# design 1

### Routed clock nets over the placement, design 1

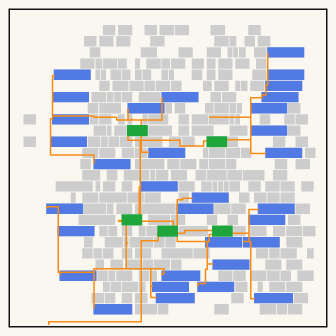

===== src/rtl/dx_bidir_pkg.sv =====
// Shared state encoding and phase-counter helpers for the dx_bidir bus controller.
package dx_bidir_pkg;

  localparam int unsigned CNT_W       = 8;
  localparam int unsigned SYNC_CYCLES = 2;

  localparam logic [2:0] StIdle  = 3'd0;
  localparam logic [2:0] StDrive = 3'd1;
  localparam logic [2:0] StTurn  = 3'd2;
  localparam logic [2:0] StRead  = 3'd3;
  localparam logic [2:0] StSync  = 3'd4;
  localparam logic [2:0] StResp  = 3'd5;

  // Phase counter load value for an N-cycle phase; the phase ends when the count hits 0.
  function automatic logic [CNT_W-1:0] cnt_load(input int unsigned n);
    return (n == 0) ? '0 : CNT_W'(n - 1);
  endfunction

endpackage


===== src/rtl/dx_bidir_sync.sv =====
// DATA_WIDTH-wide two-flop synchronizer for the pad return path.
module dx_bidir_sync #(
  parameter int unsigned DATA_WIDTH = 8
) (
  input  logic                  clk,
  input  logic                  resetn,
  input  logic [DATA_WIDTH-1:0] d_i,
  output logic [DATA_WIDTH-1:0] q_o
);

  logic [DATA_WIDTH-1:0] meta_q;
  logic [DATA_WIDTH-1:0] sync_q;

  always_ff @(posedge clk or negedge resetn) begin
    if (!resetn) begin
      meta_q <= '0;
      sync_q <= '0;
    end else begin
      meta_q <= d_i;
      sync_q <= meta_q;
    end
  end

  assign q_o = sync_q;

endmodule


===== src/rtl/dx_bidir_bus_ctrl.sv =====
// Half-duplex read/write sequencer for one shared tri-state bus (dx_iobuf pad).
// Optional DX_BIDIR_SYNC_EN: synchronize dio_o and add a 2-cycle SYNC phase to reads.
module dx_bidir_bus_ctrl
  import dx_bidir_pkg::*;
#(
  parameter int unsigned DATA_WIDTH    = 8,
  parameter int unsigned STROBE_CYCLES = 2,
  parameter int unsigned TURN_CYCLES   = 1
) (
  input  logic                  clk,
  input  logic                  resetn,
  input  logic                  cmd_valid,
  output logic                  cmd_ready,
  input  logic                  cmd_write,
  input  logic [DATA_WIDTH-1:0] cmd_wdata,
  output logic                  rsp_valid,
  input  logic                  rsp_ready,
  output logic                  rsp_write,
  output logic [DATA_WIDTH-1:0] rsp_rdata,
  output logic                  bus_stb,
  output logic [DATA_WIDTH-1:0] dio_i,
  output logic [DATA_WIDTH-1:0] dio_t,
  input  logic [DATA_WIDTH-1:0] dio_o
);

  localparam logic [CNT_W-1:0] StbLoad  = cnt_load(STROBE_CYCLES);
  localparam logic [CNT_W-1:0] TurnLoad = cnt_load(TURN_CYCLES);
  localparam logic [CNT_W-1:0] SyncLoad = cnt_load(SYNC_CYCLES);

  logic [2:0]            state_q, state_d;
  logic [CNT_W-1:0]      cnt_q, cnt_d;
  logic                  cmd_ready_q, cmd_ready_d;
  logic                  rsp_valid_q, rsp_valid_d;
  logic                  rsp_write_q, rsp_write_d;
  logic [DATA_WIDTH-1:0] rsp_rdata_q, rsp_rdata_d;
  logic                  stb_q, stb_d;
  logic [DATA_WIDTH-1:0] dio_i_q, dio_i_d;
  logic [DATA_WIDTH-1:0] dio_t_q, dio_t_d;
  logic [DATA_WIDTH-1:0] cap_src;

`ifdef DX_BIDIR_SYNC_EN
  dx_bidir_sync #(
    .DATA_WIDTH (DATA_WIDTH)
  ) u_sync (
    .clk    (clk),
    .resetn (resetn),
    .d_i    (dio_o),
    .q_o    (cap_src)
  );
`else
  assign cap_src = dio_o;
`endif

  // Outputs are computed from the next state so every port comes straight from a flop.
  always_comb begin
    state_d     = state_q;
    cnt_d       = cnt_q;
    rsp_valid_d = rsp_valid_q;
    rsp_write_d = rsp_write_q;
    rsp_rdata_d = rsp_rdata_q;
    stb_d       = 1'b0;
    dio_i_d     = '0;
    dio_t_d     = '1;

    unique case (state_q)
      StIdle: begin
        if (cmd_valid && cmd_ready_q) begin
          cnt_d = StbLoad;
          stb_d = 1'b1;
          if (cmd_write) begin
            state_d = StDrive;
            dio_t_d = '0;
            dio_i_d = cmd_wdata;
          end else begin
            state_d = StRead;
          end
        end
      end
      StDrive: begin
        if (cnt_q == '0) begin
          if (TURN_CYCLES != 0) begin
            state_d = StTurn;
            cnt_d   = TurnLoad;
          end else begin
            state_d     = StResp;
            rsp_valid_d = 1'b1;
            rsp_write_d = 1'b1;
            rsp_rdata_d = '0;
          end
        end else begin
          cnt_d   = cnt_q - 1'b1;
          stb_d   = 1'b1;
          dio_t_d = '0;
          dio_i_d = dio_i_q;
        end
      end
      StTurn: begin
        if (cnt_q == '0) begin
          state_d     = StResp;
          rsp_valid_d = 1'b1;
          rsp_write_d = 1'b1;
          rsp_rdata_d = '0;
        end else begin
          cnt_d = cnt_q - 1'b1;
        end
      end
      StRead: begin
        if (cnt_q == '0) begin
`ifdef DX_BIDIR_SYNC_EN
          state_d = StSync;
          cnt_d   = SyncLoad;
`else
          state_d     = StResp;
          rsp_valid_d = 1'b1;
          rsp_write_d = 1'b0;
          rsp_rdata_d = cap_src;
`endif
        end else begin
          cnt_d = cnt_q - 1'b1;
          stb_d = 1'b1;
        end
      end
      StSync: begin
        if (cnt_q == '0) begin
          state_d     = StResp;
          rsp_valid_d = 1'b1;
          rsp_write_d = 1'b0;
          rsp_rdata_d = cap_src;
        end else begin
          cnt_d = cnt_q - 1'b1;
        end
      end
      StResp: begin
        if (rsp_ready) begin
          state_d     = StIdle;
          rsp_valid_d = 1'b0;
        end
      end
      default: begin
        state_d     = StIdle;
        rsp_valid_d = 1'b0;
      end
    endcase

    cmd_ready_d = (state_d == StIdle);
  end

  always_ff @(posedge clk or negedge resetn) begin
    if (!resetn) begin
      state_q     <= StIdle;
      cnt_q       <= '0;
      cmd_ready_q <= 1'b0;
      rsp_valid_q <= 1'b0;
      rsp_write_q <= 1'b0;
      rsp_rdata_q <= '0;
      stb_q       <= 1'b0;
      dio_i_q     <= '0;
      dio_t_q     <= '1;
    end else begin
      state_q     <= state_d;
      cnt_q       <= cnt_d;
      cmd_ready_q <= cmd_ready_d;
      rsp_valid_q <= rsp_valid_d;
      rsp_write_q <= rsp_write_d;
      rsp_rdata_q <= rsp_rdata_d;
      stb_q       <= stb_d;
      dio_i_q     <= dio_i_d;
      dio_t_q     <= dio_t_d;
    end
  end

  assign cmd_ready = cmd_ready_q;
  assign rsp_valid = rsp_valid_q;
  assign rsp_write = rsp_write_q;
  assign rsp_rdata = rsp_rdata_q;
  assign bus_stb   = stb_q;
  assign dio_i     = dio_i_q;
  assign dio_t     = dio_t_q;

endmodule


===== config.mk =====
export PLATFORM = sky130hd
export DESIGN_NAME = dx_bidir_bus_ctrl
export DESIGN_NICKNAME = d
export VERILOG_FILES = /design/src/rtl/dx_bidir_pkg.sv /design/src/rtl/dx_bidir_sync.sv /design/src/rtl/dx_bidir_bus_ctrl.sv
export SDC_FILE = /design/constraint.sdc
export NUM_CORES = 1
export LEC_CHECK = 0
export CORE_MARGIN = 2
export CORE_UTILIZATION = 34
export CTS_CLUSTER_SIZE = 40
export DETAILED_ROUTE_END_ITERATION = 6
export SETUP_SLACK_MARGIN = 0.5
export SYNTH_ARGS = -nofsm -noshare
export SYNTH_HDL_FRONTEND = slang
export SYNTH_SLANG_ARGS = --single-unit

===== constraint.sdc =====
create_clock -name clk -period 1.96 [get_ports clk]
set_input_delay 0.392 -clock clk [delete_from_list [all_inputs] [get_ports clk]]
set_output_delay 0.392 -clock clk [all_outputs]
set_load 0.005 [all_outputs]

# design 2

## src/rtl/mask_centroid.sv

```systemverilog
// mask_centroid: accumulates mask moments per frame and divides them into a centroid.
// Optional crosshair overlay at the last centroid when CENTROID_MARKER_EN is defined.
module mask_centroid #(
    parameter int          CW         = 11,
    parameter int          AW         = 22,
    parameter int          MW         = 33,
    parameter logic [23:0] MARK_COLOR = 24'hFF0000
) (
    input  logic          clk,
    input  logic          rst_n,
    input  logic          de_in,
    input  logic          h_sync_in,
    input  logic          v_sync_in,
    input  logic [23:0]   pixel_in,
    output logic          de_out,
    output logic          h_sync_out,
    output logic          v_sync_out,
    output logic [23:0]   pixel_out,
    output logic [CW-1:0] x_c,
    output logic [CW-1:0] y_c,
    output logic [AW-1:0] area,
    output logic          centroid_valid,
    output logic          busy
);

    localparam int NW = $clog2(MW + 1);

    typedef enum logic [1:0] {
        IDLE,
        DIV,
        DONE
    } state_t;

    state_t state;
    state_t state_nx;

    logic          de_d;
    logic          vs_d;
    logic [23:0]   pix_d;
    logic          frame_end;
    logic          fg;
    logic [CW-1:0] x_cnt;
    logic [CW-1:0] y_cnt;
    logic [AW-1:0] m00;
    logic [MW-1:0] m10;
    logic [MW-1:0] m01;

    logic [AW-1:0] div_d;
    logic [MW-1:0] qx;
    logic [MW-1:0] qy;
    logic [AW-1:0] rx;
    logic [AW-1:0] ry;
    logic [NW-1:0] cnt;

    logic          load;
    logic          step;
    logic          finish;

    logic [AW:0]   dvs;
    logic [AW:0]   rx_sh;
    logic [AW:0]   ry_sh;
    logic          rx_ge;
    logic          ry_ge;
    logic [AW-1:0] rx_nx;
    logic [AW-1:0] ry_nx;

    assign frame_end  = v_sync_in & ~vs_d;
    assign fg         = de_in & pixel_in[23];
    assign de_out     = de_d;
    assign v_sync_out = vs_d;
    assign busy       = (state == DIV);

    always_ff @(posedge clk) begin
        if (!rst_n) begin
            de_d       <= 1'b0;
            h_sync_out <= 1'b0;
            vs_d       <= 1'b0;
            pix_d      <= '0;
        end else begin
            de_d       <= de_in;
            h_sync_out <= h_sync_in;
            vs_d       <= v_sync_in;
            pix_d      <= pixel_in;
        end
    end

    always_ff @(posedge clk) begin
        if (!rst_n) begin
            x_cnt <= '0;
            y_cnt <= '0;
        end else begin
            if (de_in) begin
                x_cnt <= x_cnt + 1'b1;
            end else begin
                x_cnt <= '0;
            end
            if (frame_end) begin
                y_cnt <= '0;
            end else if (de_d && !de_in) begin
                y_cnt <= y_cnt + 1'b1;
            end
        end
    end

    // A foreground pixel coincident with the frame edge seeds the new frame at row 0.
    always_ff @(posedge clk) begin
        if (!rst_n) begin
            m00 <= '0;
            m10 <= '0;
            m01 <= '0;
        end else if (frame_end) begin
            m00 <= AW'(fg);
            m10 <= fg ? MW'(x_cnt) : '0;
            m01 <= '0;
        end else if (fg) begin
            m00 <= m00 + 1'b1;
            m10 <= m10 + MW'(x_cnt);
            m01 <= m01 + MW'(y_cnt);
        end
    end

    always_ff @(posedge clk) begin
        if (!rst_n) begin
            state <= IDLE;
        end else begin
            state <= state_nx;
        end
    end

    always_comb begin
        state_nx = state;
        load     = 1'b0;
        step     = 1'b0;
        finish   = 1'b0;
        unique case (state)
            IDLE: begin
                if (frame_end) begin
                    load     = 1'b1;
                    state_nx = DIV;
                end
            end
            DIV: begin
                step = 1'b1;
                if (cnt == NW'(MW - 1)) begin
                    state_nx = DONE;
                end
            end
            DONE: begin
                finish   = 1'b1;
                state_nx = IDLE;
            end
            default: state_nx = IDLE;
        endcase
    end

    // Restoring step: dividend shifts out of q's MSB while quotient bits shift in.
    always_comb begin
        dvs   = {1'b0, div_d};
        rx_sh = {rx, qx[MW-1]};
        ry_sh = {ry, qy[MW-1]};
        rx_ge = (rx_sh >= dvs);
        ry_ge = (ry_sh >= dvs);
        rx_nx = rx_ge ? AW'(rx_sh - dvs) : AW'(rx_sh);
        ry_nx = ry_ge ? AW'(ry_sh - dvs) : AW'(ry_sh);
    end

    always_ff @(posedge clk) begin
        if (!rst_n) begin
            div_d <= '0;
            qx    <= '0;
            qy    <= '0;
            rx    <= '0;
            ry    <= '0;
            cnt   <= '0;
        end else if (load) begin
            div_d <= m00;
            qx    <= m10;
            qy    <= m01;
            rx    <= '0;
            ry    <= '0;
            cnt   <= '0;
        end else if (step) begin
            qx    <= {qx[MW-2:0], rx_ge};
            qy    <= {qy[MW-2:0], ry_ge};
            rx    <= rx_nx;
            ry    <= ry_nx;
            cnt   <= cnt + 1'b1;
        end
    end

    always_ff @(posedge clk) begin
        if (!rst_n) begin
            x_c            <= '0;
            y_c            <= '0;
            area           <= '0;
            centroid_valid <= 1'b0;
        end else begin
            centroid_valid <= finish;
            if (finish) begin
                if (div_d != '0) begin
                    x_c  <= qx[CW-1:0];
                    y_c  <= qy[CW-1:0];
                    area <= div_d;
                end else begin
                    x_c  <= '0;
                    y_c  <= '0;
                    area <= '0;
                end
            end
        end
    end

`ifdef CENTROID_MARKER_EN
    logic [CW-1:0] x_d;
    logic [CW-1:0] y_d;

    always_ff @(posedge clk) begin
        if (!rst_n) begin
            x_d <= '0;
            y_d <= '0;
        end else begin
            x_d <= x_cnt;
            y_d <= frame_end ? '0 : y_cnt;
        end
    end

    assign pixel_out = (de_d && (area != '0) && ((x_d == x_c) || (y_d == y_c)))
                       ? MARK_COLOR : pix_d;
`else
    assign pixel_out = pix_d;
`endif

endmodule

```

## config.mk

```make
export PLATFORM = sky130hd
export DESIGN_NAME = mask_centroid
export DESIGN_NICKNAME = d
export VERILOG_FILES = /design/src/rtl/mask_centroid.sv
export SDC_FILE = /design/constraint.sdc
export NUM_CORES = 1
export LEC_CHECK = 0
export ABC_AREA = 1
export CAP_MARGIN = 30
export CORE_UTILIZATION = 59
export DETAILED_ROUTE_END_ITERATION = 10
export PLACE_DENSITY = 0.79
export SYNTH_ARGS = -nofsm -noshare
export SYNTH_HDL_FRONTEND = slang
export SYNTH_SLANG_ARGS = --single-unit
export TNS_END_PERCENT = 30
```

## constraint.sdc

```tcl
create_clock -name clk -period 4.7 [get_ports clk]
set_input_delay 1.41 -clock clk [delete_from_list [all_inputs] [get_ports clk]]
set_output_delay 1.41 -clock clk [all_outputs]
set_load 0.05 [all_outputs]
```

### The metal 2 layer, design 1

Scale bar: 20 µm.
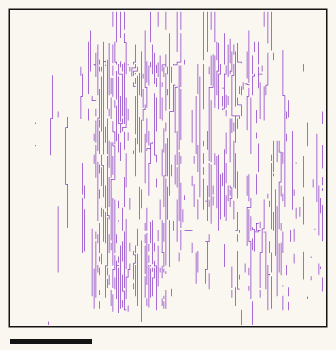
share of all routed wire: 50%
main direction: vertical
wire length on this layer: 2,740 µm
longest straight run: 29.2 µm
routed wire length: 5.532 mm
M2 GR Usage: 0.3325
Vias: 1,931

Notes on 'Routed clock nets over the placement' of design 1 above:
legend:
  blue:
    item: flip-flops
    count: 32
  green:
    item: clock-net drivers
    count: 5
  orange:
    item: clock wires
    length: 414 µm
routed clock nets: 6
flops lie: widely spread
Clk pwr share: 0.118
clock latency (worst-skew pair): 0.28 ns
Clock group: 519 µW
Setup Skew: 0.009263 ns

==> results_slide.txt, design 1 <==
Implementation Results

Status
  • Status: completed

Yosys
  • Seq share, synth: 0.4430
  • Synth warnings: 0
  • Post-synth ARST share: 1.000
  • Top-area cell share: 0.4285
  • Syn avg cell area: approximately 10 µm²

Place
  • Port buffer count: between 40 and 50

Cells and area
  • Most frequent logic cell in the layout: buf_4
  • Number of nets in the layout: 302

STA
  • Final hold viol count: 0
  • Max_slew headroom: 0.6918

Die
  • Die width: 76.97 µm
  • Core area: 0.005107 mm²
  • IO Pins: ~49
  • Core Util at FP: 0.3545

Critical path
  • CP Max Fanout: 3
  • Setup crit end kind: register
  • CP bufs+invs: 0

Route
  • Residual DRC: 0
  • Initial drt markers: 94

Power and ir drop
  • Static Leakage: 1.340 nW
  • P_sw: 1.732 mW
  • Sw frac: 0.3932

Global routing
  • GRT met1 Usage: 0.2437
  • Initial antenna violation count: 0
  • Grt ovf: 0

Worst hold path
  • Worst hold path type: reg2reg
[design 1: area by class of cell]
| class | count | share of cell area |
|---|---|---|
| clock buffers | 8 | 0.02870 |
| inverters | 5 | 0.006776 |
| multi-input cells | 126 | 0.3579 |
| flip-flops and latches | 32 | 0.2567 |
| well taps | 70 | 0.02790 |
| repair buffers | 109 | 0.3220 |
[design 1: registers in the layout (all words and copies together) (netlist names)]
register and flops:
cmd_ready 1, bus_stb 1, rsp_rdata 8, dio_t 1
state_q 3, rsp_write 1, rsp_valid 1, dio_i 8
cnt_q 8
[design 1: worst paths after layout]
path | endpoint | slack, ns | cells past startpoint
setup / recovery | cnt_q[7] | 0.21 | 4
hold / removal | dio_i[5] | 0.51 | 1
setup reg to reg | cnt_q[7] | 0.21 | 4
hold reg to reg | dio_i[5] | 0.51 | 1
max in group asynchronous | dio_t[6] | 1.12 | 2
min in group asynchronous | cnt_q[5] | 0.52 | 2
[design 1: logic make-up (layout without fill, tap and decap cells)]
logic type,after synthesis,after routing,share of synthesized area
buf+inv,25,122,0.06980
fa+ha+maj,2,2,0.01382
flops,32,32,0.4430
simple gates,59,61,0.1873
compound gates,63,63,0.2861
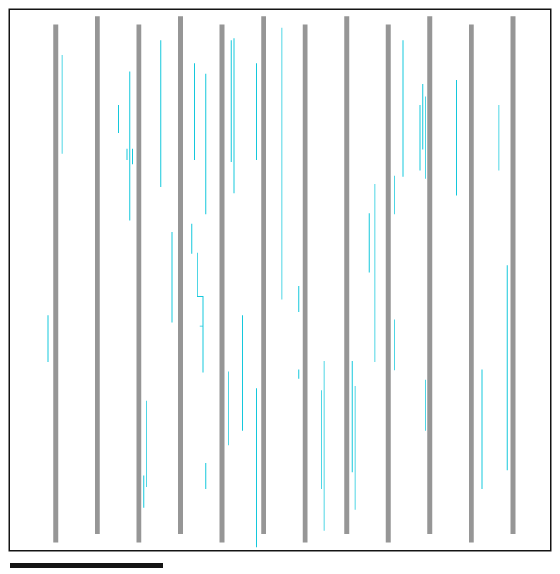
*M4 wires, design 2*
Scale bar: 50 µm. Supply wires on this layer in gray.
longest straight run: 88.4 µm
wire length on this layer: 1,260 µm
routed wire length: 47.62 mm
Vias: 17.43k

==> results_slide.txt, design 2 <==
Implementation Results

Yosys
  • Largest cells by area after synthesis: dfxtp_1 (36%), nand2_1 (16%), inv_1 (7.1%), a21oi_1 (6.2%), ha_1 (5.0%)
  • Commonest cells post-synth: nand2_1 (770), inv_1 (338), dfxtp_1 (322), a21oi_1 (222), nor2_1 (190)
  • Chip Area, Yosys: ~0.018 mm²
  • Top-area cell share: 0.3595

Clock network
  • Clock-pin slew on the worst setup and hold paths: 0.06 ns

STA
  • Final hold viol count: 0
  • Max-slew violations: 0
  • Total Neg Setup Slack: 0 ns

Route
  • Via density: 5.556
  • Initial drt markers: 1,546

Cells and area
  • Register area: ~0.0064 mm²
  • Inserted Diodes: 0
  • Flop share of the area: 0.3175
  • Number of logic gates: between 1.5k and 2k

Place
  • Port buffer count: 101

Critical path
  • Flop2flop setup slack: 1.91 ns
  • Reg-to-reg critical path startpoint: div_d[2]

Worst hold path
  • Worst Hold Path EP: qy[19]

Die
  • Core area: 0.02980 mm²

Status
  • Status: completed

Power and ir drop
  • Max VDD drop: 0.3318 mV
design 2: state kept, by name (all words and copies together) (netlist names):
signal	cells
cnt	6
de_out	1
qy	33
x_c	11
qx	33
ry	22
m01	33
rx	22
state	2
y_c	11
v_sync_out	1
area	22
m10	33
pixel_out	24
x_cnt	11
div_d	22
m00	22
y_cnt	11
h_sync_out	1
centroid_valid	1
design 2: cells by family (layout without fill, tap and decap cells):
kind of cell             after synthesis  count (layout)
AND-OR/OR-AND                        463             463
XOR/XNOR                              33              33
adder cells (fa/ha/maj)               75              75
buffers and inverters                450             527
flip-flops                           322             322
AND/OR/NAND/NOR                     1327            1327
design 2: per-layer routing:
layer,part of all wire,wire length (µm),vias up,GRT usage
li1,-,-,8780,-
met1,0.44,20860,7980,0.3920
met2,0.48,22780,578,0.5307
met3,0.057,2719,92,0.03252
met4,0.026,1258,0,0.1047
met5,0,0,-,0
design 2: worst max-delay path, stage by stage (launching register included):
cell             delay [ns]
dfxtp_1                0.37
inv_1                  0.12
nor2_4                 0.10
clkdlybuf4s50_1        0.90
design 2: power breakdown:
group          switching [mW]  internal (mW)
clock                    1.13           1.79
combinational            1.70          0.843
sequential             0.0652           2.82

==> layout pictures side by side <==
Signal wires on met1.
shot_01.png
Scale bar: 50 µm. Supply wires on this layer in gray.
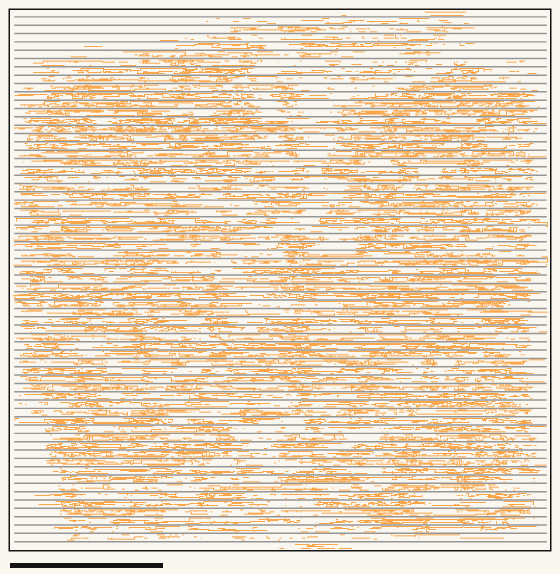
shot_02.png
Scale bar: 20 µm. Supply wires on this layer in gray.
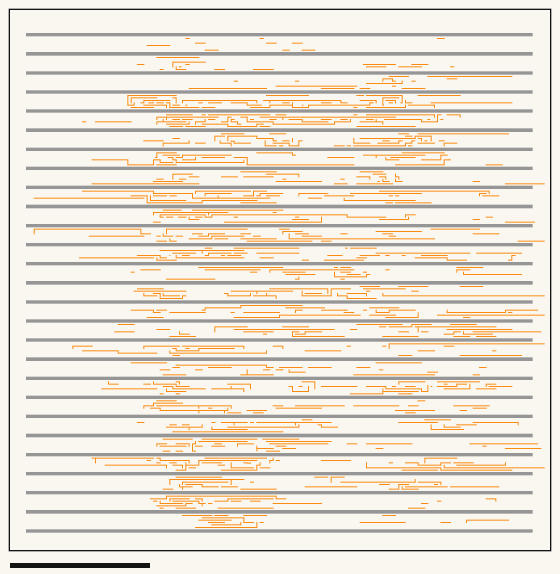
The one with the largest die is shot_01.png.
shot_02.png comes from design 1.
shot_01.png comes from design 2.

Key to shot_01.png:
longest straight run: 52.4 µm
nets with wire on the layer: 2,692
share of all routed wire: 44%
wire length on this layer: 20.9 mm


# design 3

### M3 wires, design 3

Cells faint in the background.
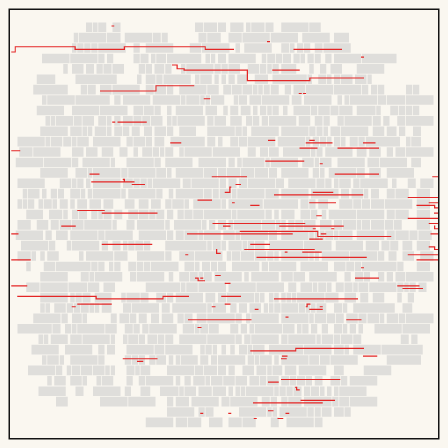

### src/rtl/key_remap_ctrl_pkg.sv
// key_remap_ctrl_pkg: shared note/key width and remap FSM state encoding.
package key_remap_ctrl_pkg;
   localparam int NOTE_KEY_BITS = 7;
   typedef enum logic [2:0] {
      IDLE     = 3'd0,
      SEL_NOTE = 3'd1,
      WAIT_REL = 3'd2,
      SEL_KEY  = 3'd3,
      WRITE    = 3'd4,
      FINISH   = 3'd5
   } state_t;
endpackage

### src/rtl/key_debounce.sv
// key_debounce: per-bit debouncer; a bit follows raw only after CYCLES consecutive differing samples.
module key_debounce #(
   parameter int W      = key_remap_ctrl_pkg::NOTE_KEY_BITS,
   parameter int CYCLES = 1_000_000
) (
   input  logic         clk,
   input  logic         rst,
   input  logic [W-1:0] raw,
   output logic [W-1:0] db
);
   import key_remap_ctrl_pkg::*;
   localparam int CW = $clog2(CYCLES + 1);
   for (genvar b = 0; b < W; b++) begin : g_bit
      logic [CW-1:0] cnt;
      always_ff @(posedge clk) begin
         if (rst) begin
            cnt   <= '0;
            db[b] <= 1'b0;
         end else if (raw[b] == db[b]) begin
            cnt <= '0;
         end else if (cnt == CW'(CYCLES - 1)) begin
            cnt   <= '0;
            db[b] <= raw[b];
         end else begin
            cnt <= cnt + 1'b1;
         end
      end
   end
endmodule

### src/rtl/key_remap_ctrl.sv
// key_remap_ctrl: binds a selected note slot to a physical key and writes it to the key-map RAM.
// Optional REMAP_TIMEOUT_EN aborts a selection that sits idle for TIMEOUT_CYCLES.
module key_remap_ctrl #(
   parameter int NOTE_KEY_BITS   = key_remap_ctrl_pkg::NOTE_KEY_BITS,
   parameter int DEBOUNCE_CYCLES = 1_000_000,
   parameter int TIMEOUT_CYCLES  = 500_000_000
) (
   input  logic                     clk,
   input  logic                     rst,
   input  logic                     start,
   input  logic                     cancel,
   input  logic [NOTE_KEY_BITS-1:0] keys,
   output logic                     ram_rw,
   output logic [NOTE_KEY_BITS-1:0] ram_addr,
   output logic [NOTE_KEY_BITS-1:0] ram_data,
   output logic                     busy,
   output logic                     done,
   output logic                     err
);
   import key_remap_ctrl_pkg::*;
   state_t state, state_nx;
   logic [NOTE_KEY_BITS-1:0] db, db_q, note_reg, key_reg;
   logic press, multi, rel, to_hit;
   key_debounce #(.W(NOTE_KEY_BITS), .CYCLES(DEBOUNCE_CYCLES)) u_debounce (
      .clk (clk),
      .rst (rst),
      .raw (keys),
      .db  (db)
   );
   assign press = db_q == '0 && $countones(db) == 1;
   assign multi = db_q == '0 && $countones(db) > 1;
   assign rel   = db == '0;
   assign busy  = state != IDLE;
`ifdef REMAP_TIMEOUT_EN
   localparam int TW = $clog2(TIMEOUT_CYCLES + 1);
   logic [TW-1:0] to_cnt;
   logic          sel;
   assign sel    = state inside {SEL_NOTE, WAIT_REL, SEL_KEY};
   assign to_hit = sel && to_cnt == TW'(TIMEOUT_CYCLES - 1);
   always_ff @(posedge clk) begin
      if (rst || !sel || state_nx != state)
         to_cnt <= '0;
      else
         to_cnt <= to_cnt + 1'b1;
   end
`else
   assign to_hit = 1'b0;
`endif
   // cancel outranks timeout, which outranks any key activity
   always_comb begin
      state_nx = state;
      ram_rw   = 1'b0;
      ram_addr = '0;
      ram_data = '0;
      done     = 1'b0;
      err      = 1'b0;
      if (state != IDLE && cancel) begin
         state_nx = IDLE;
      end else if (to_hit) begin
         state_nx = IDLE;
         err      = 1'b1;
      end else begin
         case (state)
            IDLE:     state_nx = start ? SEL_NOTE : IDLE;
            SEL_NOTE: begin
               state_nx = press ? WAIT_REL : SEL_NOTE;
               err      = multi;
            end
            WAIT_REL: state_nx = rel ? SEL_KEY : WAIT_REL;
            SEL_KEY:  begin
               state_nx = press ? WRITE : SEL_KEY;
               err      = multi;
            end
            WRITE:    begin
               ram_rw   = 1'b1;
               ram_addr = note_reg;
               ram_data = key_reg;
               state_nx = FINISH;
            end
            FINISH:   begin
               done     = 1'b1;
               state_nx = IDLE;
            end
            default:  state_nx = IDLE;
         endcase
      end
   end
   always_ff @(posedge clk) begin
      if (rst) begin
         state    <= IDLE;
         db_q     <= '0;
         note_reg <= '0;
         key_reg  <= '0;
      end else begin
         state <= state_nx;
         db_q  <= db;
         if (state == SEL_NOTE && state_nx == WAIT_REL)
            note_reg <= db;
         if (state == SEL_KEY && state_nx == WRITE)
            key_reg <= db;
      end
   end
endmodule

### config.mk
export PLATFORM = sky130hd
export DESIGN_NAME = key_remap_ctrl
export DESIGN_NICKNAME = d
export VERILOG_FILES = /design/src/rtl/key_remap_ctrl_pkg.sv /design/src/rtl/key_debounce.sv /design/src/rtl/key_remap_ctrl.sv
export SDC_FILE = /design/constraint.sdc
export NUM_CORES = 1
export LEC_CHECK = 0
export ABC_AREA = 0
export ABC_CLOCK_PERIOD_IN_PS = 8800
export CAP_MARGIN = 40
export CORE_MARGIN = 1
export CORE_UTILIZATION = 65
export DETAILED_ROUTE_END_ITERATION = 12
export PLACE_DENSITY = 0.95
export SLEW_MARGIN = 20
export SYNTH_ARGS = -nofsm -noshare
export SYNTH_HDL_FRONTEND = slang
export SYNTH_SLANG_ARGS = --single-unit
### constraint.sdc
create_clock -name clk -period 8.8 [get_ports clk]
set_input_delay 1.76 -clock clk [delete_from_list [all_inputs] [get_ports clk]]
set_output_delay 1.76 -clock clk [all_outputs]
set_load 0.02 [all_outputs]
# design 4

## src/rtl/sha256_digest_reader.sv

```systemverilog
// sha256_digest_reader
// Captures a finished SHA-256 hash state in one cycle and streams it out
// as NUM_WORDS words (H0 first) over a valid/ready handshake, so the hash
// core is free to start on the next message while this digest drains.
//
// Handshake: a word transfers at a rising edge where valid_o and ready_i
// are both high. Once valid_o rises, it stays high and word_o/last_o stay
// stable until that transfer. ready_i may change freely and never reaches
// an output combinationally. last_o marks the final word and is only
// meaningful while valid_o is high.
//
// All outputs are registered. Their next values are computed from the
// next state and next index.

module sha256_digest_reader #(
  parameter int WORD_W    = 32,
  parameter int NUM_WORDS = 8
) (
  input  logic                        CLK,
  input  logic                        RST,
  input  logic                        load,
  input  logic [WORD_W*NUM_WORDS-1:0] digest_i,
  input  logic                        ready_i,
  output logic [WORD_W-1:0]           word_o,
  output logic                        valid_o,
  output logic                        last_o,
  output logic                        busy_o,
  output logic                        done_o,
  output logic                        dbg_state_o
);

  localparam int DIGEST_W = WORD_W * NUM_WORDS;
  localparam int IDX_W    = (NUM_WORDS > 1) ? $clog2(NUM_WORDS) : 1;
  localparam logic [IDX_W-1:0] LAST_IDX = IDX_W'(NUM_WORDS - 1);

  typedef enum logic [0:0] {
    S_IDLE = 1'b0,
    S_SEND = 1'b1
  } state_t;

  // State and datapath registers
  state_t                r_state;
  logic [IDX_W-1:0]      r_idx;
  logic [DIGEST_W-1:0]   r_shadow;

  // Registered outputs
  logic [WORD_W-1:0]     r_word;
  logic                  r_valid;
  logic                  r_last;
  logic                  r_busy;
  logic                  r_done;

  // Next-state and next-output values
  state_t                w_state_nxt;
  logic [IDX_W-1:0]      w_idx_nxt;
  logic [DIGEST_W-1:0]   w_shadow_nxt;
  logic [WORD_W-1:0]     w_word_nxt;
  logic                  w_valid_nxt;
  logic                  w_last_nxt;
  logic                  w_busy_nxt;
  logic                  w_done_nxt;

  // Event decodes
  logic                  w_hs;
  logic                  w_load_ok;
  logic                  w_final;

  // A transfer happens on valid & ready. A load is only taken in IDLE, so a
  // load during SEND never touches the shadow copy being streamed.
  assign w_hs      = r_valid & ready_i;
  assign w_load_ok = (r_state == S_IDLE) & load;
  assign w_final   = w_hs & (r_idx == LAST_IDX);

  // State register
  always_ff @(posedge CLK or negedge RST) begin
    if (!RST) begin
      r_state <= S_IDLE;
    end else begin
      r_state <= w_state_nxt;
    end
  end

  // Next-state logic: IDLE -> SEND on an accepted load, and SEND -> IDLE on
  // the transfer of the last word
  always_comb begin
    w_state_nxt = r_state;
    case (r_state)
      S_IDLE: begin
        if (load) begin
          w_state_nxt = S_SEND;
        end
      end
      S_SEND: begin
        if (w_final) begin
          w_state_nxt = S_IDLE;
        end
      end
      default: begin
        w_state_nxt = S_IDLE;
      end
    endcase
  end

  // Word index and shadow update. The index restarts at H0 on a load,
  // advances on each transfer, and returns to 0 after the last word, so it
  // never points past the final word.
  always_comb begin
    w_idx_nxt    = r_idx;
    w_shadow_nxt = r_shadow;
    if (w_load_ok) begin
      w_idx_nxt    = '0;
      w_shadow_nxt = digest_i;
    end else if (w_hs) begin
      if (r_idx == LAST_IDX) begin
        w_idx_nxt = '0;
      end else begin
        w_idx_nxt = r_idx + IDX_W'(1);
      end
    end
  end

  // Output decode from the next state. Word i is taken from the top of the
  // digest downward, so word 0 is H0 (the most significant 32 bits). The
  // word path uses w_shadow_nxt so that H0 is already present in the first
  // SEND cycle.
  always_comb begin
    w_valid_nxt = (w_state_nxt == S_SEND);
    w_busy_nxt  = (w_state_nxt == S_SEND);
    w_last_nxt  = (w_state_nxt == S_SEND) && (w_idx_nxt == LAST_IDX);
    w_done_nxt  = w_final;
    w_word_nxt  = '0;
    if (w_state_nxt == S_SEND) begin
      for (int i = 0; i < NUM_WORDS; i++) begin
        if (w_idx_nxt == IDX_W'(i)) begin
          w_word_nxt = w_shadow_nxt[(NUM_WORDS-1-i)*WORD_W +: WORD_W];
        end
      end
    end
  end

  // Datapath and output registers. Reset clears everything, so a digest
  // that is aborted part-way never produces done_o.
  always_ff @(posedge CLK or negedge RST) begin
    if (!RST) begin
      r_idx    <= '0;
      r_shadow <= '0;
      r_word   <= '0;
      r_valid  <= 1'b0;
      r_last   <= 1'b0;
      r_busy   <= 1'b0;
      r_done   <= 1'b0;
    end else begin
      r_idx    <= w_idx_nxt;
      r_shadow <= w_shadow_nxt;
      r_word   <= w_word_nxt;
      r_valid  <= w_valid_nxt;
      r_last   <= w_last_nxt;
      r_busy   <= w_busy_nxt;
      r_done   <= w_done_nxt;
    end
  end

  assign word_o      = r_word;
  assign valid_o     = r_valid;
  assign last_o      = r_last;
  assign busy_o      = r_busy;
  assign done_o      = r_done;
  assign dbg_state_o = r_state;

endmodule

```

## config.mk

```make
export PLATFORM = sky130hd
export DESIGN_NAME = sha256_digest_reader
export DESIGN_NICKNAME = d
export VERILOG_FILES = /design/src/rtl/sha256_digest_reader.sv
export SDC_FILE = /design/constraint.sdc
export NUM_CORES = 1
export LEC_CHECK = 0
export CAP_MARGIN = 20
export CORE_MARGIN = 4
export CORE_UTILIZATION = 30
export CTS_CLUSTER_SIZE = 30
export DETAILED_ROUTE_END_ITERATION = 10
export PLACE_DENSITY_LB_ADDON = 0.2
export RECOVER_POWER = 100
export SYNTH_ARGS = -nofsm -noshare
export SYNTH_HDL_FRONTEND = slang
export SYNTH_SLANG_ARGS = --single-unit
```

## constraint.sdc

```tcl
create_clock -name CLK -period 5.15 [get_ports CLK]
set_input_delay 1.545 -clock CLK [delete_from_list [all_inputs] [get_ports CLK]]
set_output_delay 1.545 -clock CLK [all_outputs]
set_load 0.005 [all_outputs]
```

# design 5

[src/rtl/pipe_ctrl_if.sv]
// Control bundle between the decode/branch side of the pipeline and pipe_ctrl.
// master drives the decode inputs; slave is the controller.
interface pipe_ctrl_if;
    logic        id_valid;
    logic [31:0] id_inst;
    logic        ex_br_taken;
    logic        stall;
    logic        flush;
    logic [11:0] ex_ctl;
    logic [11:0] mem_ctl;
    logic [11:0] wb_ctl;
    logic [4:0]  ex_rd;
    logic [4:0]  mem_rd;
    logic [4:0]  wb_rd;
    logic        illegal_pulse;

    modport master (
        output id_valid, id_inst, ex_br_taken,
        input  stall, flush, ex_ctl, mem_ctl, wb_ctl, ex_rd, mem_rd, wb_rd, illegal_pulse
    );

    modport slave (
        input  id_valid, id_inst, ex_br_taken,
        output stall, flush, ex_ctl, mem_ctl, wb_ctl, ex_rd, mem_rd, wb_rd, illegal_pulse
    );
endinterface

[src/rtl/pipe_ctrl.sv]
// RV32 pipeline controller: decodes ID into a control bundle, shifts it through EX/MEM/WB,
// and inserts load-use bubbles and branch flushes. Bundle: {valid,regwen,asel,bsel,brun,memrw,wbsel,size,illegal,isload}.
module pipe_ctrl #(
    parameter int LOAD_LAT = 1,
    parameter bit RV32M    = 1'b0
) (
    input  logic       clk,
    input  logic       reset,
    pipe_ctrl_if.slave bus
);
    localparam logic [6:0] OP_R     = 7'b0110011;
    localparam logic [6:0] OP_I     = 7'b0010011;
    localparam logic [6:0] OP_LOAD  = 7'b0000011;
    localparam logic [6:0] OP_S     = 7'b0100011;
    localparam logic [6:0] OP_B     = 7'b1100011;
    localparam logic [6:0] OP_JAL   = 7'b1101111;
    localparam logic [6:0] OP_JALR  = 7'b1100111;
    localparam logic [6:0] OP_AUIPC = 7'b0010111;
    localparam logic [6:0] OP_LUI   = 7'b0110111;
    localparam logic [6:0] OP_SYS   = 7'b1110011;
    localparam logic [6:0] OP_FENCE = 7'b0001111;

    // The detect cycle is itself the first stalled cycle, so the counter holds the remainder.
    localparam logic [1:0] CNT_LOAD = 2'(LOAD_LAT - 1);
    localparam int         VLD  = 11;
    localparam int         ILL  = 1;
    localparam int         ISLD = 0;

    logic [6:0]  op;
    logic [4:0]  rd;
    logic [4:0]  rs1;
    logic [4:0]  rs2;
    logic [2:0]  f3;
    logic [6:0]  f7;
    logic        illegal;
    logic        regwen;
    logic [1:0]  wbsel;
    logic [11:0] dec_ctl_p0;
    logic [4:0]  dec_rd_p0;

    logic [1:0]  cnt;
    logic [11:0] ex_ctl_p1;
    logic [11:0] mem_ctl_p2;
    logic [11:0] wb_ctl_p3;
    logic [4:0]  ex_rd_p1;
    logic [4:0]  mem_rd_p2;
    logic [4:0]  wb_rd_p3;
    logic        src_hit;
    logic        hazard;
    logic        stall;

    assign op  = bus.id_inst[6:0];
    assign rd  = bus.id_inst[11:7];
    assign f3  = bus.id_inst[14:12];
    assign rs1 = bus.id_inst[19:15];
    assign rs2 = bus.id_inst[24:20];
    assign f7  = bus.id_inst[31:25];

    // ID decode (p0)
    always_comb begin
        illegal = !(op inside {OP_R, OP_I, OP_LOAD, OP_S, OP_B, OP_JAL, OP_JALR,
                               OP_AUIPC, OP_LUI, OP_SYS, OP_FENCE})
                  || (op == OP_R && f7 == 7'b0000001 && !RV32M);
        regwen  = !illegal && rd != 5'd0
                  && (op inside {OP_R, OP_I, OP_LOAD, OP_JAL, OP_AUIPC, OP_LUI, OP_JALR});
        wbsel   = (op == OP_LOAD) ? 2'b00 :
                  (op == OP_JAL || op == OP_JALR) ? 2'b10 : 2'b01;
        dec_ctl_p0 = {1'b1, regwen,
                      op inside {OP_B, OP_JAL, OP_AUIPC},
                      !(op inside {OP_R, OP_SYS}),
                      op == OP_B && f3[2:1] == 2'b11,
                      !illegal && op == OP_S,
                      wbsel, f3[1:0], illegal, op == OP_LOAD};
        dec_rd_p0  = regwen ? rd : 5'd0;
    end

    always_comb begin
        src_hit = (!(op inside {OP_LUI, OP_AUIPC, OP_JAL}) && rs1 == ex_rd_p1)
                  || ((op inside {OP_R, OP_S, OP_B}) && rs2 == ex_rd_p1);
        hazard  = !reset && cnt == 2'd0 && bus.id_valid && ex_ctl_p1[VLD]
                  && ex_ctl_p1[ISLD] && ex_rd_p1 != 5'd0 && src_hit;
        stall   = !reset && !bus.ex_br_taken && (hazard || cnt != 2'd0);
    end

    // ID->EX (p1), EX->MEM (p2), MEM->WB (p3); only ID->EX is held by a stall
    always_ff @(posedge clk) begin
        if (reset) begin
            cnt        <= 2'd0;
            ex_ctl_p1  <= '0;
            mem_ctl_p2 <= '0;
            wb_ctl_p3  <= '0;
            ex_rd_p1   <= '0;
            mem_rd_p2  <= '0;
            wb_rd_p3   <= '0;
        end else begin
            mem_ctl_p2 <= ex_ctl_p1;
            mem_rd_p2  <= ex_rd_p1;
            wb_ctl_p3  <= mem_ctl_p2;
            wb_rd_p3   <= mem_rd_p2;
            if (bus.ex_br_taken)
                cnt <= 2'd0;
            else if (hazard)
                cnt <= CNT_LOAD;
            else if (cnt != 2'd0)
                cnt <= cnt - 2'd1;
            if (stall || bus.ex_br_taken || !bus.id_valid) begin
                ex_ctl_p1 <= '0;
                ex_rd_p1  <= '0;
            end else begin
                ex_ctl_p1 <= dec_ctl_p0;
                ex_rd_p1  <= dec_rd_p0;
            end
        end
    end

    assign bus.stall         = stall;
    assign bus.flush         = bus.ex_br_taken;
    assign bus.ex_ctl        = ex_ctl_p1;
    assign bus.mem_ctl       = mem_ctl_p2;
    assign bus.wb_ctl        = wb_ctl_p3;
    assign bus.ex_rd         = ex_rd_p1;
    assign bus.mem_rd        = mem_rd_p2;
    assign bus.wb_rd         = wb_rd_p3;
    assign bus.illegal_pulse = ex_ctl_p1[VLD] & ex_ctl_p1[ILL];
endmodule

[src/flat_wrapper.sv]
// flat-port wrapper written by rule: the top's interface ports become plain ports
module pipe_ctrl_flat 
#(
    parameter int LOAD_LAT = 1,
    parameter bit RV32M    = 1'b0
)
  (clk, reset, bus_id_valid, bus_id_inst, bus_ex_br_taken, bus_stall, bus_flush, bus_ex_ctl, bus_mem_ctl, bus_wb_ctl, bus_ex_rd, bus_mem_rd, bus_wb_rd, bus_illegal_pulse);
  pipe_ctrl_if bus_i ();
  input  logic clk;
  input  logic reset;
  input wire logic [$bits(bus_i.id_valid)-1:0] bus_id_valid;
  input wire logic [$bits(bus_i.id_inst)-1:0] bus_id_inst;
  input wire logic [$bits(bus_i.ex_br_taken)-1:0] bus_ex_br_taken;
  output wire logic [$bits(bus_i.stall)-1:0] bus_stall;
  output wire logic [$bits(bus_i.flush)-1:0] bus_flush;
  output wire logic [$bits(bus_i.ex_ctl)-1:0] bus_ex_ctl;
  output wire logic [$bits(bus_i.mem_ctl)-1:0] bus_mem_ctl;
  output wire logic [$bits(bus_i.wb_ctl)-1:0] bus_wb_ctl;
  output wire logic [$bits(bus_i.ex_rd)-1:0] bus_ex_rd;
  output wire logic [$bits(bus_i.mem_rd)-1:0] bus_mem_rd;
  output wire logic [$bits(bus_i.wb_rd)-1:0] bus_wb_rd;
  output wire logic [$bits(bus_i.illegal_pulse)-1:0] bus_illegal_pulse;
  assign bus_i.id_valid = bus_id_valid;
  assign bus_i.id_inst = bus_id_inst;
  assign bus_i.ex_br_taken = bus_ex_br_taken;
  assign bus_stall = bus_i.stall;
  assign bus_flush = bus_i.flush;
  assign bus_ex_ctl = bus_i.ex_ctl;
  assign bus_mem_ctl = bus_i.mem_ctl;
  assign bus_wb_ctl = bus_i.wb_ctl;
  assign bus_ex_rd = bus_i.ex_rd;
  assign bus_mem_rd = bus_i.mem_rd;
  assign bus_wb_rd = bus_i.wb_rd;
  assign bus_illegal_pulse = bus_i.illegal_pulse;
  pipe_ctrl #(.LOAD_LAT(LOAD_LAT), .RV32M(RV32M)) u_core (.clk(clk), .reset(reset), .bus(bus_i));
endmodule
[config.mk]
export PLATFORM = sky130hd
export DESIGN_NAME = pipe_ctrl_flat
export DESIGN_NICKNAME = d
export VERILOG_FILES = /design/src/rtl/pipe_ctrl_if.sv /design/src/rtl/pipe_ctrl.sv /design/src/flat_wrapper.sv
export SDC_FILE = /design/constraint.sdc
export NUM_CORES = 1
export LEC_CHECK = 0
export CORE_MARGIN = 5
export CORE_UTILIZATION = 41
export CTS_CLUSTER_SIZE = 30
export DETAILED_ROUTE_END_ITERATION = 12
export HOLD_SLACK_MARGIN = 0.02
export PLACE_DENSITY = 0.83
export SETUP_SLACK_MARGIN = 0.15
export SLEW_MARGIN = 20
export SYNTH_ARGS = -nofsm -noshare
export SYNTH_HDL_FRONTEND = slang
export SYNTH_SLANG_ARGS = --single-unit
export TNS_END_PERCENT = 50
[constraint.sdc]
create_clock -name clk -period 2.01 [get_ports clk]
set_input_delay 0.402 -clock clk [delete_from_list [all_inputs] [get_ports clk]]
set_output_delay 0.402 -clock clk [all_outputs]
set_load 0.005 [all_outputs]
### The metal 2 layer, design 5

Scale bar: 20 µm.
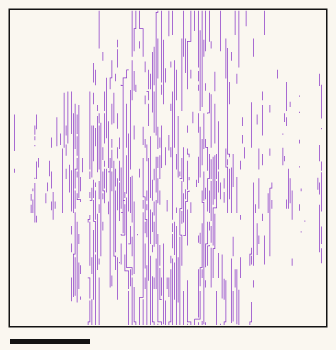
share of all routed wire: 53%
wire length on this layer: 2,900 µm
longest straight run: 38.8 µm
main direction: vertical
nets with wire on the layer: 306
routed wire length: 5.458 mm
M2 GR Usage: 0.2946
Vias: 1,759

==> results_slide.txt, design 5 <==
Implementation Results

Status
  • Status: finished, violations left
  • Violated checks: setup timing

Route
  • M1 WL: 2.194 mm
  • Metal2 WL: 2.898 mm
  • Drt pass-1 iters: 4

Place
  • Setup slack at placement: -0.9636 ns
  • Port buffer count: 89

Clock network
  • CTS tree: built
  • Clk buf depth: 2

Global routing
  • GRT met1 Usage: 0.2043
  • Largest net degree at the start of global routing: 38

Critical path
  • Crit-path leading delay family: buffers and inverters

Yosys
  • Adder Share, Synth: 0.006390
  • Xor/xnor share: 0.05367
  • Main synth FF type: dfxtp_1

Power and ir drop
  • Logic pwr share: 0.116

STA
  • Final worst slack: -0.2705 ns
  • Max-slew violations: 0
  • Final Setup Violations: 1

Die
  • Standard-cell rows: 25
design 5: layout make-up:
cell class | count | area, µm² | share of cell area
clock buffer | 6 | 82.58 | 0.02424
clock inverter | 1 | 7.507 | 0.002203
inverter | 11 | 41.29 | 0.01212
multi-input combinational | 113 | 962.2 | 0.2824
sequential | 53 | 1067 | 0.3133
tap | 54 | 67.56 | 0.01983
timing repair buffer | 124 | 1179 | 0.3459
design 5: synthesized netlist by cell type (all sizes together), types with 4 or more instances:
| master | number | share of area |
|---|---|---|
| nor4 | 5 | 0.019 |
| buf | 5 | 0.017 |
| dfxtp | 53 | 0.54 |
| inv | 11 | 0.021 |
| nor2b | 35 | 0.11 |
| clkbuf | 4 | 0.0077 |
| nor2 | 9 | 0.017 |
| xor2 | 11 | 0.049 |
| a21oi | 6 | 0.015 |
| nand3 | 4 | 0.013 |
| nor3 | 13 | 0.057 |
design 5: final timing paths:
kind / to / slack (ns) / cells past startpoint
max: bus_stall / -0.27 / 6
min: u_core.bus.wb_rd[3] / 0.47 / 1
max reg2reg: u_core.bus.ex_ctl[0] / 0.06 / 6
min reg2reg: u_core.bus.wb_rd[3] / 0.47 / 1
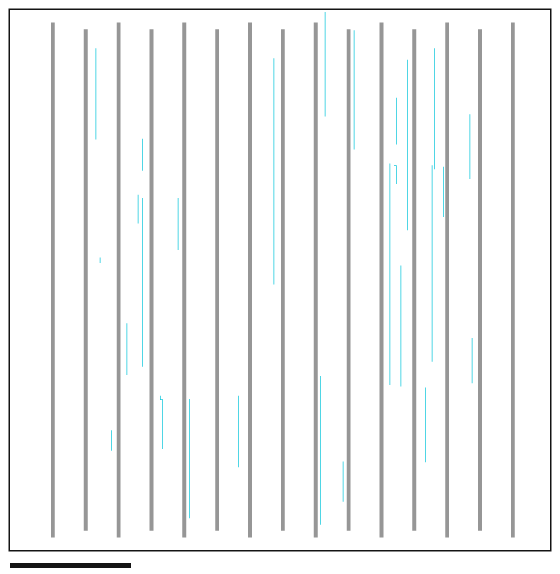
*M4 wires, design 4*
Scale bar: 50 µm. Supply wires on this layer in gray.
wire length on this layer: 1,010 µm
main direction: vertical
longest straight run: 93.2 µm
Vias: 11.42k
routed wire length: 48.26 mm

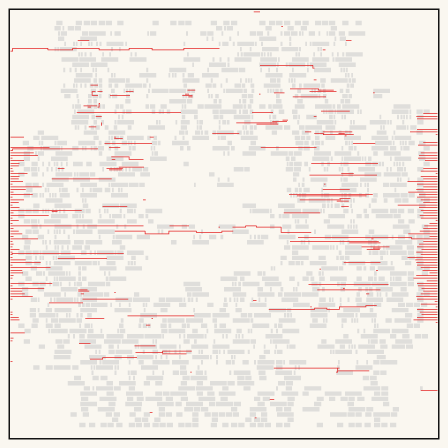
*M3 wires, design 4*
Cells faint in the background.
main direction: horizontal
wire length on this layer: 2,740 µm
met3 usage: 0.03382

==> results_slide.txt, design 4 <==
Implementation Results

Place
  • Placed inst area: 0.01737 mm²
  • Port buffer count: 296
  • Hpwl dp: 32.97 mm

Yosys
  • Largest cells by area after synthesis: dfrtp_1 (53%), nand2_1 (15%), mux2_2 (5.8%), mux2i_1 (2.8%), mux2_4 (2.6%)
  • Synthesized netlist cell count: around 1.4k
  • Flip-flops with a built-in enable: 0
  • Adder Share, Synth: 0.001804
  • Cell type with the largest total area: dfrtp_1

STA
  • Fin crit share: 0.8592
  • Max-slew violations: roughly 100
  • Min Tclk post-route: 4.425 ns
  • Fmax: 0.2260 GHz

Worst hold path
  • Hold Path Depth: 2

Cells and area
  • Largest cell class by area: flip-flops and latches
  • Post-Layout Cell Count: 2,311
  • Multi-input logic area: 0.005908 mm²
  • Number of logic gates: 1,019

Status
  • Status: finished, violations left
  • Violated checks: capacitance limit, slew limit

Power and ir drop
  • Sequential cell power: 3.91 mW
  • Pwr dens: 621.7 mW/mm²
  • Largest Pwr Group: combinational cells
  • PnR Total Power: 11.45 mW

Clock network
  • H-tree levels: 2
  • Post-CTS setup buffers: 0

Global routing
  • M2 GR Usage: 0.3241

Critical path
  • R2R cell count: 6
  • Reg-to-reg critical path startpoint: busy_o
  • Worst setup startpoint: load

Run
  • Max-cap violations: 1
==> design 4: placed cells by master (no fill, tap or decap), types with 3 or more instances in the layout <==
cell	n
nand2_1	554
dfrtp_1	294
clkdlybuf4s50_1	257
a21oi_1	40
mux2_1	39
mux2i_1	39
dlygate4sd3_1	38
o21ai_0	37
clkbuf_16	36
mux2_2	33
nand2b_1	31
a31oi_1	30
a211oi_1	28
nor4_1	28
o2bb2ai_1	27
o41ai_1	27
mux2_4	24
a21oi_2	20
buf_4	18
clkbuf_1	12
nor2_1	9
inv_1	8
buf_12	7
clkbuf_8	6
nor3_1	5
a32oi_1	5
clkbuf_2	5
and3_1	4
o32ai_1	4
clkinv_2	4
o211ai_1	3
o221ai_1	3
==> design 4: sequential cells by signal (all words and copies together) (netlist names) <==
register  flops
r_shadow    256
word_o       32
r_idx         3
busy_o        1
done_o        1
last_o        1
==> design 4: critical path: cells and delay by family <==
family | cells | cell delay, ns
compound gates | 3 | 0.44
simple gates | 2 | 1.10
buf+inv | 2 | 1.78
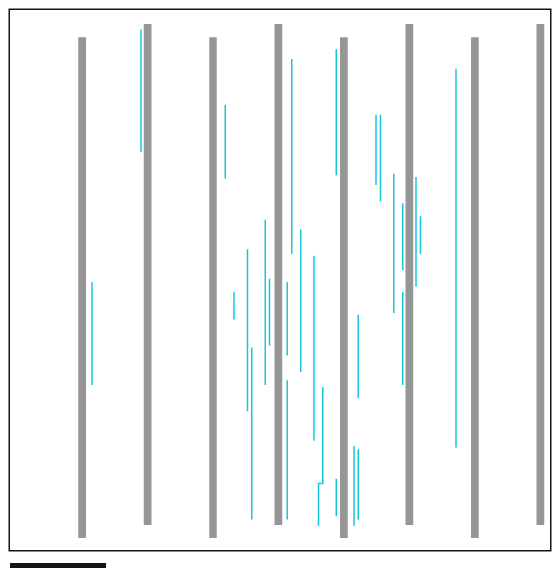
*M4 wires, design 3*
Scale bar: 20 µm. Supply wires on this layer in gray.
share of all routed wire: 3.8%
nets with wire on the layer: 25
wire length on this layer: 646 µm
longest straight run: 78.2 µm
main direction: vertical
Vias: 6,589
routed wire length: 17.02 mm

## Picture notes: 'M3 wires' of design 3
longest straight run: 28.5 µm
wire length on this layer: 792 µm
nets with wire on the layer: 73
met3 usage: 0.07349

==> results_slide.txt, design 3 <==
Implementation Results

Status
  • Status: finished, violations left
  • Violated checks: DRC

Route
  • Residual DRC: 3
  • Via density: just over 6

Cells and area
  • Post-route cell area: 0.008877 mm²
  • Signal buffers: 38
  • Comb area share: 0.4607
  • Fillers: 743

Die
  • Tap cells: 143
  • Chip Area: 0.01253 mm²

Global routing
  • Grt ovf: 0

Critical path
  • Startpoint types: register

Clock network
  • H-tree levels: 4
  • Post-CTS setup buffers: 0

Power and ir drop
  • Comb. pwr: 37.3 µW
  • Clk pwr share: 0.495

Worst hold path
  • Worst hold path type: reg2reg

STA
  • Unrepaired setup endpoints after global routing: false
==> design 3: routing by layer <==
metal | vias up | wire length, µm
met5 | - | 0
met4 | 0 | 645
met3 | 63 | 792
met2 | 160 | 8476
met1 | 3120 | 7109
li1 | 3246 | -
==> design 3: how the worst max path moves through the flow <==
stage                        endpoint  cells past startpoint
after floorplan           ram_addr[0]                      3
after global placement    ram_data[6]                      5
after detailed placement  ram_data[6]                      5
after CTS                         err                      8
after global routing              err                      8
final                             err                      8
==> design 3: cells in the final DEF (no fill, tap or decap), drive strengths merged, types with 2 or more instances in the layout <==
cell           netlist  layout
a21oi               56      56
and2                22      22
and3                 7       7
and4                 4       4
buf                 12       9
bufinv               0       4
clkbuf              22      25
clkdlybuf4s50        0      28
clkinv               0       3
dfxtp              171     171
fa                   4       4
ha                   8       8
inv                 52      52
mux2i               14      14
nand2               36      36
nand2b              26      26
nand3               57      57
nand4               27      27
nand4b               3       3
nor2               104     104
nor3                23      23
nor3b                5       5
nor4                14      14
nor4b                3       3
nor4bb               2       2
o21a                 2       2
o21ai               48      48
o21ba                2       2
o31ai               14      14
or2                  4       4
or3                 43      43
or4                 36      36
or4b                 4       4
xnor2               53      53
xor2                31      31

==> gallery <==
Routing congestion map.
Plate I
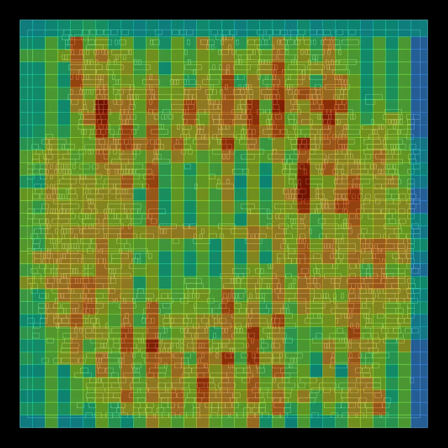
Plate II
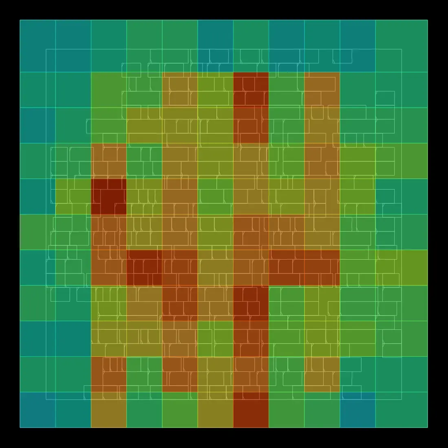
Plate III
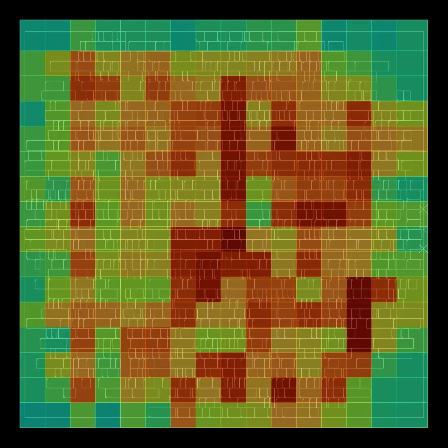
Of these, highest track usage: Plate III
design 5: Plate II
design 3: Plate III
design 4: Plate I


# design 6

### Routing congestion map, design 6

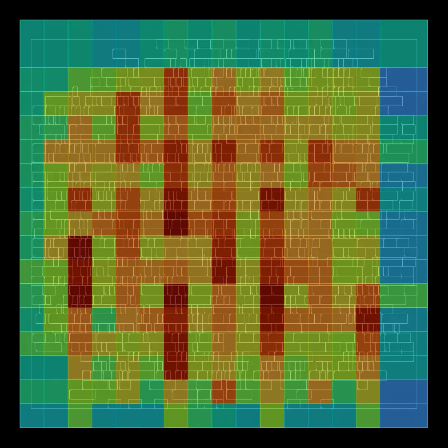

File: src/rtl/seg7_pkg.sv
// Shared constants for the seven-segment scan controller: the hex glyph table,
// the segment bit layout and the nibble-to-glyph lookup.
package seg7_pkg;

  // Active-high gfedcba patterns. Entry 0 is the rightmost element of the concatenation.
  localparam logic [15:0][6:0] HEX_TABLE = {
    7'h71, 7'h79, 7'h5E, 7'h39, 7'h7C, 7'h77, 7'h6F, 7'h7F,
    7'h07, 7'h7D, 7'h6D, 7'h66, 7'h4F, 7'h5B, 7'h06, 7'h3F
  };

  localparam logic [7:0] SEG_OFF = 8'h00;
  localparam int         DP_BIT  = 7;

  function automatic logic [6:0] seg7_hex(input logic [3:0] nibble);
    return HEX_TABLE[nibble];
  endfunction

endpackage

File: src/rtl/seg7_decode.sv
// Combinational glyph generator: one nibble plus its decimal point in, an
// active-high {dp,g..a} pattern out, forced fully dark on request.
module seg7_decode
  import seg7_pkg::*;
(
  input  logic [3:0] nibble,
  input  logic       dp,
  input  logic       dark,
  output logic [7:0] seg
);

  always_comb begin
    // NOTE: assign a default before any branch so every path drives seg and no latch is inferred.
    seg = SEG_OFF;
    if (!dark) begin
      seg[6:0]    = seg7_hex(nibble);
      seg[DP_BIT] = dp;
    end
  end

endmodule

File: src/rtl/seg7_scan_ctrl.sv
// Time-multiplexed N-digit seven-segment scanner with double-buffered contents,
// guard interval, blanking, leading-zero suppression and blinking.
module seg7_scan_ctrl
  import seg7_pkg::*;
#(
  parameter int N_DIGITS     = 8,
  parameter int DIV          = 16,
  parameter int GUARD        = 1,
  parameter int BLINK_FRAMES = 64,
  parameter int ACTIVE_LOW   = 1
) (
  input  logic                  clk,
  input  logic                  rst_n,
  input  logic [4*N_DIGITS-1:0] data,
  input  logic [N_DIGITS-1:0]   dp,
  input  logic [N_DIGITS-1:0]   blank_mask,
  input  logic [N_DIGITS-1:0]   blink_mask,
  input  logic                  lz_blank,
  input  logic                  load,
  output logic                  upd_done,
  output logic [N_DIGITS-1:0]   AN,
  output logic [7:0]            SEG
);

  localparam int PRES_W  = $clog2(DIV);
  localparam int IDX_W   = (N_DIGITS > 1) ? $clog2(N_DIGITS) : 1;
  localparam int FRAME_W = (BLINK_FRAMES > 1) ? $clog2(BLINK_FRAMES) : 1;

  typedef struct packed {
    logic [4*N_DIGITS-1:0] data;
    logic [N_DIGITS-1:0]   dp;
    logic [N_DIGITS-1:0]   blank;
    logic [N_DIGITS-1:0]   blink;
    logic                  lz;
  } disp_t;

  logic [PRES_W-1:0]  pres, pres_next;
  logic [IDX_W-1:0]   idx, idx_next;
  logic [FRAME_W-1:0] frame_cnt, frame_next;
  logic               phase, phase_next;
  logic               pres_last, idx_last, fb;

  disp_t load_val, pending, shadow;
  logic  pend_v;

  assign pres_last = (pres == PRES_W'(DIV - 1));
  assign idx_last  = (idx == IDX_W'(N_DIGITS - 1));
  assign fb        = pres_last && idx_last;

  // ---------------------------------------------------------------- scan timing
  always_comb begin
    pres_next  = pres + 1'b1;
    idx_next   = idx;
    frame_next = frame_cnt;
    phase_next = phase;
    if (pres_last) begin
      pres_next = '0;
      idx_next  = idx_last ? '0 : idx + 1'b1;
      if (idx_last) begin
        if (frame_cnt == FRAME_W'(BLINK_FRAMES - 1)) begin
          frame_next = '0;
          phase_next = ~phase;
        end else begin
          frame_next = frame_cnt + 1'b1;
        end
      end
    end
  end

  always_ff @(posedge clk) begin
    // NOTE: sequential state uses non-blocking (<=) so every flop samples pre-edge values.
    if (!rst_n) begin
      pres      <= '0;
      idx       <= '0;
      frame_cnt <= '0;
      phase     <= 1'b0;
    end else begin
      pres      <= pres_next;
      idx       <= idx_next;
      frame_cnt <= frame_next;
      phase     <= phase_next;
    end
  end

  // ---------------------------------------------------------------- double buffer
  assign load_val = '{data: data, dp: dp, blank: blank_mask, blink: blink_mask, lz: lz_blank};

  always_ff @(posedge clk) begin
    // NOTE: pending/shadow are ordinary flops, not a RAM, so they are cleared here;
    // this is also what discards a load still waiting for its frame boundary.
    if (!rst_n) begin
      pending  <= '0;
      shadow   <= '0;
      pend_v   <= 1'b0;
      upd_done <= 1'b0;
    end else begin
      upd_done <= fb && (load || pend_v);
      if (fb && load) begin
        shadow <= load_val;
        pend_v <= 1'b0;
      end else if (fb && pend_v) begin
        shadow <= pending;
        pend_v <= 1'b0;
      end else if (load) begin
        pending <= load_val;
        pend_v  <= 1'b1;
      end
    end
  end

  // ---------------------------------------------------------------- digit selection
  logic [N_DIGITS-1:0] lz_dark, dark_vec;
  logic                upper_zero;

  // Scan from the most significant digit down: a digit is a leading zero while
  // it and everything above it are zero.
  always_comb begin
    upper_zero = 1'b1;
    lz_dark    = '0;
    for (int k = N_DIGITS - 1; k >= 0; k--) begin
      upper_zero = upper_zero && (shadow.data[4*k +: 4] == 4'h0);
      lz_dark[k] = shadow.lz && (k != 0) && upper_zero;
    end
  end

  assign dark_vec = shadow.blank | (shadow.blink & {N_DIGITS{phase}}) | lz_dark;

  logic                in_guard, slot_dark;
  logic [3:0]          cur_nibble;
  logic [7:0]          seg_hi;
  logic [N_DIGITS-1:0] an_hi;

  assign in_guard   = int'(pres) < GUARD;
  assign slot_dark  = in_guard || dark_vec[idx];
  assign cur_nibble = shadow.data[{idx, 2'b00} +: 4];

  seg7_decode u_decode (
    .nibble (cur_nibble),
    .dp     (shadow.dp[idx]),
    .dark   (slot_dark),
    .seg    (seg_hi)
  );

  always_comb begin
    an_hi = '0;
    if (!slot_dark) an_hi[idx] = 1'b1;
  end

  // ---------------------------------------------------------------- pin registers
  always_ff @(posedge clk) begin
    if (!rst_n) begin
      AN  <= (ACTIVE_LOW != 0) ? '1 : '0;
      SEG <= (ACTIVE_LOW != 0) ? ~SEG_OFF : SEG_OFF;
    end else begin
      AN  <= (ACTIVE_LOW != 0) ? ~an_hi : an_hi;
      SEG <= (ACTIVE_LOW != 0) ? ~seg_hi : seg_hi;
    end
  end

endmodule

File: config.mk
export PLATFORM = sky130hd
export DESIGN_NAME = seg7_scan_ctrl
export DESIGN_NICKNAME = d
export VERILOG_FILES = /design/src/rtl/seg7_pkg.sv /design/src/rtl/seg7_decode.sv /design/src/rtl/seg7_scan_ctrl.sv
export SDC_FILE = /design/constraint.sdc
export NUM_CORES = 1
export LEC_CHECK = 0
export CORE_MARGIN = 3
export CORE_UTILIZATION = 58
export CTS_BUF_LIST = sky130_fd_sc_hd__clkbuf_2 sky130_fd_sc_hd__clkbuf_4 sky130_fd_sc_hd__clkbuf_8
export CTS_CLUSTER_DIAMETER = 100
export DETAILED_ROUTE_END_ITERATION = 7
export PLACE_DENSITY = 0.87
export SLEW_MARGIN = 15
export SYNTH_ARGS = -nofsm -noshare
export SYNTH_HDL_FRONTEND = slang
export SYNTH_SLANG_ARGS = --single-unit
File: constraint.sdc
create_clock -name clk -period 5.28 [get_ports clk]
set_input_delay 1.056 -clock clk [delete_from_list [all_inputs] [get_ports clk]]
set_output_delay 1.056 -clock clk [all_outputs]
set_load 0.02 [all_outputs]
# design 7

<file path="src/rtl/qosc_pkg.sv">
// Shared types and default sizing for the quadrature oscillator sample streamer.
package qosc_pkg;

    localparam int QOSC_DATA_W     = 8;
    localparam int QOSC_FIFO_DEPTH = 4;
    localparam int QOSC_CLK_DIV    = 2;

    typedef enum logic [1:0] {
        ST_IDLE  = 2'd0,
        ST_LOAD  = 2'd1,
        ST_SHIFT = 2'd2,
        ST_GAP   = 2'd3
    } stream_state_e;

    typedef struct packed {
        logic [QOSC_DATA_W-1:0] re;
        logic [QOSC_DATA_W-1:0] im;
    } sample_pair_t;

endpackage

</file>
<file path="src/rtl/qosc_sample_fifo.sv">
// Synchronous FIFO for captured sample pairs; full/empty come from an extra pointer bit.
module qosc_sample_fifo
    import qosc_pkg::*;
#(
    parameter int WIDTH = 2 * QOSC_DATA_W,
    parameter int DEPTH = QOSC_FIFO_DEPTH,
    localparam int AW   = $clog2(DEPTH)
) (
    input  logic             clk,
    input  logic             rst_n,
    input  logic             push,
    input  logic             pop,
    input  logic [WIDTH-1:0] din,
    output logic [WIDTH-1:0] dout,
    output logic             full,
    output logic             empty,
    output logic [AW:0]      level
);

    logic [WIDTH-1:0] mem [DEPTH];
    logic [AW:0]      wr_ptr;
    logic [AW:0]      rd_ptr;
    logic             do_pop;
    logic             do_push;

    assign empty = (wr_ptr == rd_ptr);
    assign full  = (wr_ptr[AW] != rd_ptr[AW]) && (wr_ptr[AW-1:0] == rd_ptr[AW-1:0]);
    assign level = wr_ptr - rd_ptr;
    assign dout  = mem[rd_ptr[AW-1:0]];

    // A pop in the same cycle frees the head slot, so a push into a full FIFO is still accepted.
    assign do_pop  = pop && !empty;
    assign do_push = push && (!full || do_pop);

    always_ff @(posedge clk or negedge rst_n) begin
        if (!rst_n) begin
            wr_ptr <= '0;
            rd_ptr <= '0;
        end else begin
            if (do_push) wr_ptr <= wr_ptr + 1'b1;
            if (do_pop)  rd_ptr <= rd_ptr + 1'b1;
        end
    end

    always_ff @(posedge clk) begin
        if (do_push) mem[wr_ptr[AW-1:0]] <= din;
    end

endmodule

</file>
<file path="src/rtl/qosc_sample_streamer.sv">
// Captures oscillator sample pairs into a FIFO and streams them out as framed serial words.
//
//   state    | meaning
//   ST_IDLE  | serial outputs low, waiting for a queued pair
//   ST_LOAD  | one cycle: pop head pair into the shift register
//   ST_SHIFT | frame high, one bit per 2*CLK_DIV cycles, MSB first
//   ST_GAP   | 2*CLK_DIV idle cycles between frames
module qosc_sample_streamer
    import qosc_pkg::*;
#(
    parameter int DATA_W     = QOSC_DATA_W,
    parameter int FIFO_DEPTH = QOSC_FIFO_DEPTH,
    parameter int CLK_DIV    = QOSC_CLK_DIV,
    localparam int LVL_W     = $clog2(FIFO_DEPTH) + 1
) (
    input  logic              clk,
    input  logic              rst_n,
    input  logic              enable,
    input  logic              sample_valid,
    input  logic [DATA_W-1:0] sample_re,
    input  logic [DATA_W-1:0] sample_im,
    output logic              ser_clk,
    output logic              ser_data,
    output logic              ser_frame,
    output logic              overflow,
    output logic [LVL_W-1:0]  fifo_level
);

    localparam int FRAME_W = 2 * DATA_W;
    localparam int CNT_W   = $clog2(2 * CLK_DIV);
    localparam int BIT_W   = $clog2(FRAME_W);
    localparam logic [CNT_W-1:0] CNT_MAX = CNT_W'(2 * CLK_DIV - 1);
    localparam logic [CNT_W-1:0] HALF    = CNT_W'(CLK_DIV);
    localparam logic [BIT_W-1:0] BIT_MAX = BIT_W'(FRAME_W - 1);

    stream_state_e       state_q, state_d;
    logic [CNT_W-1:0]    cnt_q, cnt_d;
    logic [BIT_W-1:0]    bit_q, bit_d;
    logic [FRAME_W-1:0]  shift_q, shift_d;
    logic [FRAME_W-1:0]  fifo_dout;
    logic                fifo_full;
    logic                fifo_empty;
    logic                pop;
    logic                push;
    logic                frame_d;
    logic                data_d;
    logic                sclk_d;
    logic                overflow_d;

    assign pop  = (state_q == ST_LOAD);
    assign push = sample_valid && enable;

    qosc_sample_fifo #(
        .WIDTH (FRAME_W),
        .DEPTH (FIFO_DEPTH)
    ) u_fifo (
        .clk   (clk),
        .rst_n (rst_n),
        .push  (push),
        .pop   (pop),
        .din   ({sample_re, sample_im}),
        .dout  (fifo_dout),
        .full  (fifo_full),
        .empty (fifo_empty),
        .level (fifo_level)
    );

    always_ff @(posedge clk or negedge rst_n) begin
        if (!rst_n) begin
            state_q <= ST_IDLE;
            cnt_q   <= '0;
            bit_q   <= '0;
            shift_q <= '0;
        end else begin
            state_q <= state_d;
            cnt_q   <= cnt_d;
            bit_q   <= bit_d;
            shift_q <= shift_d;
        end
    end

    always_comb begin
        state_d = state_q;
        cnt_d   = cnt_q;
        bit_d   = bit_q;
        shift_d = shift_q;
        case (state_q)
            ST_IDLE: begin
                if (!fifo_empty) state_d = ST_LOAD;
            end
            ST_LOAD: begin
                shift_d = fifo_dout;
                cnt_d   = CNT_MAX;
                bit_d   = BIT_MAX;
                state_d = ST_SHIFT;
            end
            ST_SHIFT: begin
                if (cnt_q == '0) begin
                    shift_d = {shift_q[FRAME_W-2:0], 1'b0};
                    cnt_d   = CNT_MAX;
                    if (bit_q == '0) state_d = ST_GAP;
                    else             bit_d   = bit_q - 1'b1;
                end else begin
                    cnt_d = cnt_q - 1'b1;
                end
            end
            ST_GAP: begin
                if (cnt_q == '0) state_d = fifo_empty ? ST_IDLE : ST_LOAD;
                else             cnt_d   = cnt_q - 1'b1;
            end
            default: state_d = ST_IDLE;
        endcase

        // Serial pins are registered from next-state values so they line up with the state.
        frame_d = (state_d == ST_SHIFT);
        data_d  = frame_d && shift_d[FRAME_W-1];
        sclk_d  = frame_d && (cnt_d < HALF);

        overflow_d = overflow;
        if (!enable)                                 overflow_d = 1'b0;
        else if (sample_valid && fifo_full && !pop)  overflow_d = 1'b1;
    end

    always_ff @(posedge clk or negedge rst_n) begin
        if (!rst_n) begin
            ser_clk   <= 1'b0;
            ser_data  <= 1'b0;
            ser_frame <= 1'b0;
            overflow  <= 1'b0;
        end else begin
            ser_clk   <= sclk_d;
            ser_data  <= data_d;
            ser_frame <= frame_d;
            overflow  <= overflow_d;
        end
    end

endmodule

</file>
<file path="config.mk">
export PLATFORM = sky130hd
export DESIGN_NAME = qosc_sample_streamer
export DESIGN_NICKNAME = d
export VERILOG_FILES = /design/src/rtl/qosc_pkg.sv /design/src/rtl/qosc_sample_fifo.sv /design/src/rtl/qosc_sample_streamer.sv
export SDC_FILE = /design/constraint.sdc
export NUM_CORES = 1
export LEC_CHECK = 0
export CAP_MARGIN = 20
export CORE_MARGIN = 2
export CORE_UTILIZATION = 23
export DETAILED_ROUTE_END_ITERATION = 7
export SLEW_MARGIN = 10
export SYNTH_ARGS = -nofsm -noshare
export SYNTH_HDL_FRONTEND = slang
export SYNTH_SLANG_ARGS = --single-unit
</file>
<file path="constraint.sdc">
create_clock -name clk -period 2.6 [get_ports clk]
set_clock_uncertainty 0.1 [all_clocks]
set_input_delay 0.52 -clock clk [delete_from_list [all_inputs] [get_ports clk]]
set_output_delay 0.52 -clock clk [all_outputs]
set_load 0.03 [all_outputs]
</file>
### Signal wires on met1, design 6

Scale bar: 20 µm. Supply wires on this layer in gray.
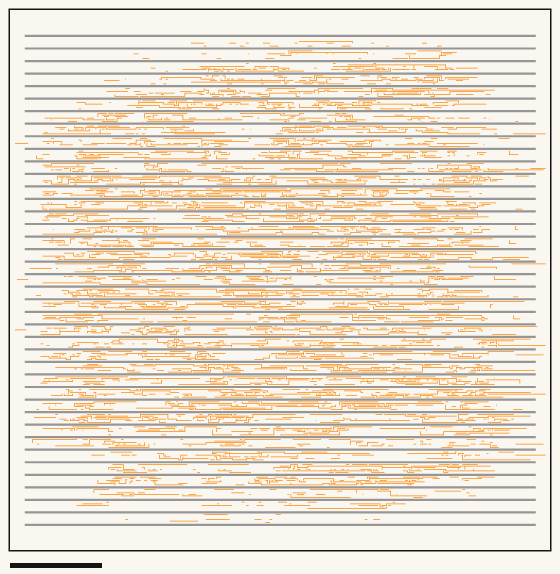
wire length on this layer: 7,970 µm
share of all routed wire: 46%
longest straight run: 29.4 µm
nets with wire on the layer: 930
main direction: horizontal
routed wire length: 17.25 mm
Vias: 6,497

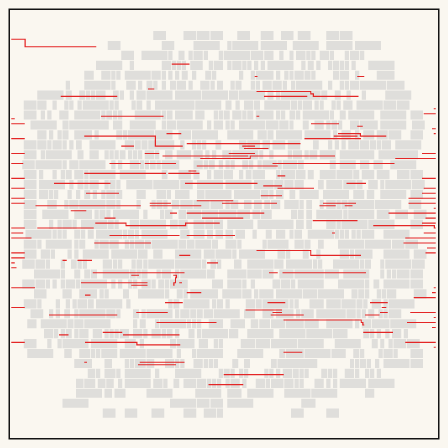
*M3 wires, design 6*
Cells faint in the background.
nets with wire on the layer: 98
longest straight run: 33.1 µm
main direction: horizontal
share of all routed wire: 7.2%
wire length on this layer: 1,240 µm
met3 usage: 0.06324

Notes on 'Routing congestion map' of design 6 above:
GR peak layer: met2
M2 GR Usage: 0.3937
Layout Utilization: 0.7090

==> results_slide.txt, design 6 <==
Implementation Results

Status
  • Status: completed

Clock network
  • Clock sinks: 146

Die
  • Standard-cell rows: 39

Global routing
  • Grt ovf: 0
  • Largest net degree at the start of global routing: 128

Cells and area
  • Largest cell class by area: combinational gates
  • Inverters: 24
  • Inserted Diodes: 0
  • Multi-input logic area: approximately 0.0038 mm²
  • Post-Layout Cell Count: 1,127
  • Flop share of the area: 0.3507

Route
  • Metal2 WL: approximately 7.7 mm
  • Via density: 5.765
  • Residual DRC: 0
  • Post-route ant nets: 0
  • Met3 WL: roughly 1.2 mm

Critical path
  • R2r endpoint: shadow[55]
  • Worst path depth: 6
  • CP Max Fanout: 27
  • Setup crit end kind: register
  • Crit path top cell by count: ha_1

STA
  • Slew @ Worst Pin: 1.119 ns

Power and ir drop
  • Static Leakage: 3.261 nW
  • Logic pwr share: 0.099
  • Largest Pwr Group: registers

Yosys
  • Post-Synthesis Cell Area: 0.007166 mm²

Place
  • Port buffer count: 76
## design 6: cell families after synthesis
family,after synthesis
xor gates and xnor gates,9
DFF,146
AOI/OAI and AO/OA,251
buffers and inverters,100
muxes,27
and+or+nand+nor,379
adders and majority gates,10
## design 6: Yosys cell counts, types with 2 or more instances
cell	instances	area [µm²]
mux4_2	2	45.04
nand4_1	6	37.54
o221a_2	17	191.4
inv_1	23	86.33
dfxtp_1	146	2923
nand3_1	12	60.06
nor2_1	192	720.7
buf_1	6	22.52
nand3b_1	2	15.01
mux2_2	4	45.04
buf_2	3	15.01
xnor2_1	5	43.79
a22oi_1	4	30.03
and2_1	7	43.79
ha_1	10	125.1
nor4_1	8	50.05
buf_6	3	33.78
a21boi_0	58	435.4
nor2b_1	6	37.54
a211o_1	4	35.03
mux2i_1	15	150.1
nor3_1	3	15.01
o211ai_1	5	37.54
nand2b_1	3	18.77
mux2_1	4	45.04
nand2_1	134	503.0
o21ai_0	44	220.2
xor2_1	4	35.03
a211oi_1	44	330.3
a221oi_2	2	30.03
a21oi_1	59	295.3
clkbuf_1	62	232.7
and3_1	4	25.02
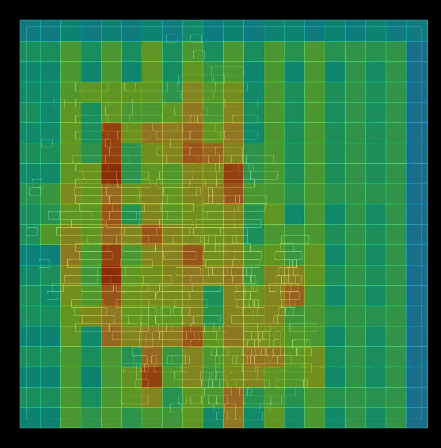
*Routing congestion map, design 7*
Layout Utilization: 0.2805
met3 usage: 0.02078
M2 GR Usage: 0.1381
GR peak layer: met2
DR WL/cell: 14.10 µm

==> results_slide.txt, design 7 <==
Implementation Results

Status
  • Status: completed

Die
  • DIE HEIGHT: 138.3 µm
  • Core Util at FP: 0.2326
  • Core area: 0.01784 mm²

Route
  • Metal2 WL: between 3 and 4 mm

Critical path
  • Reg-to-reg critical path startpoint: state_q[0]
  • WS Path Type: reg2out
  • Delay of the slowest cell on the worst path: around 0.38 ns
  • Worst setup startpoint: u_fifo.wr_ptr[0]

Cells and area
  • Register area: 0.002773 mm²
  • Number of nets in the layout: 328
  • Fillers: around 1.8k
  • Multi-input logic area: 0.001205 mm²
  • Number of logic gates: 120

Global routing
  • Global-route wire length before repair: 12.12 mm
  • Number of global-route vias before repair: 2,360
  • Largest net degree at the start of global routing: 35

Clock network
  • Num CTS Buffers: 9
  • Root buf cell: clkbuf_16
  • Post-CTS setup buffers: 0
  • Hold Buf Count CTS: 0

Yosys
  • Yosys cell count: 255
  • Synth warnings: 0
  • Main synth FF type: edfxtp_1
  • Most instantiated library cell after synthesis: edfxtp_1
  • Top-area cell share: 0.4632

Place
  • Port buffer count: 26

STA
  • Final hold viol count: 0
  • Slew @ Worst Pin: 0.9003 ns
  • Fmax: 0.4185 GHz
  • Final worst slack: 0.2105 ns
[design 7: stage by stage]
stage          cells  instance area [µm²]  hold WS, ns  utilization  power (mW)
5_1_grt          526                 5005       0.4219       0.2805       3.957
3_5_place_dp     510                 4687       0.3805       0.2627       2.439
4_1_cts          526                 5002       0.3951       0.2804       3.841
3_3_place_gp     510                 4687       0.3654       0.2627       2.420
6_report         526                 5005       0.3962       0.2805       3.777
2_1_floorplan    255                 4149       0.1244            -       2.206
[design 7: logic make-up after synthesis]
| family | after synthesis | synth area share |
|---|---|---|
| buffers and inverters | 37 | 0.04192 |
| AOI/OAI and AO/OA | 35 | 0.06665 |
| and+or+nand+nor | 43 | 0.05549 |
| muxes | 19 | 0.1010 |
| adders and majority gates | 16 | 0.05006 |
| xor gates and xnor gates | 7 | 0.01659 |
| DFF | 98 | 0.6683 |
[design 7: registers in the layout, summed over array words and instances (netlist names), 2 cells and up]
signal	flops
u_fifo.mem	64
shift_q	16
bit_q	4
u_fifo.rd_ptr	3
u_fifo.wr_ptr	3
cnt_q	2
state_q	2
[design 7: power by group]
group | total [mW] | internal [mW] | switching, mW
logic | 0.546 | 0.218 | 0.328
clock network | 1.38 | 0.844 | 0.539
registers | 1.85 | 1.80 | 0.0447

==> notes/layouts.md <==
Pictures saved along the way, in no particular order.

The metal 2 layer.
(a)
Scale bar: 50 µm.
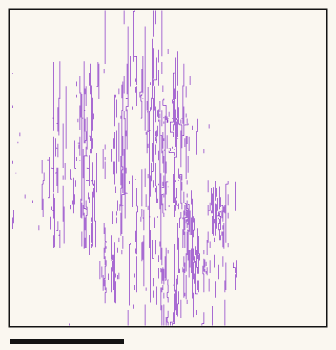
(b)
Scale bar: 20 µm.
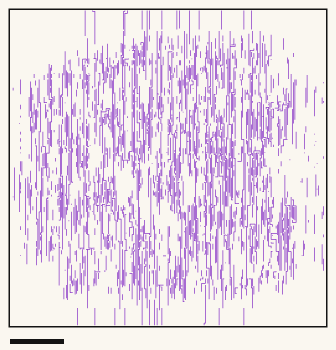
(b) -> design 6
(a) -> design 7

Key to (b):
main direction: vertical
longest straight run: 41.3 µm
nets with wire on the layer: 789
wire length on this layer: 7,720 µm
share of all routed wire: 45%


# design 8

### src/rtl/fb_pkg.sv
// Shared framebuffer types and default geometry for the pixel generators.
package fb_pkg;

    localparam int unsigned FB_WIDTH_DEF       = 640;
    localparam int unsigned FB_HEIGHT_DEF      = 480;
    localparam int unsigned X_BITS_DEF         = 10;
    localparam int unsigned Y_BITS_DEF         = 10;
    localparam int unsigned PIXEL_BITS_DEF     = 12;
    localparam int unsigned AXI_ADDR_WIDTH_DEF = 20;

    typedef logic [X_BITS_DEF-1:0]     fb_x_t;
    typedef logic [Y_BITS_DEF-1:0]     fb_y_t;
    typedef logic [PIXEL_BITS_DEF-1:0] fb_color_t;

    typedef struct packed {
        fb_x_t     x0;
        fb_y_t     y0;
        fb_x_t     x1;
        fb_y_t     y1;
        fb_color_t color;
    } fb_rect_t;

    typedef enum logic {
        ST_IDLE = 1'b0,
        ST_FILL = 1'b1
    } fill_state_e;

endpackage

### src/rtl/fb_rect_norm.sv
// Combinational rectangle normalise (corner min/max) with optional screen clip.
// Clipping is compiled in when FB_RECT_FILL_CLIP_EN is defined.
module fb_rect_norm
    import fb_pkg::*;
#(
    parameter int unsigned X_BITS    = X_BITS_DEF,
    parameter int unsigned Y_BITS    = Y_BITS_DEF,
    parameter int unsigned FB_WIDTH  = FB_WIDTH_DEF,
    parameter int unsigned FB_HEIGHT = FB_HEIGHT_DEF
) (
    input  logic [X_BITS-1:0] x0,
    input  logic [Y_BITS-1:0] y0,
    input  logic [X_BITS-1:0] x1,
    input  logic [Y_BITS-1:0] y1,
    output logic [X_BITS-1:0] xmin_c,
    output logic [X_BITS-1:0] xmax_c,
    output logic [Y_BITS-1:0] ymin_c,
    output logic [Y_BITS-1:0] ymax_c,
    output logic              off_c
);

`ifdef FB_RECT_FILL_CLIP_EN
    localparam bit CLIP_EN = 1'b1;
`else
    localparam bit CLIP_EN = 1'b0;
`endif

    logic [X_BITS-1:0] x_lo, x_hi;
    logic [Y_BITS-1:0] y_lo, y_hi;

    always_comb begin
        x_lo   = (x0 <= x1) ? x0 : x1;
        x_hi   = (x0 <= x1) ? x1 : x0;
        y_lo   = (y0 <= y1) ? y0 : y1;
        y_hi   = (y0 <= y1) ? y1 : y0;
        xmin_c = x_lo;
        xmax_c = x_hi;
        ymin_c = y_lo;
        ymax_c = y_hi;
        off_c  = 1'b0;
        // Clamp far corner to the last visible pixel; flag fully off-screen boxes
        if (CLIP_EN) begin
            if (32'(x_hi) > FB_WIDTH - 1)
                xmax_c = X_BITS'(FB_WIDTH - 1);
            if (32'(y_hi) > FB_HEIGHT - 1)
                ymax_c = Y_BITS'(FB_HEIGHT - 1);
            off_c = (32'(x_lo) >= FB_WIDTH) || (32'(y_lo) >= FB_HEIGHT);
        end
    end

endmodule

### src/rtl/fb_rect_fill.sv
// Rectangle-fill pixel generator: one addr/colour beat per covered pixel, row-major.
// Optional screen clipping via FB_RECT_FILL_CLIP_EN (see fb_rect_norm).
module fb_rect_fill
    import fb_pkg::*;
#(
    parameter int unsigned FB_WIDTH       = FB_WIDTH_DEF,
    parameter int unsigned FB_HEIGHT      = FB_HEIGHT_DEF,
    parameter int unsigned X_BITS         = X_BITS_DEF,
    parameter int unsigned Y_BITS         = Y_BITS_DEF,
    parameter int unsigned PIXEL_BITS     = PIXEL_BITS_DEF,
    parameter int unsigned AXI_ADDR_WIDTH = AXI_ADDR_WIDTH_DEF
) (
    input  logic                      clk,
    input  logic                      reset_n,
    input  logic                      cmd_valid,
    output logic                      cmd_ready,
    input  logic [X_BITS-1:0]         cmd_x0,
    input  logic [Y_BITS-1:0]         cmd_y0,
    input  logic [X_BITS-1:0]         cmd_x1,
    input  logic [Y_BITS-1:0]         cmd_y1,
    input  logic [PIXEL_BITS-1:0]     cmd_color,
    output logic                      axi_tvalid,
    input  logic                      axi_tready,
    output logic [AXI_ADDR_WIDTH-1:0] addr,
    output logic [PIXEL_BITS-1:0]     color,
    output logic                      busy,
    output logic                      done
);

    localparam int unsigned AW = AXI_ADDR_WIDTH;

    logic [X_BITS-1:0] n_xmin, n_xmax;
    logic [Y_BITS-1:0] n_ymin, n_ymax;
    logic              n_off;

    fb_rect_norm #(
        .X_BITS    (X_BITS),
        .Y_BITS    (Y_BITS),
        .FB_WIDTH  (FB_WIDTH),
        .FB_HEIGHT (FB_HEIGHT)
    ) u_norm (
        .x0     (cmd_x0),
        .y0     (cmd_y0),
        .x1     (cmd_x1),
        .y1     (cmd_y1),
        .xmin_c (n_xmin),
        .xmax_c (n_xmax),
        .ymin_c (n_ymin),
        .ymax_c (n_ymax),
        .off_c  (n_off)
    );

    fill_state_e           state_q, state_d;
    logic [X_BITS-1:0]     xmin_q, xmin_d, xmax_q, xmax_d, x_q, x_d;
    logic [Y_BITS-1:0]     ymax_q, ymax_d, y_q, y_d;
    logic [AW-1:0]         row_base_q, row_base_d, addr_q, addr_d;
    logic [PIXEL_BITS-1:0] color_q, color_d;
    logic                  tvalid_q, tvalid_d;
    logic                  ready_q, ready_d;
    logic                  busy_q, busy_d;
    logic                  done_q, done_d;
    logic                  beat;
    logic [AW-1:0]         new_row_base;

    assign beat         = tvalid_q && axi_tready;
    // Constant multiply by the row stride; synthesis reduces it to shift-add
    assign new_row_base = AW'(n_ymin) * AW'(FB_WIDTH);

    // State register and datapath registers
    always_ff @(posedge clk or negedge reset_n) begin
        if (!reset_n) begin
            state_q    <= ST_IDLE;
            xmin_q     <= '0;
            xmax_q     <= '0;
            x_q        <= '0;
            ymax_q     <= '0;
            y_q        <= '0;
            row_base_q <= '0;
            addr_q     <= '0;
            color_q    <= '0;
            tvalid_q   <= 1'b0;
            ready_q    <= 1'b1;
            busy_q     <= 1'b0;
            done_q     <= 1'b0;
        end else begin
            state_q    <= state_d;
            xmin_q     <= xmin_d;
            xmax_q     <= xmax_d;
            x_q        <= x_d;
            ymax_q     <= ymax_d;
            y_q        <= y_d;
            row_base_q <= row_base_d;
            addr_q     <= addr_d;
            color_q    <= color_d;
            tvalid_q   <= tvalid_d;
            ready_q    <= ready_d;
            busy_q     <= busy_d;
            done_q     <= done_d;
        end
    end

    // Next-state and next-output logic
    always_comb begin
        state_d    = state_q;
        xmin_d     = xmin_q;
        xmax_d     = xmax_q;
        x_d        = x_q;
        ymax_d     = ymax_q;
        y_d        = y_q;
        row_base_d = row_base_q;
        addr_d     = addr_q;
        color_d    = color_q;
        tvalid_d   = tvalid_q;
        ready_d    = ready_q;
        busy_d     = busy_q;
        done_d     = 1'b0;

        case (state_q)
            ST_IDLE: begin
                if (cmd_valid && ready_q) begin
                    if (n_off) begin
                        done_d = 1'b1;
                    end else begin
                        xmin_d     = n_xmin;
                        xmax_d     = n_xmax;
                        x_d        = n_xmin;
                        ymax_d     = n_ymax;
                        y_d        = n_ymin;
                        row_base_d = new_row_base;
                        addr_d     = new_row_base + AW'(n_xmin);
                        color_d    = cmd_color;
                        tvalid_d   = 1'b1;
                        ready_d    = 1'b0;
                        busy_d     = 1'b1;
                        state_d    = ST_FILL;
                    end
                end
            end
            ST_FILL: begin
                if (beat) begin
                    if (x_q < xmax_q) begin
                        x_d    = x_q + X_BITS'(1);
                        addr_d = addr_q + AW'(1);
                    end else if (y_q < ymax_q) begin
                        x_d        = xmin_q;
                        y_d        = y_q + Y_BITS'(1);
                        row_base_d = row_base_q + AW'(FB_WIDTH);
                        addr_d     = row_base_q + AW'(FB_WIDTH) + AW'(xmin_q);
                    end else begin
                        tvalid_d = 1'b0;
                        done_d   = 1'b1;
                        ready_d  = 1'b1;
                        busy_d   = 1'b0;
                        state_d  = ST_IDLE;
                    end
                end
            end
            default: begin
                state_d  = ST_IDLE;
                tvalid_d = 1'b0;
                ready_d  = 1'b1;
                busy_d   = 1'b0;
            end
        endcase
    end

    assign cmd_ready  = ready_q;
    assign busy       = busy_q;
    assign done       = done_q;
    assign axi_tvalid = tvalid_q;
    assign addr       = addr_q;
    assign color      = color_q;

endmodule

### config.mk
export PLATFORM = sky130hd
export DESIGN_NAME = fb_rect_fill
export DESIGN_NICKNAME = d
export VERILOG_FILES = /design/src/rtl/fb_pkg.sv /design/src/rtl/fb_rect_norm.sv /design/src/rtl/fb_rect_fill.sv
export SDC_FILE = /design/constraint.sdc
export NUM_CORES = 1
export LEC_CHECK = 0
export ABC_CLOCK_PERIOD_IN_PS = 2900
export CORE_ASPECT_RATIO = 0.7
export CORE_MARGIN = 4
export CORE_UTILIZATION = 25
export DETAILED_ROUTE_END_ITERATION = 8
export GPL_TIMING_DRIVEN = 0
export PLACE_DENSITY = 0.46
export SETUP_SLACK_MARGIN = 0.02
export SLEW_MARGIN = 20
export SYNTH_ARGS = -nofsm -noshare
export SYNTH_HDL_FRONTEND = slang
export SYNTH_SLANG_ARGS = --single-unit
### constraint.sdc
create_clock -name clk -period 2.9 [get_ports clk]
set_input_delay 0.58 -clock clk [delete_from_list [all_inputs] [get_ports clk]]
set_output_delay 0.58 -clock clk [all_outputs]
set_load 0.01 [all_outputs]
# design 9

===== config.mk =====
export PLATFORM = sky130hd
export DESIGN_NAME = reg_bank8
export DESIGN_NICKNAME = d
export VERILOG_FILES = /design/src/rtl/reg_bank8.sv
export SDC_FILE = /design/constraint.sdc
export NUM_CORES = 1
export LEC_CHECK = 0
export CAP_MARGIN = 40
export CORE_MARGIN = 3
export CORE_UTILIZATION = 42
export DETAILED_ROUTE_END_ITERATION = 7
export PLACE_DENSITY = 0.77
export SYNTH_ARGS = -nofsm -noshare
export SYNTH_HDL_FRONTEND = slang
export SYNTH_SLANG_ARGS = --single-unit

===== constraint.sdc =====
create_clock -name clk -period 3.4 [get_ports clk]
set_clock_uncertainty 0.1 [all_clocks]
set_input_delay 0.68 -clock clk [delete_from_list [all_inputs] [get_ports clk]]
set_output_delay 0.68 -clock clk [all_outputs]
set_load 0.01 [all_outputs]

===== src/rtl/reg_bank8.sv =====
// Eight-entry 32-bit register bank: direct write port plus ROM bulk-load sequencer.
// Define REG_BANK8_ZERO_R0_EN to hardwire r0 to zero (ROM word for r0 is still fetched).
module reg_bank8 #(
  parameter int unsigned WIDTH    = 32,
  parameter int unsigned ROM_AW   = 8,
  parameter int unsigned ROM_BASE = 0
) (
  input  logic              clk,
  input  logic              rst,
  input  logic              load_start,
  input  logic              we,
  input  logic [2:0]        waddr,
  input  logic [WIDTH-1:0]  wdata,
  output logic              rom_en,
  output logic [ROM_AW-1:0] rom_addr,
  input  logic [WIDTH-1:0]  rom_data,
  output logic              busy,
  output logic              done,
  output logic [WIDTH-1:0]  r0,
  output logic [WIDTH-1:0]  r1,
  output logic [WIDTH-1:0]  r2,
  output logic [WIDTH-1:0]  r3,
  output logic [WIDTH-1:0]  r4,
  output logic [WIDTH-1:0]  r5,
  output logic [WIDTH-1:0]  r6,
  output logic [WIDTH-1:0]  r7
);

  typedef enum logic [1:0] {StIdle, StLoad, StDrain, StDone} state_e;

  localparam logic [ROM_AW-1:0] BaseAddr = ROM_AW'(ROM_BASE);

  state_e           state_q;
  logic [2:0]       idx_q;
  logic [2:0]       pend_q;
  logic             pend_vld_q;
  logic [WIDTH-1:0] regs_q [8];

  logic             wr_en;
  logic [2:0]       wr_idx;
  logic [WIDTH-1:0] wr_data;

  // Single write port: direct writes only in IDLE, ROM write-back while loading.
  always_comb begin
    wr_en   = 1'b0;
    wr_idx  = waddr;
    wr_data = wdata;
    unique case (state_q)
      StIdle: wr_en = we;
      StLoad, StDrain: begin
        wr_en   = pend_vld_q;
        wr_idx  = pend_q;
        wr_data = rom_data;
      end
      default: ;
    endcase
`ifdef REG_BANK8_ZERO_R0_EN
    if (wr_idx == 3'd0) wr_en = 1'b0;
`endif
  end

  always_ff @(posedge clk) begin
    if (rst) begin
      for (int i = 0; i < 8; i++) regs_q[i] <= '0;
    end else if (wr_en) begin
      regs_q[wr_idx] <= wr_data;
    end
  end

  // rom_addr presents the index issued this cycle; pend_q tracks the one whose data is on rom_data.
  always_ff @(posedge clk) begin
    if (rst) begin
      state_q    <= StIdle;
      idx_q      <= 3'd0;
      pend_q     <= 3'd0;
      pend_vld_q <= 1'b0;
      rom_en     <= 1'b0;
      rom_addr   <= '0;
      busy       <= 1'b0;
      done       <= 1'b0;
    end else begin
      unique case (state_q)
        StIdle: begin
          if (load_start) begin
            state_q    <= StLoad;
            idx_q      <= 3'd0;
            pend_vld_q <= 1'b0;
            rom_en     <= 1'b1;
            rom_addr   <= BaseAddr;
            busy       <= 1'b1;
          end
        end
        StLoad: begin
          pend_q     <= idx_q;
          pend_vld_q <= 1'b1;
          if (idx_q == 3'd7) begin
            state_q <= StDrain;
            rom_en  <= 1'b0;
          end else begin
            idx_q    <= idx_q + 3'd1;
            rom_addr <= BaseAddr + ROM_AW'(idx_q + 3'd1);
          end
        end
        StDrain: begin
          state_q    <= StDone;
          pend_vld_q <= 1'b0;
          busy       <= 1'b0;
          done       <= 1'b1;
        end
        StDone: begin
          state_q <= StIdle;
          done    <= 1'b0;
        end
        default: state_q <= StIdle;
      endcase
    end
  end

  assign r0 = regs_q[0];
  assign r1 = regs_q[1];
  assign r2 = regs_q[2];
  assign r3 = regs_q[3];
  assign r4 = regs_q[4];
  assign r5 = regs_q[5];
  assign r6 = regs_q[6];
  assign r7 = regs_q[7];

endmodule


### Routing congestion map, design 9

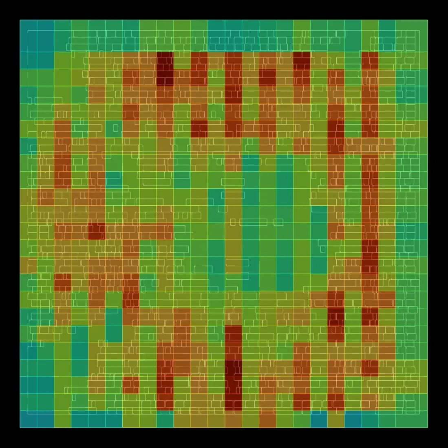
GRT met1 Usage: 0.2915
Layout Utilization: 0.6278
met3 usage: 0.05944

==> results_slide.txt, design 9 <==
Implementation Results

STA
  • Slew @ Worst Pin: 0.8414 ns
  • Total Neg Setup Slack: 0 ns
  • Final Setup Violations: 0
  • Unrepaired setup endpoints after global routing: false
  • Max-slew violations: 0
  • Final hold viol count: 0

Yosys
  • Most instantiated library cell after synthesis: edfxtp_1
  • Adder Share, Synth: 0.008281
  • Top-area cell share: 0.7268
  • Yosys cell count: 697
  • Largest cells by area after synthesis: edfxtp_1 (73%), nor3_1 (8.5%), mux2i_1 (2.6%), dfxtp_1 (2.5%), nor2_1 (2.4%)
  • Xor/xnor share: 0
  • Chip Area, Yosys: 0.01058 mm²
  • Seq share, synth: 0.7514

Place
  • Port buffer count: between 300 and 400

Route
  • Top routing layer used: met4
  • Initial drt markers: 542

Status
  • Status: completed

Critical path
  • Crit-path leading delay family: buffers and inverters

Cells and area
  • CLK BUF: around 42
  • Comb area share: 0.1547

Die
  • Core area: 0.02453 mm²
design 9: report_power, final:
part           leakage, nW  switching [mW]  internal [mW]
clock network        0.430            1.21           1.68
registers             2.76           0.119           4.03
logic                 2.06            2.10           1.30
design 9: cell families after synthesis:
| logic type | Yosys count |
|---|---|
| AND/OR/NAND/NOR | 287 |
| flip-flops | 269 |
| buffers and inverters | 65 |
| multiplexers | 37 |
| AND-OR/OR-AND | 31 |
| adder cells (fa/ha/maj) | 7 |
| other | 1 |
design 9: final timing paths:
path         cells after the start            end  startpoint
max                              7  regs_q[5][21]  state_q[0]
min                              1           done        done
max reg2reg                      7  regs_q[5][21]  state_q[0]
min reg2reg                      1           done        done
design 9: registers in the layout, indices dropped and copies added (netlist names):
signal and cells:
done 1, state_q 2, rom_addr 2, busy 1
rom_en 1, pend_q 3, regs_q 256, pend_vld_q 1
idx_q 2
design 9: through the flow:
step,util,std cells,hold WS [ns]
floorplan,-,700,0.3541
global placement,0.5908,1338,0.3633
detailed placement,0.5923,1340,0.3665
CTS,0.6278,1392,0.3920
global route,0.6278,1392,0.4277
finish,0.6278,1392,0.3877
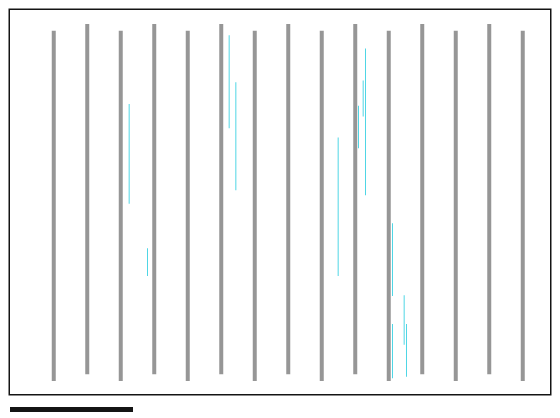
*M4 wires, design 8*
Scale bar: 50 µm. Supply wires on this layer in gray.
share of all routed wire: 1.2%
main direction: vertical
nets with wire on the layer: 10
wire length on this layer: 370 µm
Vias: 7,798
routed wire length: 29.83 mm

==> results_slide.txt, design 8 <==
Implementation Results

Yosys
  • Yosys cell count: 959
  • Top non-seq family: AND-OR/OR-AND gates
  • Top-area cell share: 0.3155
  • Commonest cells post-synth: nand2_1 (152), dfrtp_1 (98), nor2_1 (74), a21oi_1 (69), o21ai_0 (64)
  • Chip Area, Yosys: 0.007772 mm²
  • Largest cells by area after synthesis: dfrtp_1 (32%), ha_1 (9.3%), nand2_1 (7.3%), a21oi_1 (4.4%), o21ai_0 (4.1%)

Status
  • Violated checks: setup timing
  • Status: finished, violations left

STA
  • Fmax: 0.2347 GHz
  • Fin crit share: 1.469
  • Final worst slack: -1.360 ns
  • Final Setup Violations: 21

Place
  • Placed insts: between 1k and 1.5k

Cells and area
  • Share of layout cells above drive strength 1: 0.2480
  • Synth-to-Final Area Change: 41.15%
  • Post-Layout Cell Count: approximately 1.5k
  • Number of nets in the layout: 1,233

Power and ir drop
  • Logic pwr share: 0.373
  • P_sw: ~1.4 mW
  • Seq pwr share: 0.332
  • Sw frac: 0.3300
  • Largest Pwr Group: combinational cells
  • Clock group: 1.22 mW
  • Cell-internal power: 2.783 mW

Clock network
  • Clock sinks: 99
  • Num CTS Buffers: 9

Run
  • Max-cap violations: 0

Route
  • Top routing layer used: met4
  • Met3 WL: 1.888 mm

Critical path
  • Crit path capture: addr[17]
  • Setup crit end kind: register

Global routing
  • Met3 usage: 0.03807
  • Largest net degree at the start of global routing: around 60

Die
  • Chip Area: 0.03402 mm²
-- design 8: sequential cells by signal, indices dropped and copies added (netlist names) --
name / count
addr: 20
busy: 1
cmd_ready: 1
color: 12
done: 1
row_base_q: 13
state_q: 1
x_q: 10
xmax_q: 10
xmin_q: 10
y_q: 10
ymax_q: 10
-- design 8: critical path, cell delays in order --
cell	delay, ns
clkdlybuf4s15_2	0.19
inv_1	0.06
ha_1	0.20
nand2b_4	0.15
a211oi_4	0.30
a2111oi_4	0.10
nor2_2	0.17
buf_6	0.17
mux2i_4	0.31
inv_2	0.07
ha_4	0.22
ha_4	0.16
fa_2	0.42
buf_6	0.15
a21oi_4	0.22
o2111ai_4	0.16
xor2_2	0.24
nand2_2	0.13
nor2_2	0.13
xnor2_1	0.07
a221o_1	0.30
-- design 8: final cells by class --
class,instances,area (µm²),area share
flip-flops and latches,99,2479,0.2259
multi-input cells,754,5738,0.5230
inverters,56,250.2,0.02281
clock buffers,14,274.0,0.02498
clock inverters,1,7.507,0.0006843
well taps,412,515.5,0.04699
repair buffers,148,1445,0.1317
plain buffers,49,261.5,0.02384

# design 10

### The metal 2 layer, design 10

Scale bar: 20 µm.
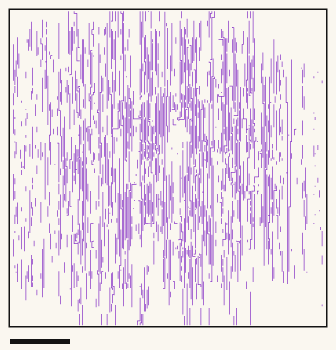

==> src/rtl/adder_multicycle_nbit_if.sv <==
// Operand/result bundle for adder_multicycle_nbit: the operand source is the master,
// the adder is the slave.
interface adder_multicycle_nbit_if #(
    parameter int BIT_WIDTH = 32
);
    logic                 start;
    logic [BIT_WIDTH-1:0] a;
    logic [BIT_WIDTH-1:0] b;
    logic                 carry_in;
    logic                 signed_mode;
    logic                 busy;
    logic                 done;
    logic [BIT_WIDTH-1:0] sum;
    logic                 carry_out;
    logic                 overflow;
    logic                 error;

    modport master (
        output start, a, b, carry_in, signed_mode,
        input  busy, done, sum, carry_out, overflow, error
    );

    modport slave (
        input  start, a, b, carry_in, signed_mode,
        output busy, done, sum, carry_out, overflow, error
    );
endinterface

==> src/rtl/adder_multicycle_nbit.sv <==
// Multi-cycle a+b+carry_in adder, one CHUNK_WIDTH slice per clock, with start/busy/done handshake.
// Define ADDER_MULTICYCLE_ERROR_DETECT_EN to add a full-width reference adder driving error.
//
// state | meaning
// IDLE  | waiting for start
// RUN   | adding slice idx_q each clock (busy)
// DONE  | results just registered, done pulse; start here begins the next op
module adder_multicycle_nbit #(
    parameter int BIT_WIDTH   = 32,
    parameter int CHUNK_WIDTH = 8
) (
    input  logic                   clk,
    input  logic                   n_rst,
    adder_multicycle_nbit_if.slave bus
);
    localparam int NCHUNK = BIT_WIDTH / CHUNK_WIDTH;
    localparam int IDXW   = (NCHUNK > 1) ? $clog2(NCHUNK) : 1;
    localparam logic [IDXW-1:0] LAST_IDX = IDXW'(NCHUNK - 1);
    localparam int MSB = BIT_WIDTH - 1;

    typedef enum logic [1:0] {IDLE, RUN, DONE} state_t;

    state_t state_q, state_d;
    logic   capture, step, finish;

    logic [BIT_WIDTH-1:0] a_q, b_q, work_q, sum_q;
    logic                 sm_q, carry_q, cout_q, ovf_q;
    logic [IDXW-1:0]      idx_q;

    int unsigned          lsb;
    logic [CHUNK_WIDTH-1:0] slice_a, slice_b;
    logic [CHUNK_WIDTH:0]   slice_r;
    logic [BIT_WIDTH-1:0]   work_full;
    logic                   ovf_d;

    always_ff @(posedge clk or negedge n_rst) begin
        if (!n_rst) state_q <= IDLE;
        else        state_q <= state_d;
    end

    always_comb begin
        state_d = state_q;
        capture = 1'b0;
        step    = 1'b0;
        finish  = 1'b0;
        case (state_q)
            IDLE: begin
                if (bus.start) begin
                    capture = 1'b1;
                    state_d = RUN;
                end
            end
            RUN: begin
                step = 1'b1;
                if (idx_q == LAST_IDX) begin
                    finish  = 1'b1;
                    state_d = DONE;
                end
            end
            DONE: begin
                if (bus.start) begin
                    capture = 1'b1;
                    state_d = RUN;
                end else begin
                    state_d = IDLE;
                end
            end
            default: state_d = IDLE;
        endcase
    end

    // Working sum with the current slice merged in, so the final edge can register it directly.
    always_comb begin
        lsb       = int'(idx_q) * CHUNK_WIDTH;
        slice_a   = a_q[lsb +: CHUNK_WIDTH];
        slice_b   = b_q[lsb +: CHUNK_WIDTH];
        slice_r   = {1'b0, slice_a} + {1'b0, slice_b} + {{CHUNK_WIDTH{1'b0}}, carry_q};
        work_full = work_q;
        work_full[lsb +: CHUNK_WIDTH] = slice_r[CHUNK_WIDTH-1:0];
        if (sm_q) ovf_d = (a_q[MSB] == b_q[MSB]) && (work_full[MSB] != a_q[MSB]);
        else      ovf_d = slice_r[CHUNK_WIDTH];
    end

    always_ff @(posedge clk or negedge n_rst) begin
        if (!n_rst) begin
            a_q     <= '0;
            b_q     <= '0;
            sm_q    <= 1'b0;
            carry_q <= 1'b0;
            idx_q   <= '0;
            work_q  <= '0;
            sum_q   <= '0;
            cout_q  <= 1'b0;
            ovf_q   <= 1'b0;
        end else if (capture) begin
            a_q     <= bus.a;
            b_q     <= bus.b;
            sm_q    <= bus.signed_mode;
            carry_q <= bus.carry_in;
            idx_q   <= '0;
        end else if (step) begin
            work_q  <= work_full;
            carry_q <= slice_r[CHUNK_WIDTH];
            idx_q   <= idx_q + IDXW'(1);
            if (finish) begin
                sum_q  <= work_full;
                cout_q <= slice_r[CHUNK_WIDTH];
                ovf_q  <= ovf_d;
            end
        end
    end

`ifdef ADDER_MULTICYCLE_ERROR_DETECT_EN
    logic                 cin_q, err_q;
    logic [BIT_WIDTH:0]   ref_sum;

    assign ref_sum = {1'b0, a_q} + {1'b0, b_q} + {{BIT_WIDTH{1'b0}}, cin_q};

    always_ff @(posedge clk or negedge n_rst) begin
        if (!n_rst) begin
            cin_q <= 1'b0;
            err_q <= 1'b0;
        end else if (capture) begin
            cin_q <= bus.carry_in;
        end else if (finish) begin
            err_q <= ({slice_r[CHUNK_WIDTH], work_full} != ref_sum);
        end
    end

    assign bus.error = err_q;
`else
    assign bus.error = 1'b0;
`endif

    assign bus.busy      = (state_q == RUN);
    assign bus.done      = (state_q == DONE);
    assign bus.sum       = sum_q;
    assign bus.carry_out = cout_q;
    assign bus.overflow  = ovf_q;
endmodule
==> src/flat_wrapper.sv <==
// flat-port wrapper written by rule: the top's interface ports become plain ports
module adder_multicycle_nbit_flat 
#(
    parameter int BIT_WIDTH   = 32,
    parameter int CHUNK_WIDTH = 8
)
  (clk, n_rst, bus_start, bus_a, bus_b, bus_carry_in, bus_signed_mode, bus_busy, bus_done, bus_sum, bus_carry_out, bus_overflow, bus_error);
  adder_multicycle_nbit_if #(.BIT_WIDTH(BIT_WIDTH)) bus_i ();
  input  logic clk;
  input  logic n_rst;
  input wire logic [$bits(bus_i.start)-1:0] bus_start;
  input wire logic [$bits(bus_i.a)-1:0] bus_a;
  input wire logic [$bits(bus_i.b)-1:0] bus_b;
  input wire logic [$bits(bus_i.carry_in)-1:0] bus_carry_in;
  input wire logic [$bits(bus_i.signed_mode)-1:0] bus_signed_mode;
  output wire logic [$bits(bus_i.busy)-1:0] bus_busy;
  output wire logic [$bits(bus_i.done)-1:0] bus_done;
  output wire logic [$bits(bus_i.sum)-1:0] bus_sum;
  output wire logic [$bits(bus_i.carry_out)-1:0] bus_carry_out;
  output wire logic [$bits(bus_i.overflow)-1:0] bus_overflow;
  output wire logic [$bits(bus_i.error)-1:0] bus_error;
  assign bus_i.start = bus_start;
  assign bus_i.a = bus_a;
  assign bus_i.b = bus_b;
  assign bus_i.carry_in = bus_carry_in;
  assign bus_i.signed_mode = bus_signed_mode;
  assign bus_busy = bus_i.busy;
  assign bus_done = bus_i.done;
  assign bus_sum = bus_i.sum;
  assign bus_carry_out = bus_i.carry_out;
  assign bus_overflow = bus_i.overflow;
  assign bus_error = bus_i.error;
  adder_multicycle_nbit #(.BIT_WIDTH(BIT_WIDTH), .CHUNK_WIDTH(CHUNK_WIDTH)) u_core (.clk(clk), .n_rst(n_rst), .bus(bus_i));
endmodule
==> config.mk <==
export PLATFORM = sky130hd
export DESIGN_NAME = adder_multicycle_nbit_flat
export DESIGN_NICKNAME = d
export VERILOG_FILES = /design/src/rtl/adder_multicycle_nbit_if.sv /design/src/rtl/adder_multicycle_nbit.sv /design/src/flat_wrapper.sv
export SDC_FILE = /design/constraint.sdc
export NUM_CORES = 1
export LEC_CHECK = 0
export CORE_UTILIZATION = 57
export CTS_CLUSTER_DIAMETER = 30
export CTS_CLUSTER_SIZE = 16
export DETAILED_ROUTE_END_ITERATION = 8
export PLACE_DENSITY = 0.85
export SYNTH_ARGS = -nofsm -noshare
export SYNTH_HDL_FRONTEND = slang
export SYNTH_SLANG_ARGS = --single-unit
==> constraint.sdc <==
create_clock -name clk -period 8.3 [get_ports clk]
set_clock_uncertainty 0.1 [all_clocks]
set_input_delay 1.245 -clock clk [delete_from_list [all_inputs] [get_ports clk]]
set_output_delay 1.245 -clock clk [all_outputs]
set_load 0.1 [all_outputs]
# design 11

==> src/rtl/decode_scan_reg_if.sv <==
// Handshake bundle for decode_scan_reg: select input side and decoded beat output side.
interface decode_scan_reg_if #(
    parameter int unsigned SEL_W = 2
);
    localparam int unsigned OUT_W = 2 ** SEL_W;

    logic             in_valid;
    logic             in_ready;
    logic [SEL_W-1:0] sel;
    logic             scan_en;
    logic             out_valid;
    logic             out_ready;
    logic [OUT_W-1:0] out;
    logic             out_last;

    // Producer of selects and consumer of beats
    modport master (
        output in_valid, sel, scan_en, out_ready,
        input  in_ready, out_valid, out, out_last
    );

    // The decoder itself
    modport slave (
        input  in_valid, sel, scan_en, out_ready,
        output in_ready, out_valid, out, out_last
    );
endinterface

==> src/rtl/decode_scan_reg.sv <==
// Registered N-to-2^N line decoder with valid/ready handshake.
// Direct mode emits one beat per accepted select; scan mode walks the active
// line from the accepted select up to the top line, one beat per consumer take.
module decode_scan_reg #(
    parameter int unsigned SEL_W      = 2,
    parameter bit          ACTIVE_LOW = 1'b1
) (
    input logic               clk,
    input logic               rst_n,
    decode_scan_reg_if.slave  bus
);
    localparam int unsigned      OUT_W    = 2 ** SEL_W;
    localparam logic [SEL_W-1:0] SEL_TOP  = {SEL_W{1'b1}};
    localparam logic [OUT_W-1:0] OUT_IDLE = ACTIVE_LOW ? {OUT_W{1'b1}} : {OUT_W{1'b0}};

    localparam logic [0:0] ST_IDLE = 1'b0;
    localparam logic [0:0] ST_SCAN = 1'b1;

    logic [0:0]       r_state;
    logic [SEL_W-1:0] r_cnt;
    logic [OUT_W-1:0] r_out;
    logic             r_last;
    logic             r_valid;

    logic [0:0]       w_state_nxt;
    logic [SEL_W-1:0] w_cnt_nxt;
    logic [OUT_W-1:0] w_out_nxt;
    logic             w_last_nxt;
    logic             w_valid_nxt;

    logic             w_in_ready;
    logic             w_acc;
    logic [SEL_W-1:0] w_cnt_inc;

    // One active line at position idx, polarity chosen by ACTIVE_LOW
    function automatic logic [OUT_W-1:0] f_decode(input logic [SEL_W-1:0] idx);
        logic [OUT_W-1:0] v;
        v      = '0;
        v[idx] = 1'b1;
        return ACTIVE_LOW ? ~v : v;
    endfunction

    // Ready depends only on state and the output slot, never on in_valid
    assign w_in_ready = (r_state == ST_IDLE) & (~r_valid | bus.out_ready);
    assign w_acc      = bus.in_valid & w_in_ready;
    assign w_cnt_inc  = r_cnt + 1'b1;

    // Next-state: load on accept, advance scan on take, blank the output when it retires
    always_comb begin
        w_state_nxt = r_state;
        w_cnt_nxt   = r_cnt;
        w_out_nxt   = r_out;
        w_last_nxt  = r_last;
        w_valid_nxt = r_valid;
        if (r_state == ST_IDLE) begin
            if (w_acc) begin
                w_cnt_nxt   = bus.sel;
                w_out_nxt   = f_decode(bus.sel);
                w_valid_nxt = 1'b1;
                if (!bus.scan_en || (bus.sel == SEL_TOP)) begin
                    w_last_nxt = 1'b1;
                end else begin
                    w_last_nxt  = 1'b0;
                    w_state_nxt = ST_SCAN;
                end
            end else if (bus.out_ready) begin
                // Retire without replacement: never leave a stale line visible
                w_valid_nxt = 1'b0;
                w_out_nxt   = OUT_IDLE;
                w_last_nxt  = 1'b0;
            end
        end else begin
            if (bus.out_ready) begin
                w_cnt_nxt   = w_cnt_inc;
                w_out_nxt   = f_decode(w_cnt_inc);
                w_valid_nxt = 1'b1;
                w_last_nxt  = (w_cnt_inc == SEL_TOP);
                if (w_cnt_inc == SEL_TOP) begin
                    w_state_nxt = ST_IDLE;
                end
            end
        end
    end

    // State and output registers; async reset abandons any burst in progress
    always_ff @(posedge clk or negedge rst_n) begin
        if (!rst_n) begin
            r_state <= ST_IDLE;
            r_cnt   <= '0;
            r_out   <= OUT_IDLE;
            r_last  <= 1'b0;
            r_valid <= 1'b0;
        end else begin
            r_state <= w_state_nxt;
            r_cnt   <= w_cnt_nxt;
            r_out   <= w_out_nxt;
            r_last  <= w_last_nxt;
            r_valid <= w_valid_nxt;
        end
    end

    assign bus.in_ready  = w_in_ready;
    assign bus.out_valid = r_valid;
    assign bus.out       = r_out;
    assign bus.out_last  = r_last;
endmodule

==> src/flat_wrapper.sv <==
// flat-port wrapper written by rule: the top's interface ports become plain ports
module decode_scan_reg_flat 
#(
    parameter int unsigned SEL_W      = 2,
    parameter bit          ACTIVE_LOW = 1'b1
)
  (clk, rst_n, bus_in_valid, bus_sel, bus_scan_en, bus_out_ready, bus_in_ready, bus_out_valid, bus_out, bus_out_last);
  decode_scan_reg_if #(.SEL_W(SEL_W)) bus_i ();
  input logic clk;
  input logic rst_n;
  input wire logic [$bits(bus_i.in_valid)-1:0] bus_in_valid;
  input wire logic [$bits(bus_i.sel)-1:0] bus_sel;
  input wire logic [$bits(bus_i.scan_en)-1:0] bus_scan_en;
  input wire logic [$bits(bus_i.out_ready)-1:0] bus_out_ready;
  output wire logic [$bits(bus_i.in_ready)-1:0] bus_in_ready;
  output wire logic [$bits(bus_i.out_valid)-1:0] bus_out_valid;
  output wire logic [$bits(bus_i.out)-1:0] bus_out;
  output wire logic [$bits(bus_i.out_last)-1:0] bus_out_last;
  assign bus_i.in_valid = bus_in_valid;
  assign bus_i.sel = bus_sel;
  assign bus_i.scan_en = bus_scan_en;
  assign bus_i.out_ready = bus_out_ready;
  assign bus_in_ready = bus_i.in_ready;
  assign bus_out_valid = bus_i.out_valid;
  assign bus_out = bus_i.out;
  assign bus_out_last = bus_i.out_last;
  decode_scan_reg #(.SEL_W(SEL_W), .ACTIVE_LOW(ACTIVE_LOW)) u_core (.clk(clk), .rst_n(rst_n), .bus(bus_i));
endmodule
==> config.mk <==
export PLATFORM = sky130hd
export DESIGN_NAME = decode_scan_reg_flat
export DESIGN_NICKNAME = d
export VERILOG_FILES = /design/src/rtl/decode_scan_reg_if.sv /design/src/rtl/decode_scan_reg.sv /design/src/flat_wrapper.sv
export SDC_FILE = /design/constraint.sdc
export NUM_CORES = 1
export LEC_CHECK = 0
export ABC_AREA = 0
export CAP_MARGIN = 20
export CORE_MARGIN = 2
export CORE_UTILIZATION = 31
export CTS_BUF_LIST = sky130_fd_sc_hd__clkbuf_8
export DETAILED_ROUTE_END_ITERATION = 6
export GPL_TIMING_DRIVEN = 0
export HOLD_SLACK_MARGIN = 0.05
export PLACE_DENSITY = 0.51
export SETUP_SLACK_MARGIN = 0.4
export SLEW_MARGIN = 20
export SYNTH_ARGS = -nofsm -noshare
export SYNTH_HDL_FRONTEND = slang
export SYNTH_SLANG_ARGS = --single-unit
export TNS_END_PERCENT = 10
==> constraint.sdc <==
create_clock -name clk -period 3.4 [get_ports clk]
set_clock_uncertainty 0.2 [all_clocks]
set_input_delay 0.68 -clock clk [delete_from_list [all_inputs] [get_ports clk]]
set_output_delay 0.68 -clock clk [all_outputs]
set_load 0.02 [all_outputs]
### Routing congestion map, design 11

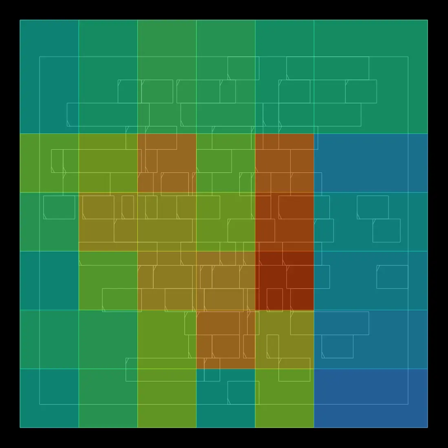
M2 GR Usage: 0.2240
met3 usage: 0.02264

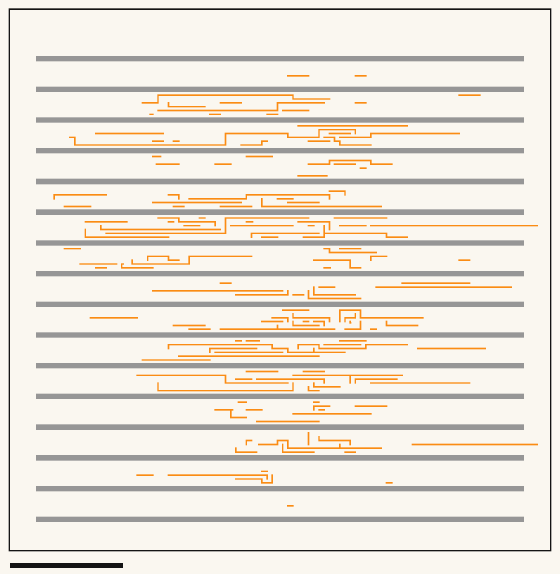
*Signal wires on met1, design 11*
Scale bar: 10 µm. Supply wires on this layer in gray.
main direction: horizontal
wire length on this layer: 631 µm
longest straight run: 14.7 µm
routed wire length: 1.342 mm
Vias: 490
GRT met1 Usage: 0.1995

==> results_slide.txt, design 11 <==
Implementation Results

Global routing
  • Number of global-route vias before repair: 501
  • GR peak layer: met2
  • Initial antenna violation count: 0
  • Grt ovf: 0

Yosys
  • Cell type with the largest total area: dfrtp_1
  • Number of nets at floorplan: slightly below 70
  • Largest cells by area after synthesis: dfrtp_1 (21%), dfstp_2 (18%), ha_1 (8.4%), a211oi_2 (4.2%), nand2_1 (3.8%)
  • Commonest cells post-synth: nand2_1 (6), dfrtp_1 (5), dfstp_2 (4), ha_1 (4), inv_1 (4)
  • Top-area cell share: 0.2101

Clock network
  • H-tree levels: 1
  • Num CTS Buffers: 3
  • Clock-pin slew on the worst setup and hold paths: 0.04 ns
  • Root buf cell: clkbuf_8
  • Post-CTS setup buffers: 0

Status
  • Status: completed

Place
  • Setup slack at placement: approximately 0.37 ns

Worst hold path
  • Worst Hold Path EP: u_core.bus.out[3]
  • HP Start: u_core.bus.out[3]

Critical path
  • Startpoint types: input pin
  • Crit path DRT: 2.52 ns
  • Reg-to-reg critical path startpoint: u_core.r_cnt[0]
  • Worst EP arrival: 1.87 ns

Route
  • Initial drt markers: 11
  • Residual DRC: 0

STA
  • Final hold viol count: 0
  • Unrepaired setup endpoints after global routing: false
  • Max_slew headroom: 0.7094
  • Fmax: between 0.3 and 0.4 GHz

Cells and area
  • Most frequent logic cell in the layout: clkdlybuf4s50_1
  • Synth-to-Final Area Change: 34.45%
  • Layout Utilization: 0.4539
  • Most instantiated logic cells after routing: clkdlybuf4s50_1 (12), nand2_1 (6), inv_1 (5), dfrtp_1 (5)

Die
  • Standard-cell rows: 15

Run
  • Log Warnings: 29
## design 11: logic make-up (layout without fill, tap and decap cells)
kind of cell	Yosys count	count (layout)	share of synthesized area
fa+ha+maj	4	4	0.08404
xor+xnor	1	1	0.01471
mux	1	1	0.02520
buf+inv	6	23	0.05250
flops	9	9	0.3866
simple gates	24	24	0.2584
compound gates	12	12	0.1786
## design 11: area by class of cell
type / count / area (µm²)
fillers: 189 / 963.4
multi-input cells: 42 / 334.1
flip-flops and latches: 9 / 230.2
repair buffers: 13 / 128.9
clock buffers: 3 / 41.29
well taps: 25 / 31.28
plain buffers: 2 / 16.27
inverters: 4 / 15.01
clock inverters: 1 / 3.754
## design 11: critical path: stages
cell             delay (ns)
dlygate4sd2_1          0.37
nor2b_4                0.12
nor2_1                 0.10
clkdlybuf4s50_1        0.60
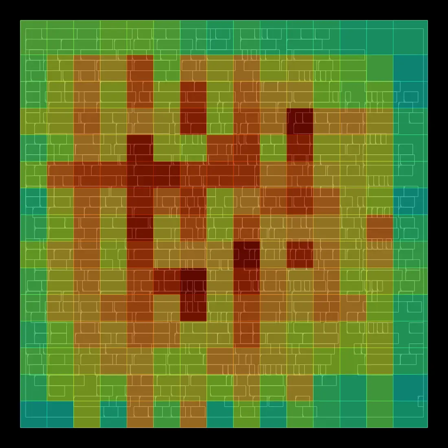
*Routing congestion map, design 10*
met3 usage: 0.05318
M2 GR Usage: 0.4168
GRT met1 Usage: 0.3575
Layout Utilization: 0.7576

## Picture notes: 'The metal 2 layer' of design 10
nets with wire on the layer: 586
main direction: vertical
wire length on this layer: 6,680 µm
share of all routed wire: 49%
routed wire length: 13.62 mm
Vias: 4,337

==> results_slide.txt, design 10 <==
Implementation Results

Cells and area
  • CLK BUF: 18
  • Post-Layout Cell Count: 719
  • Signal buffers: around 110

Critical path
  • Delay of the slowest cell on the worst path: roughly 1.1 ns
  • Flop2flop setup slack: 4.48 ns
  • Reg-to-reg critical path startpoint: u_core.idx_q[1]
  • Crit path max-delay cell type: clkdlybuf4s50_1
  • Worst EP arrival: 2.67 ns
  • Worst setup startpoint: u_core.state_q[0]
  • Crit-path leading delay family: buffers and inverters

STA
  • Final worst slack: 4.282 ns
  • Fin crit share: 0.4841
  • Max-slew violations: 0
  • Final Setup Violations: 0
  • Min Tclk post-route: approximately 4 ns

Clock network
  • Hold Buf Count CTS: 0
  • H-tree levels: 4
  • Clock-pin slew on the worst setup and hold paths: around 0.060 ns
  • CTS tree: built
  • Num CTS Buffers: 17
  • Clock latency (worst-skew pair): 0.51 ns

Yosys
  • Most instantiated library cell after synthesis: dfrtp_1
  • Top-area cell share: 0.5571
  • Simple share: 0.06780
  • Yosys cell count: 470
  • Cell Type Count: 42
  • Post-Synthesis Cell Area: 0.006108 mm²

Global routing
  • Largest net degree at the start of global routing: 81
  • Number of global-route vias before repair: roughly 4.4k
  • Global-route wire length before repair: roughly 22 mm
  • Total global-route track usage: 0.2634

Worst hold path
  • Worst hold path type: reg2reg

Die
  • Standard-cell rows: 37
  • Tap cells: 136
  • Core Util at FP: 0.5890
  • Die width: about 110 µm

Place
  • GP Congestion: 0.8352
  • Setup slack at placement: 4.613 ns
  • Placed insts: 688
  • Port buffer count: 104

Status
  • Status: completed

Run
  • Max-cap violations: 0

Route
  • Residual DRC: 0
-- design 10: routing by layer --
metal	GRT usage	up-vias	routed length [µm]
li1	-	1937	-
met1	0.3575	2200	5809
met2	0.4168	168	6680
met3	0.05318	32	692
met4	0.1141	0	439
met5	0	-	0
-- design 10: state kept, by name, summed over array words and instances, names as in the netlist --
signal                flops
u_core.carry_q            1
u_core.sm_q               1
u_core.work_q            32
u_core.state_q            2
u_core.idx_q              2
u_core.bus.carry_out      1
u_core.a_q               32
u_core.bus.overflow       1
u_core.b_q               32
u_core.bus.sum           32
-- design 10: layout by cell type, fill, tap and decap left out, types with 2 or more instances in the layout --
cell type and n:
clkbuf_16 16, o21a_1 2, inv_1 13, mux4_2 16
clkbuf_8 2, ha_1 13, clkdlybuf4s50_1 103, dfrtp_1 136
fa_1 2, a211oi_1 2, nor2b_1 2, clkinvlp_4 3
buf_4 5, nand2_1 13, and2_1 3, nor2_1 66
a221oi_1 29, nand2b_1 3, mux2_2 65, xnor2_1 3
clkinv_4 3, a21oi_1 5, inv_6 3, bufinv_16 3
a22o_1 33, and3_1 2, and4_1 3, nor4_1 2
o21bai_1 2, o21ai_0 7, xor2_1 2, a22oi_1 4

==> screenshots <==
M3 wires.
Cells faint in the background.
panel A
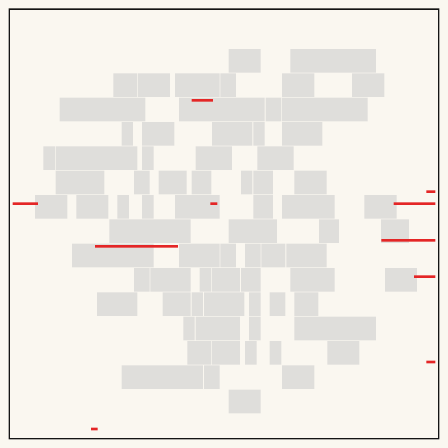
panel B
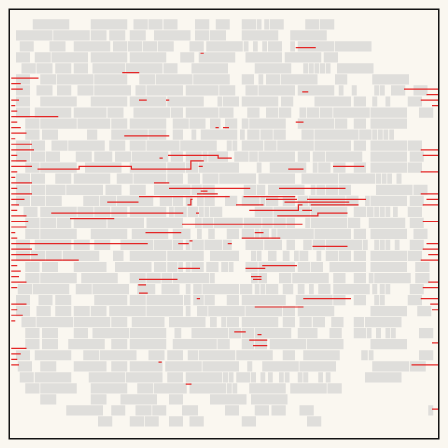
Panel A comes from design 11.
Panel B comes from design 10.



==> screenshots <==
The metal 2 layer.
picture 1
Scale bar: 50 µm.
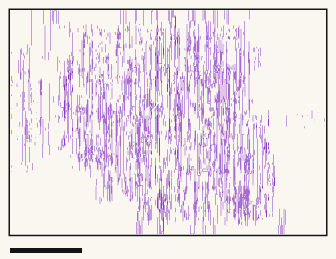
picture 2
Scale bar: 20 µm.
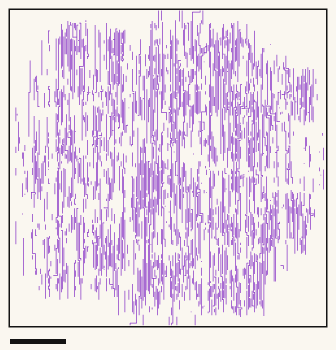
picture 3
Scale bar: 10 µm.
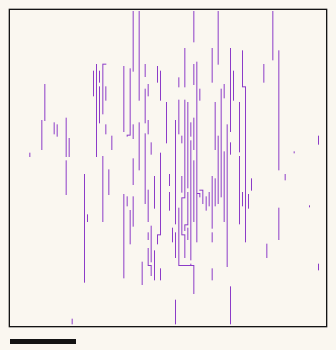
picture 4
Scale bar: 50 µm.
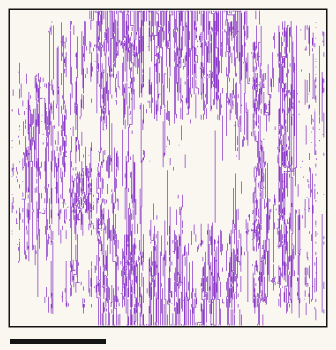
picture 5
Scale bar: 50 µm.
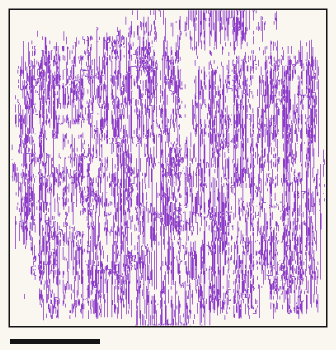
picture 6
Scale bar: 50 µm.
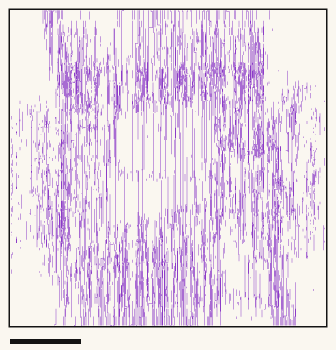
Of these, largest die: picture 6
Of these, smallest die: picture 3
Design 9 is picture 4.
Design 4 is picture 6.
Design 3 is picture 2.
Design 2 is picture 5.
Design 8 is picture 1.
Design 11 is picture 3.

Key to picture 5:
share of all routed wire: 48%
main direction: vertical
longest straight run: 75.3 µm
nets with wire on the layer: 2,212
wire length on this layer: 22.8 mm


## Gallery

Routing congestion map.
image #1
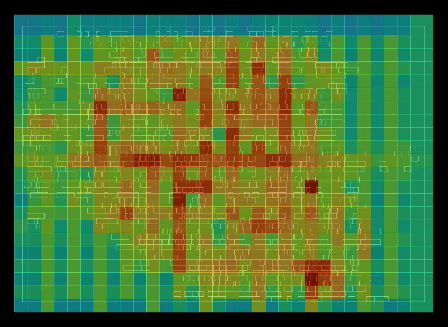
image #2
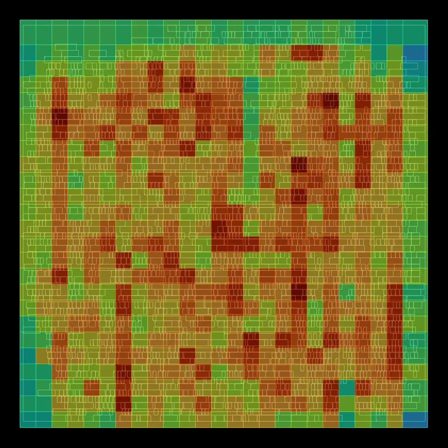
image #3
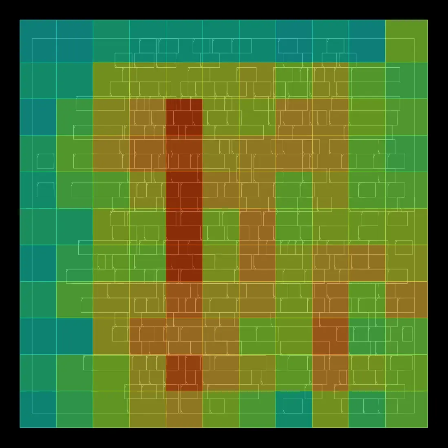
Image #2 comes from design 2.
Image #1 comes from design 8.
Image #3 comes from design 1.
The one with the highest track usage is image #2.

No activity file was given, so power comes from the tool's default toggle rates.
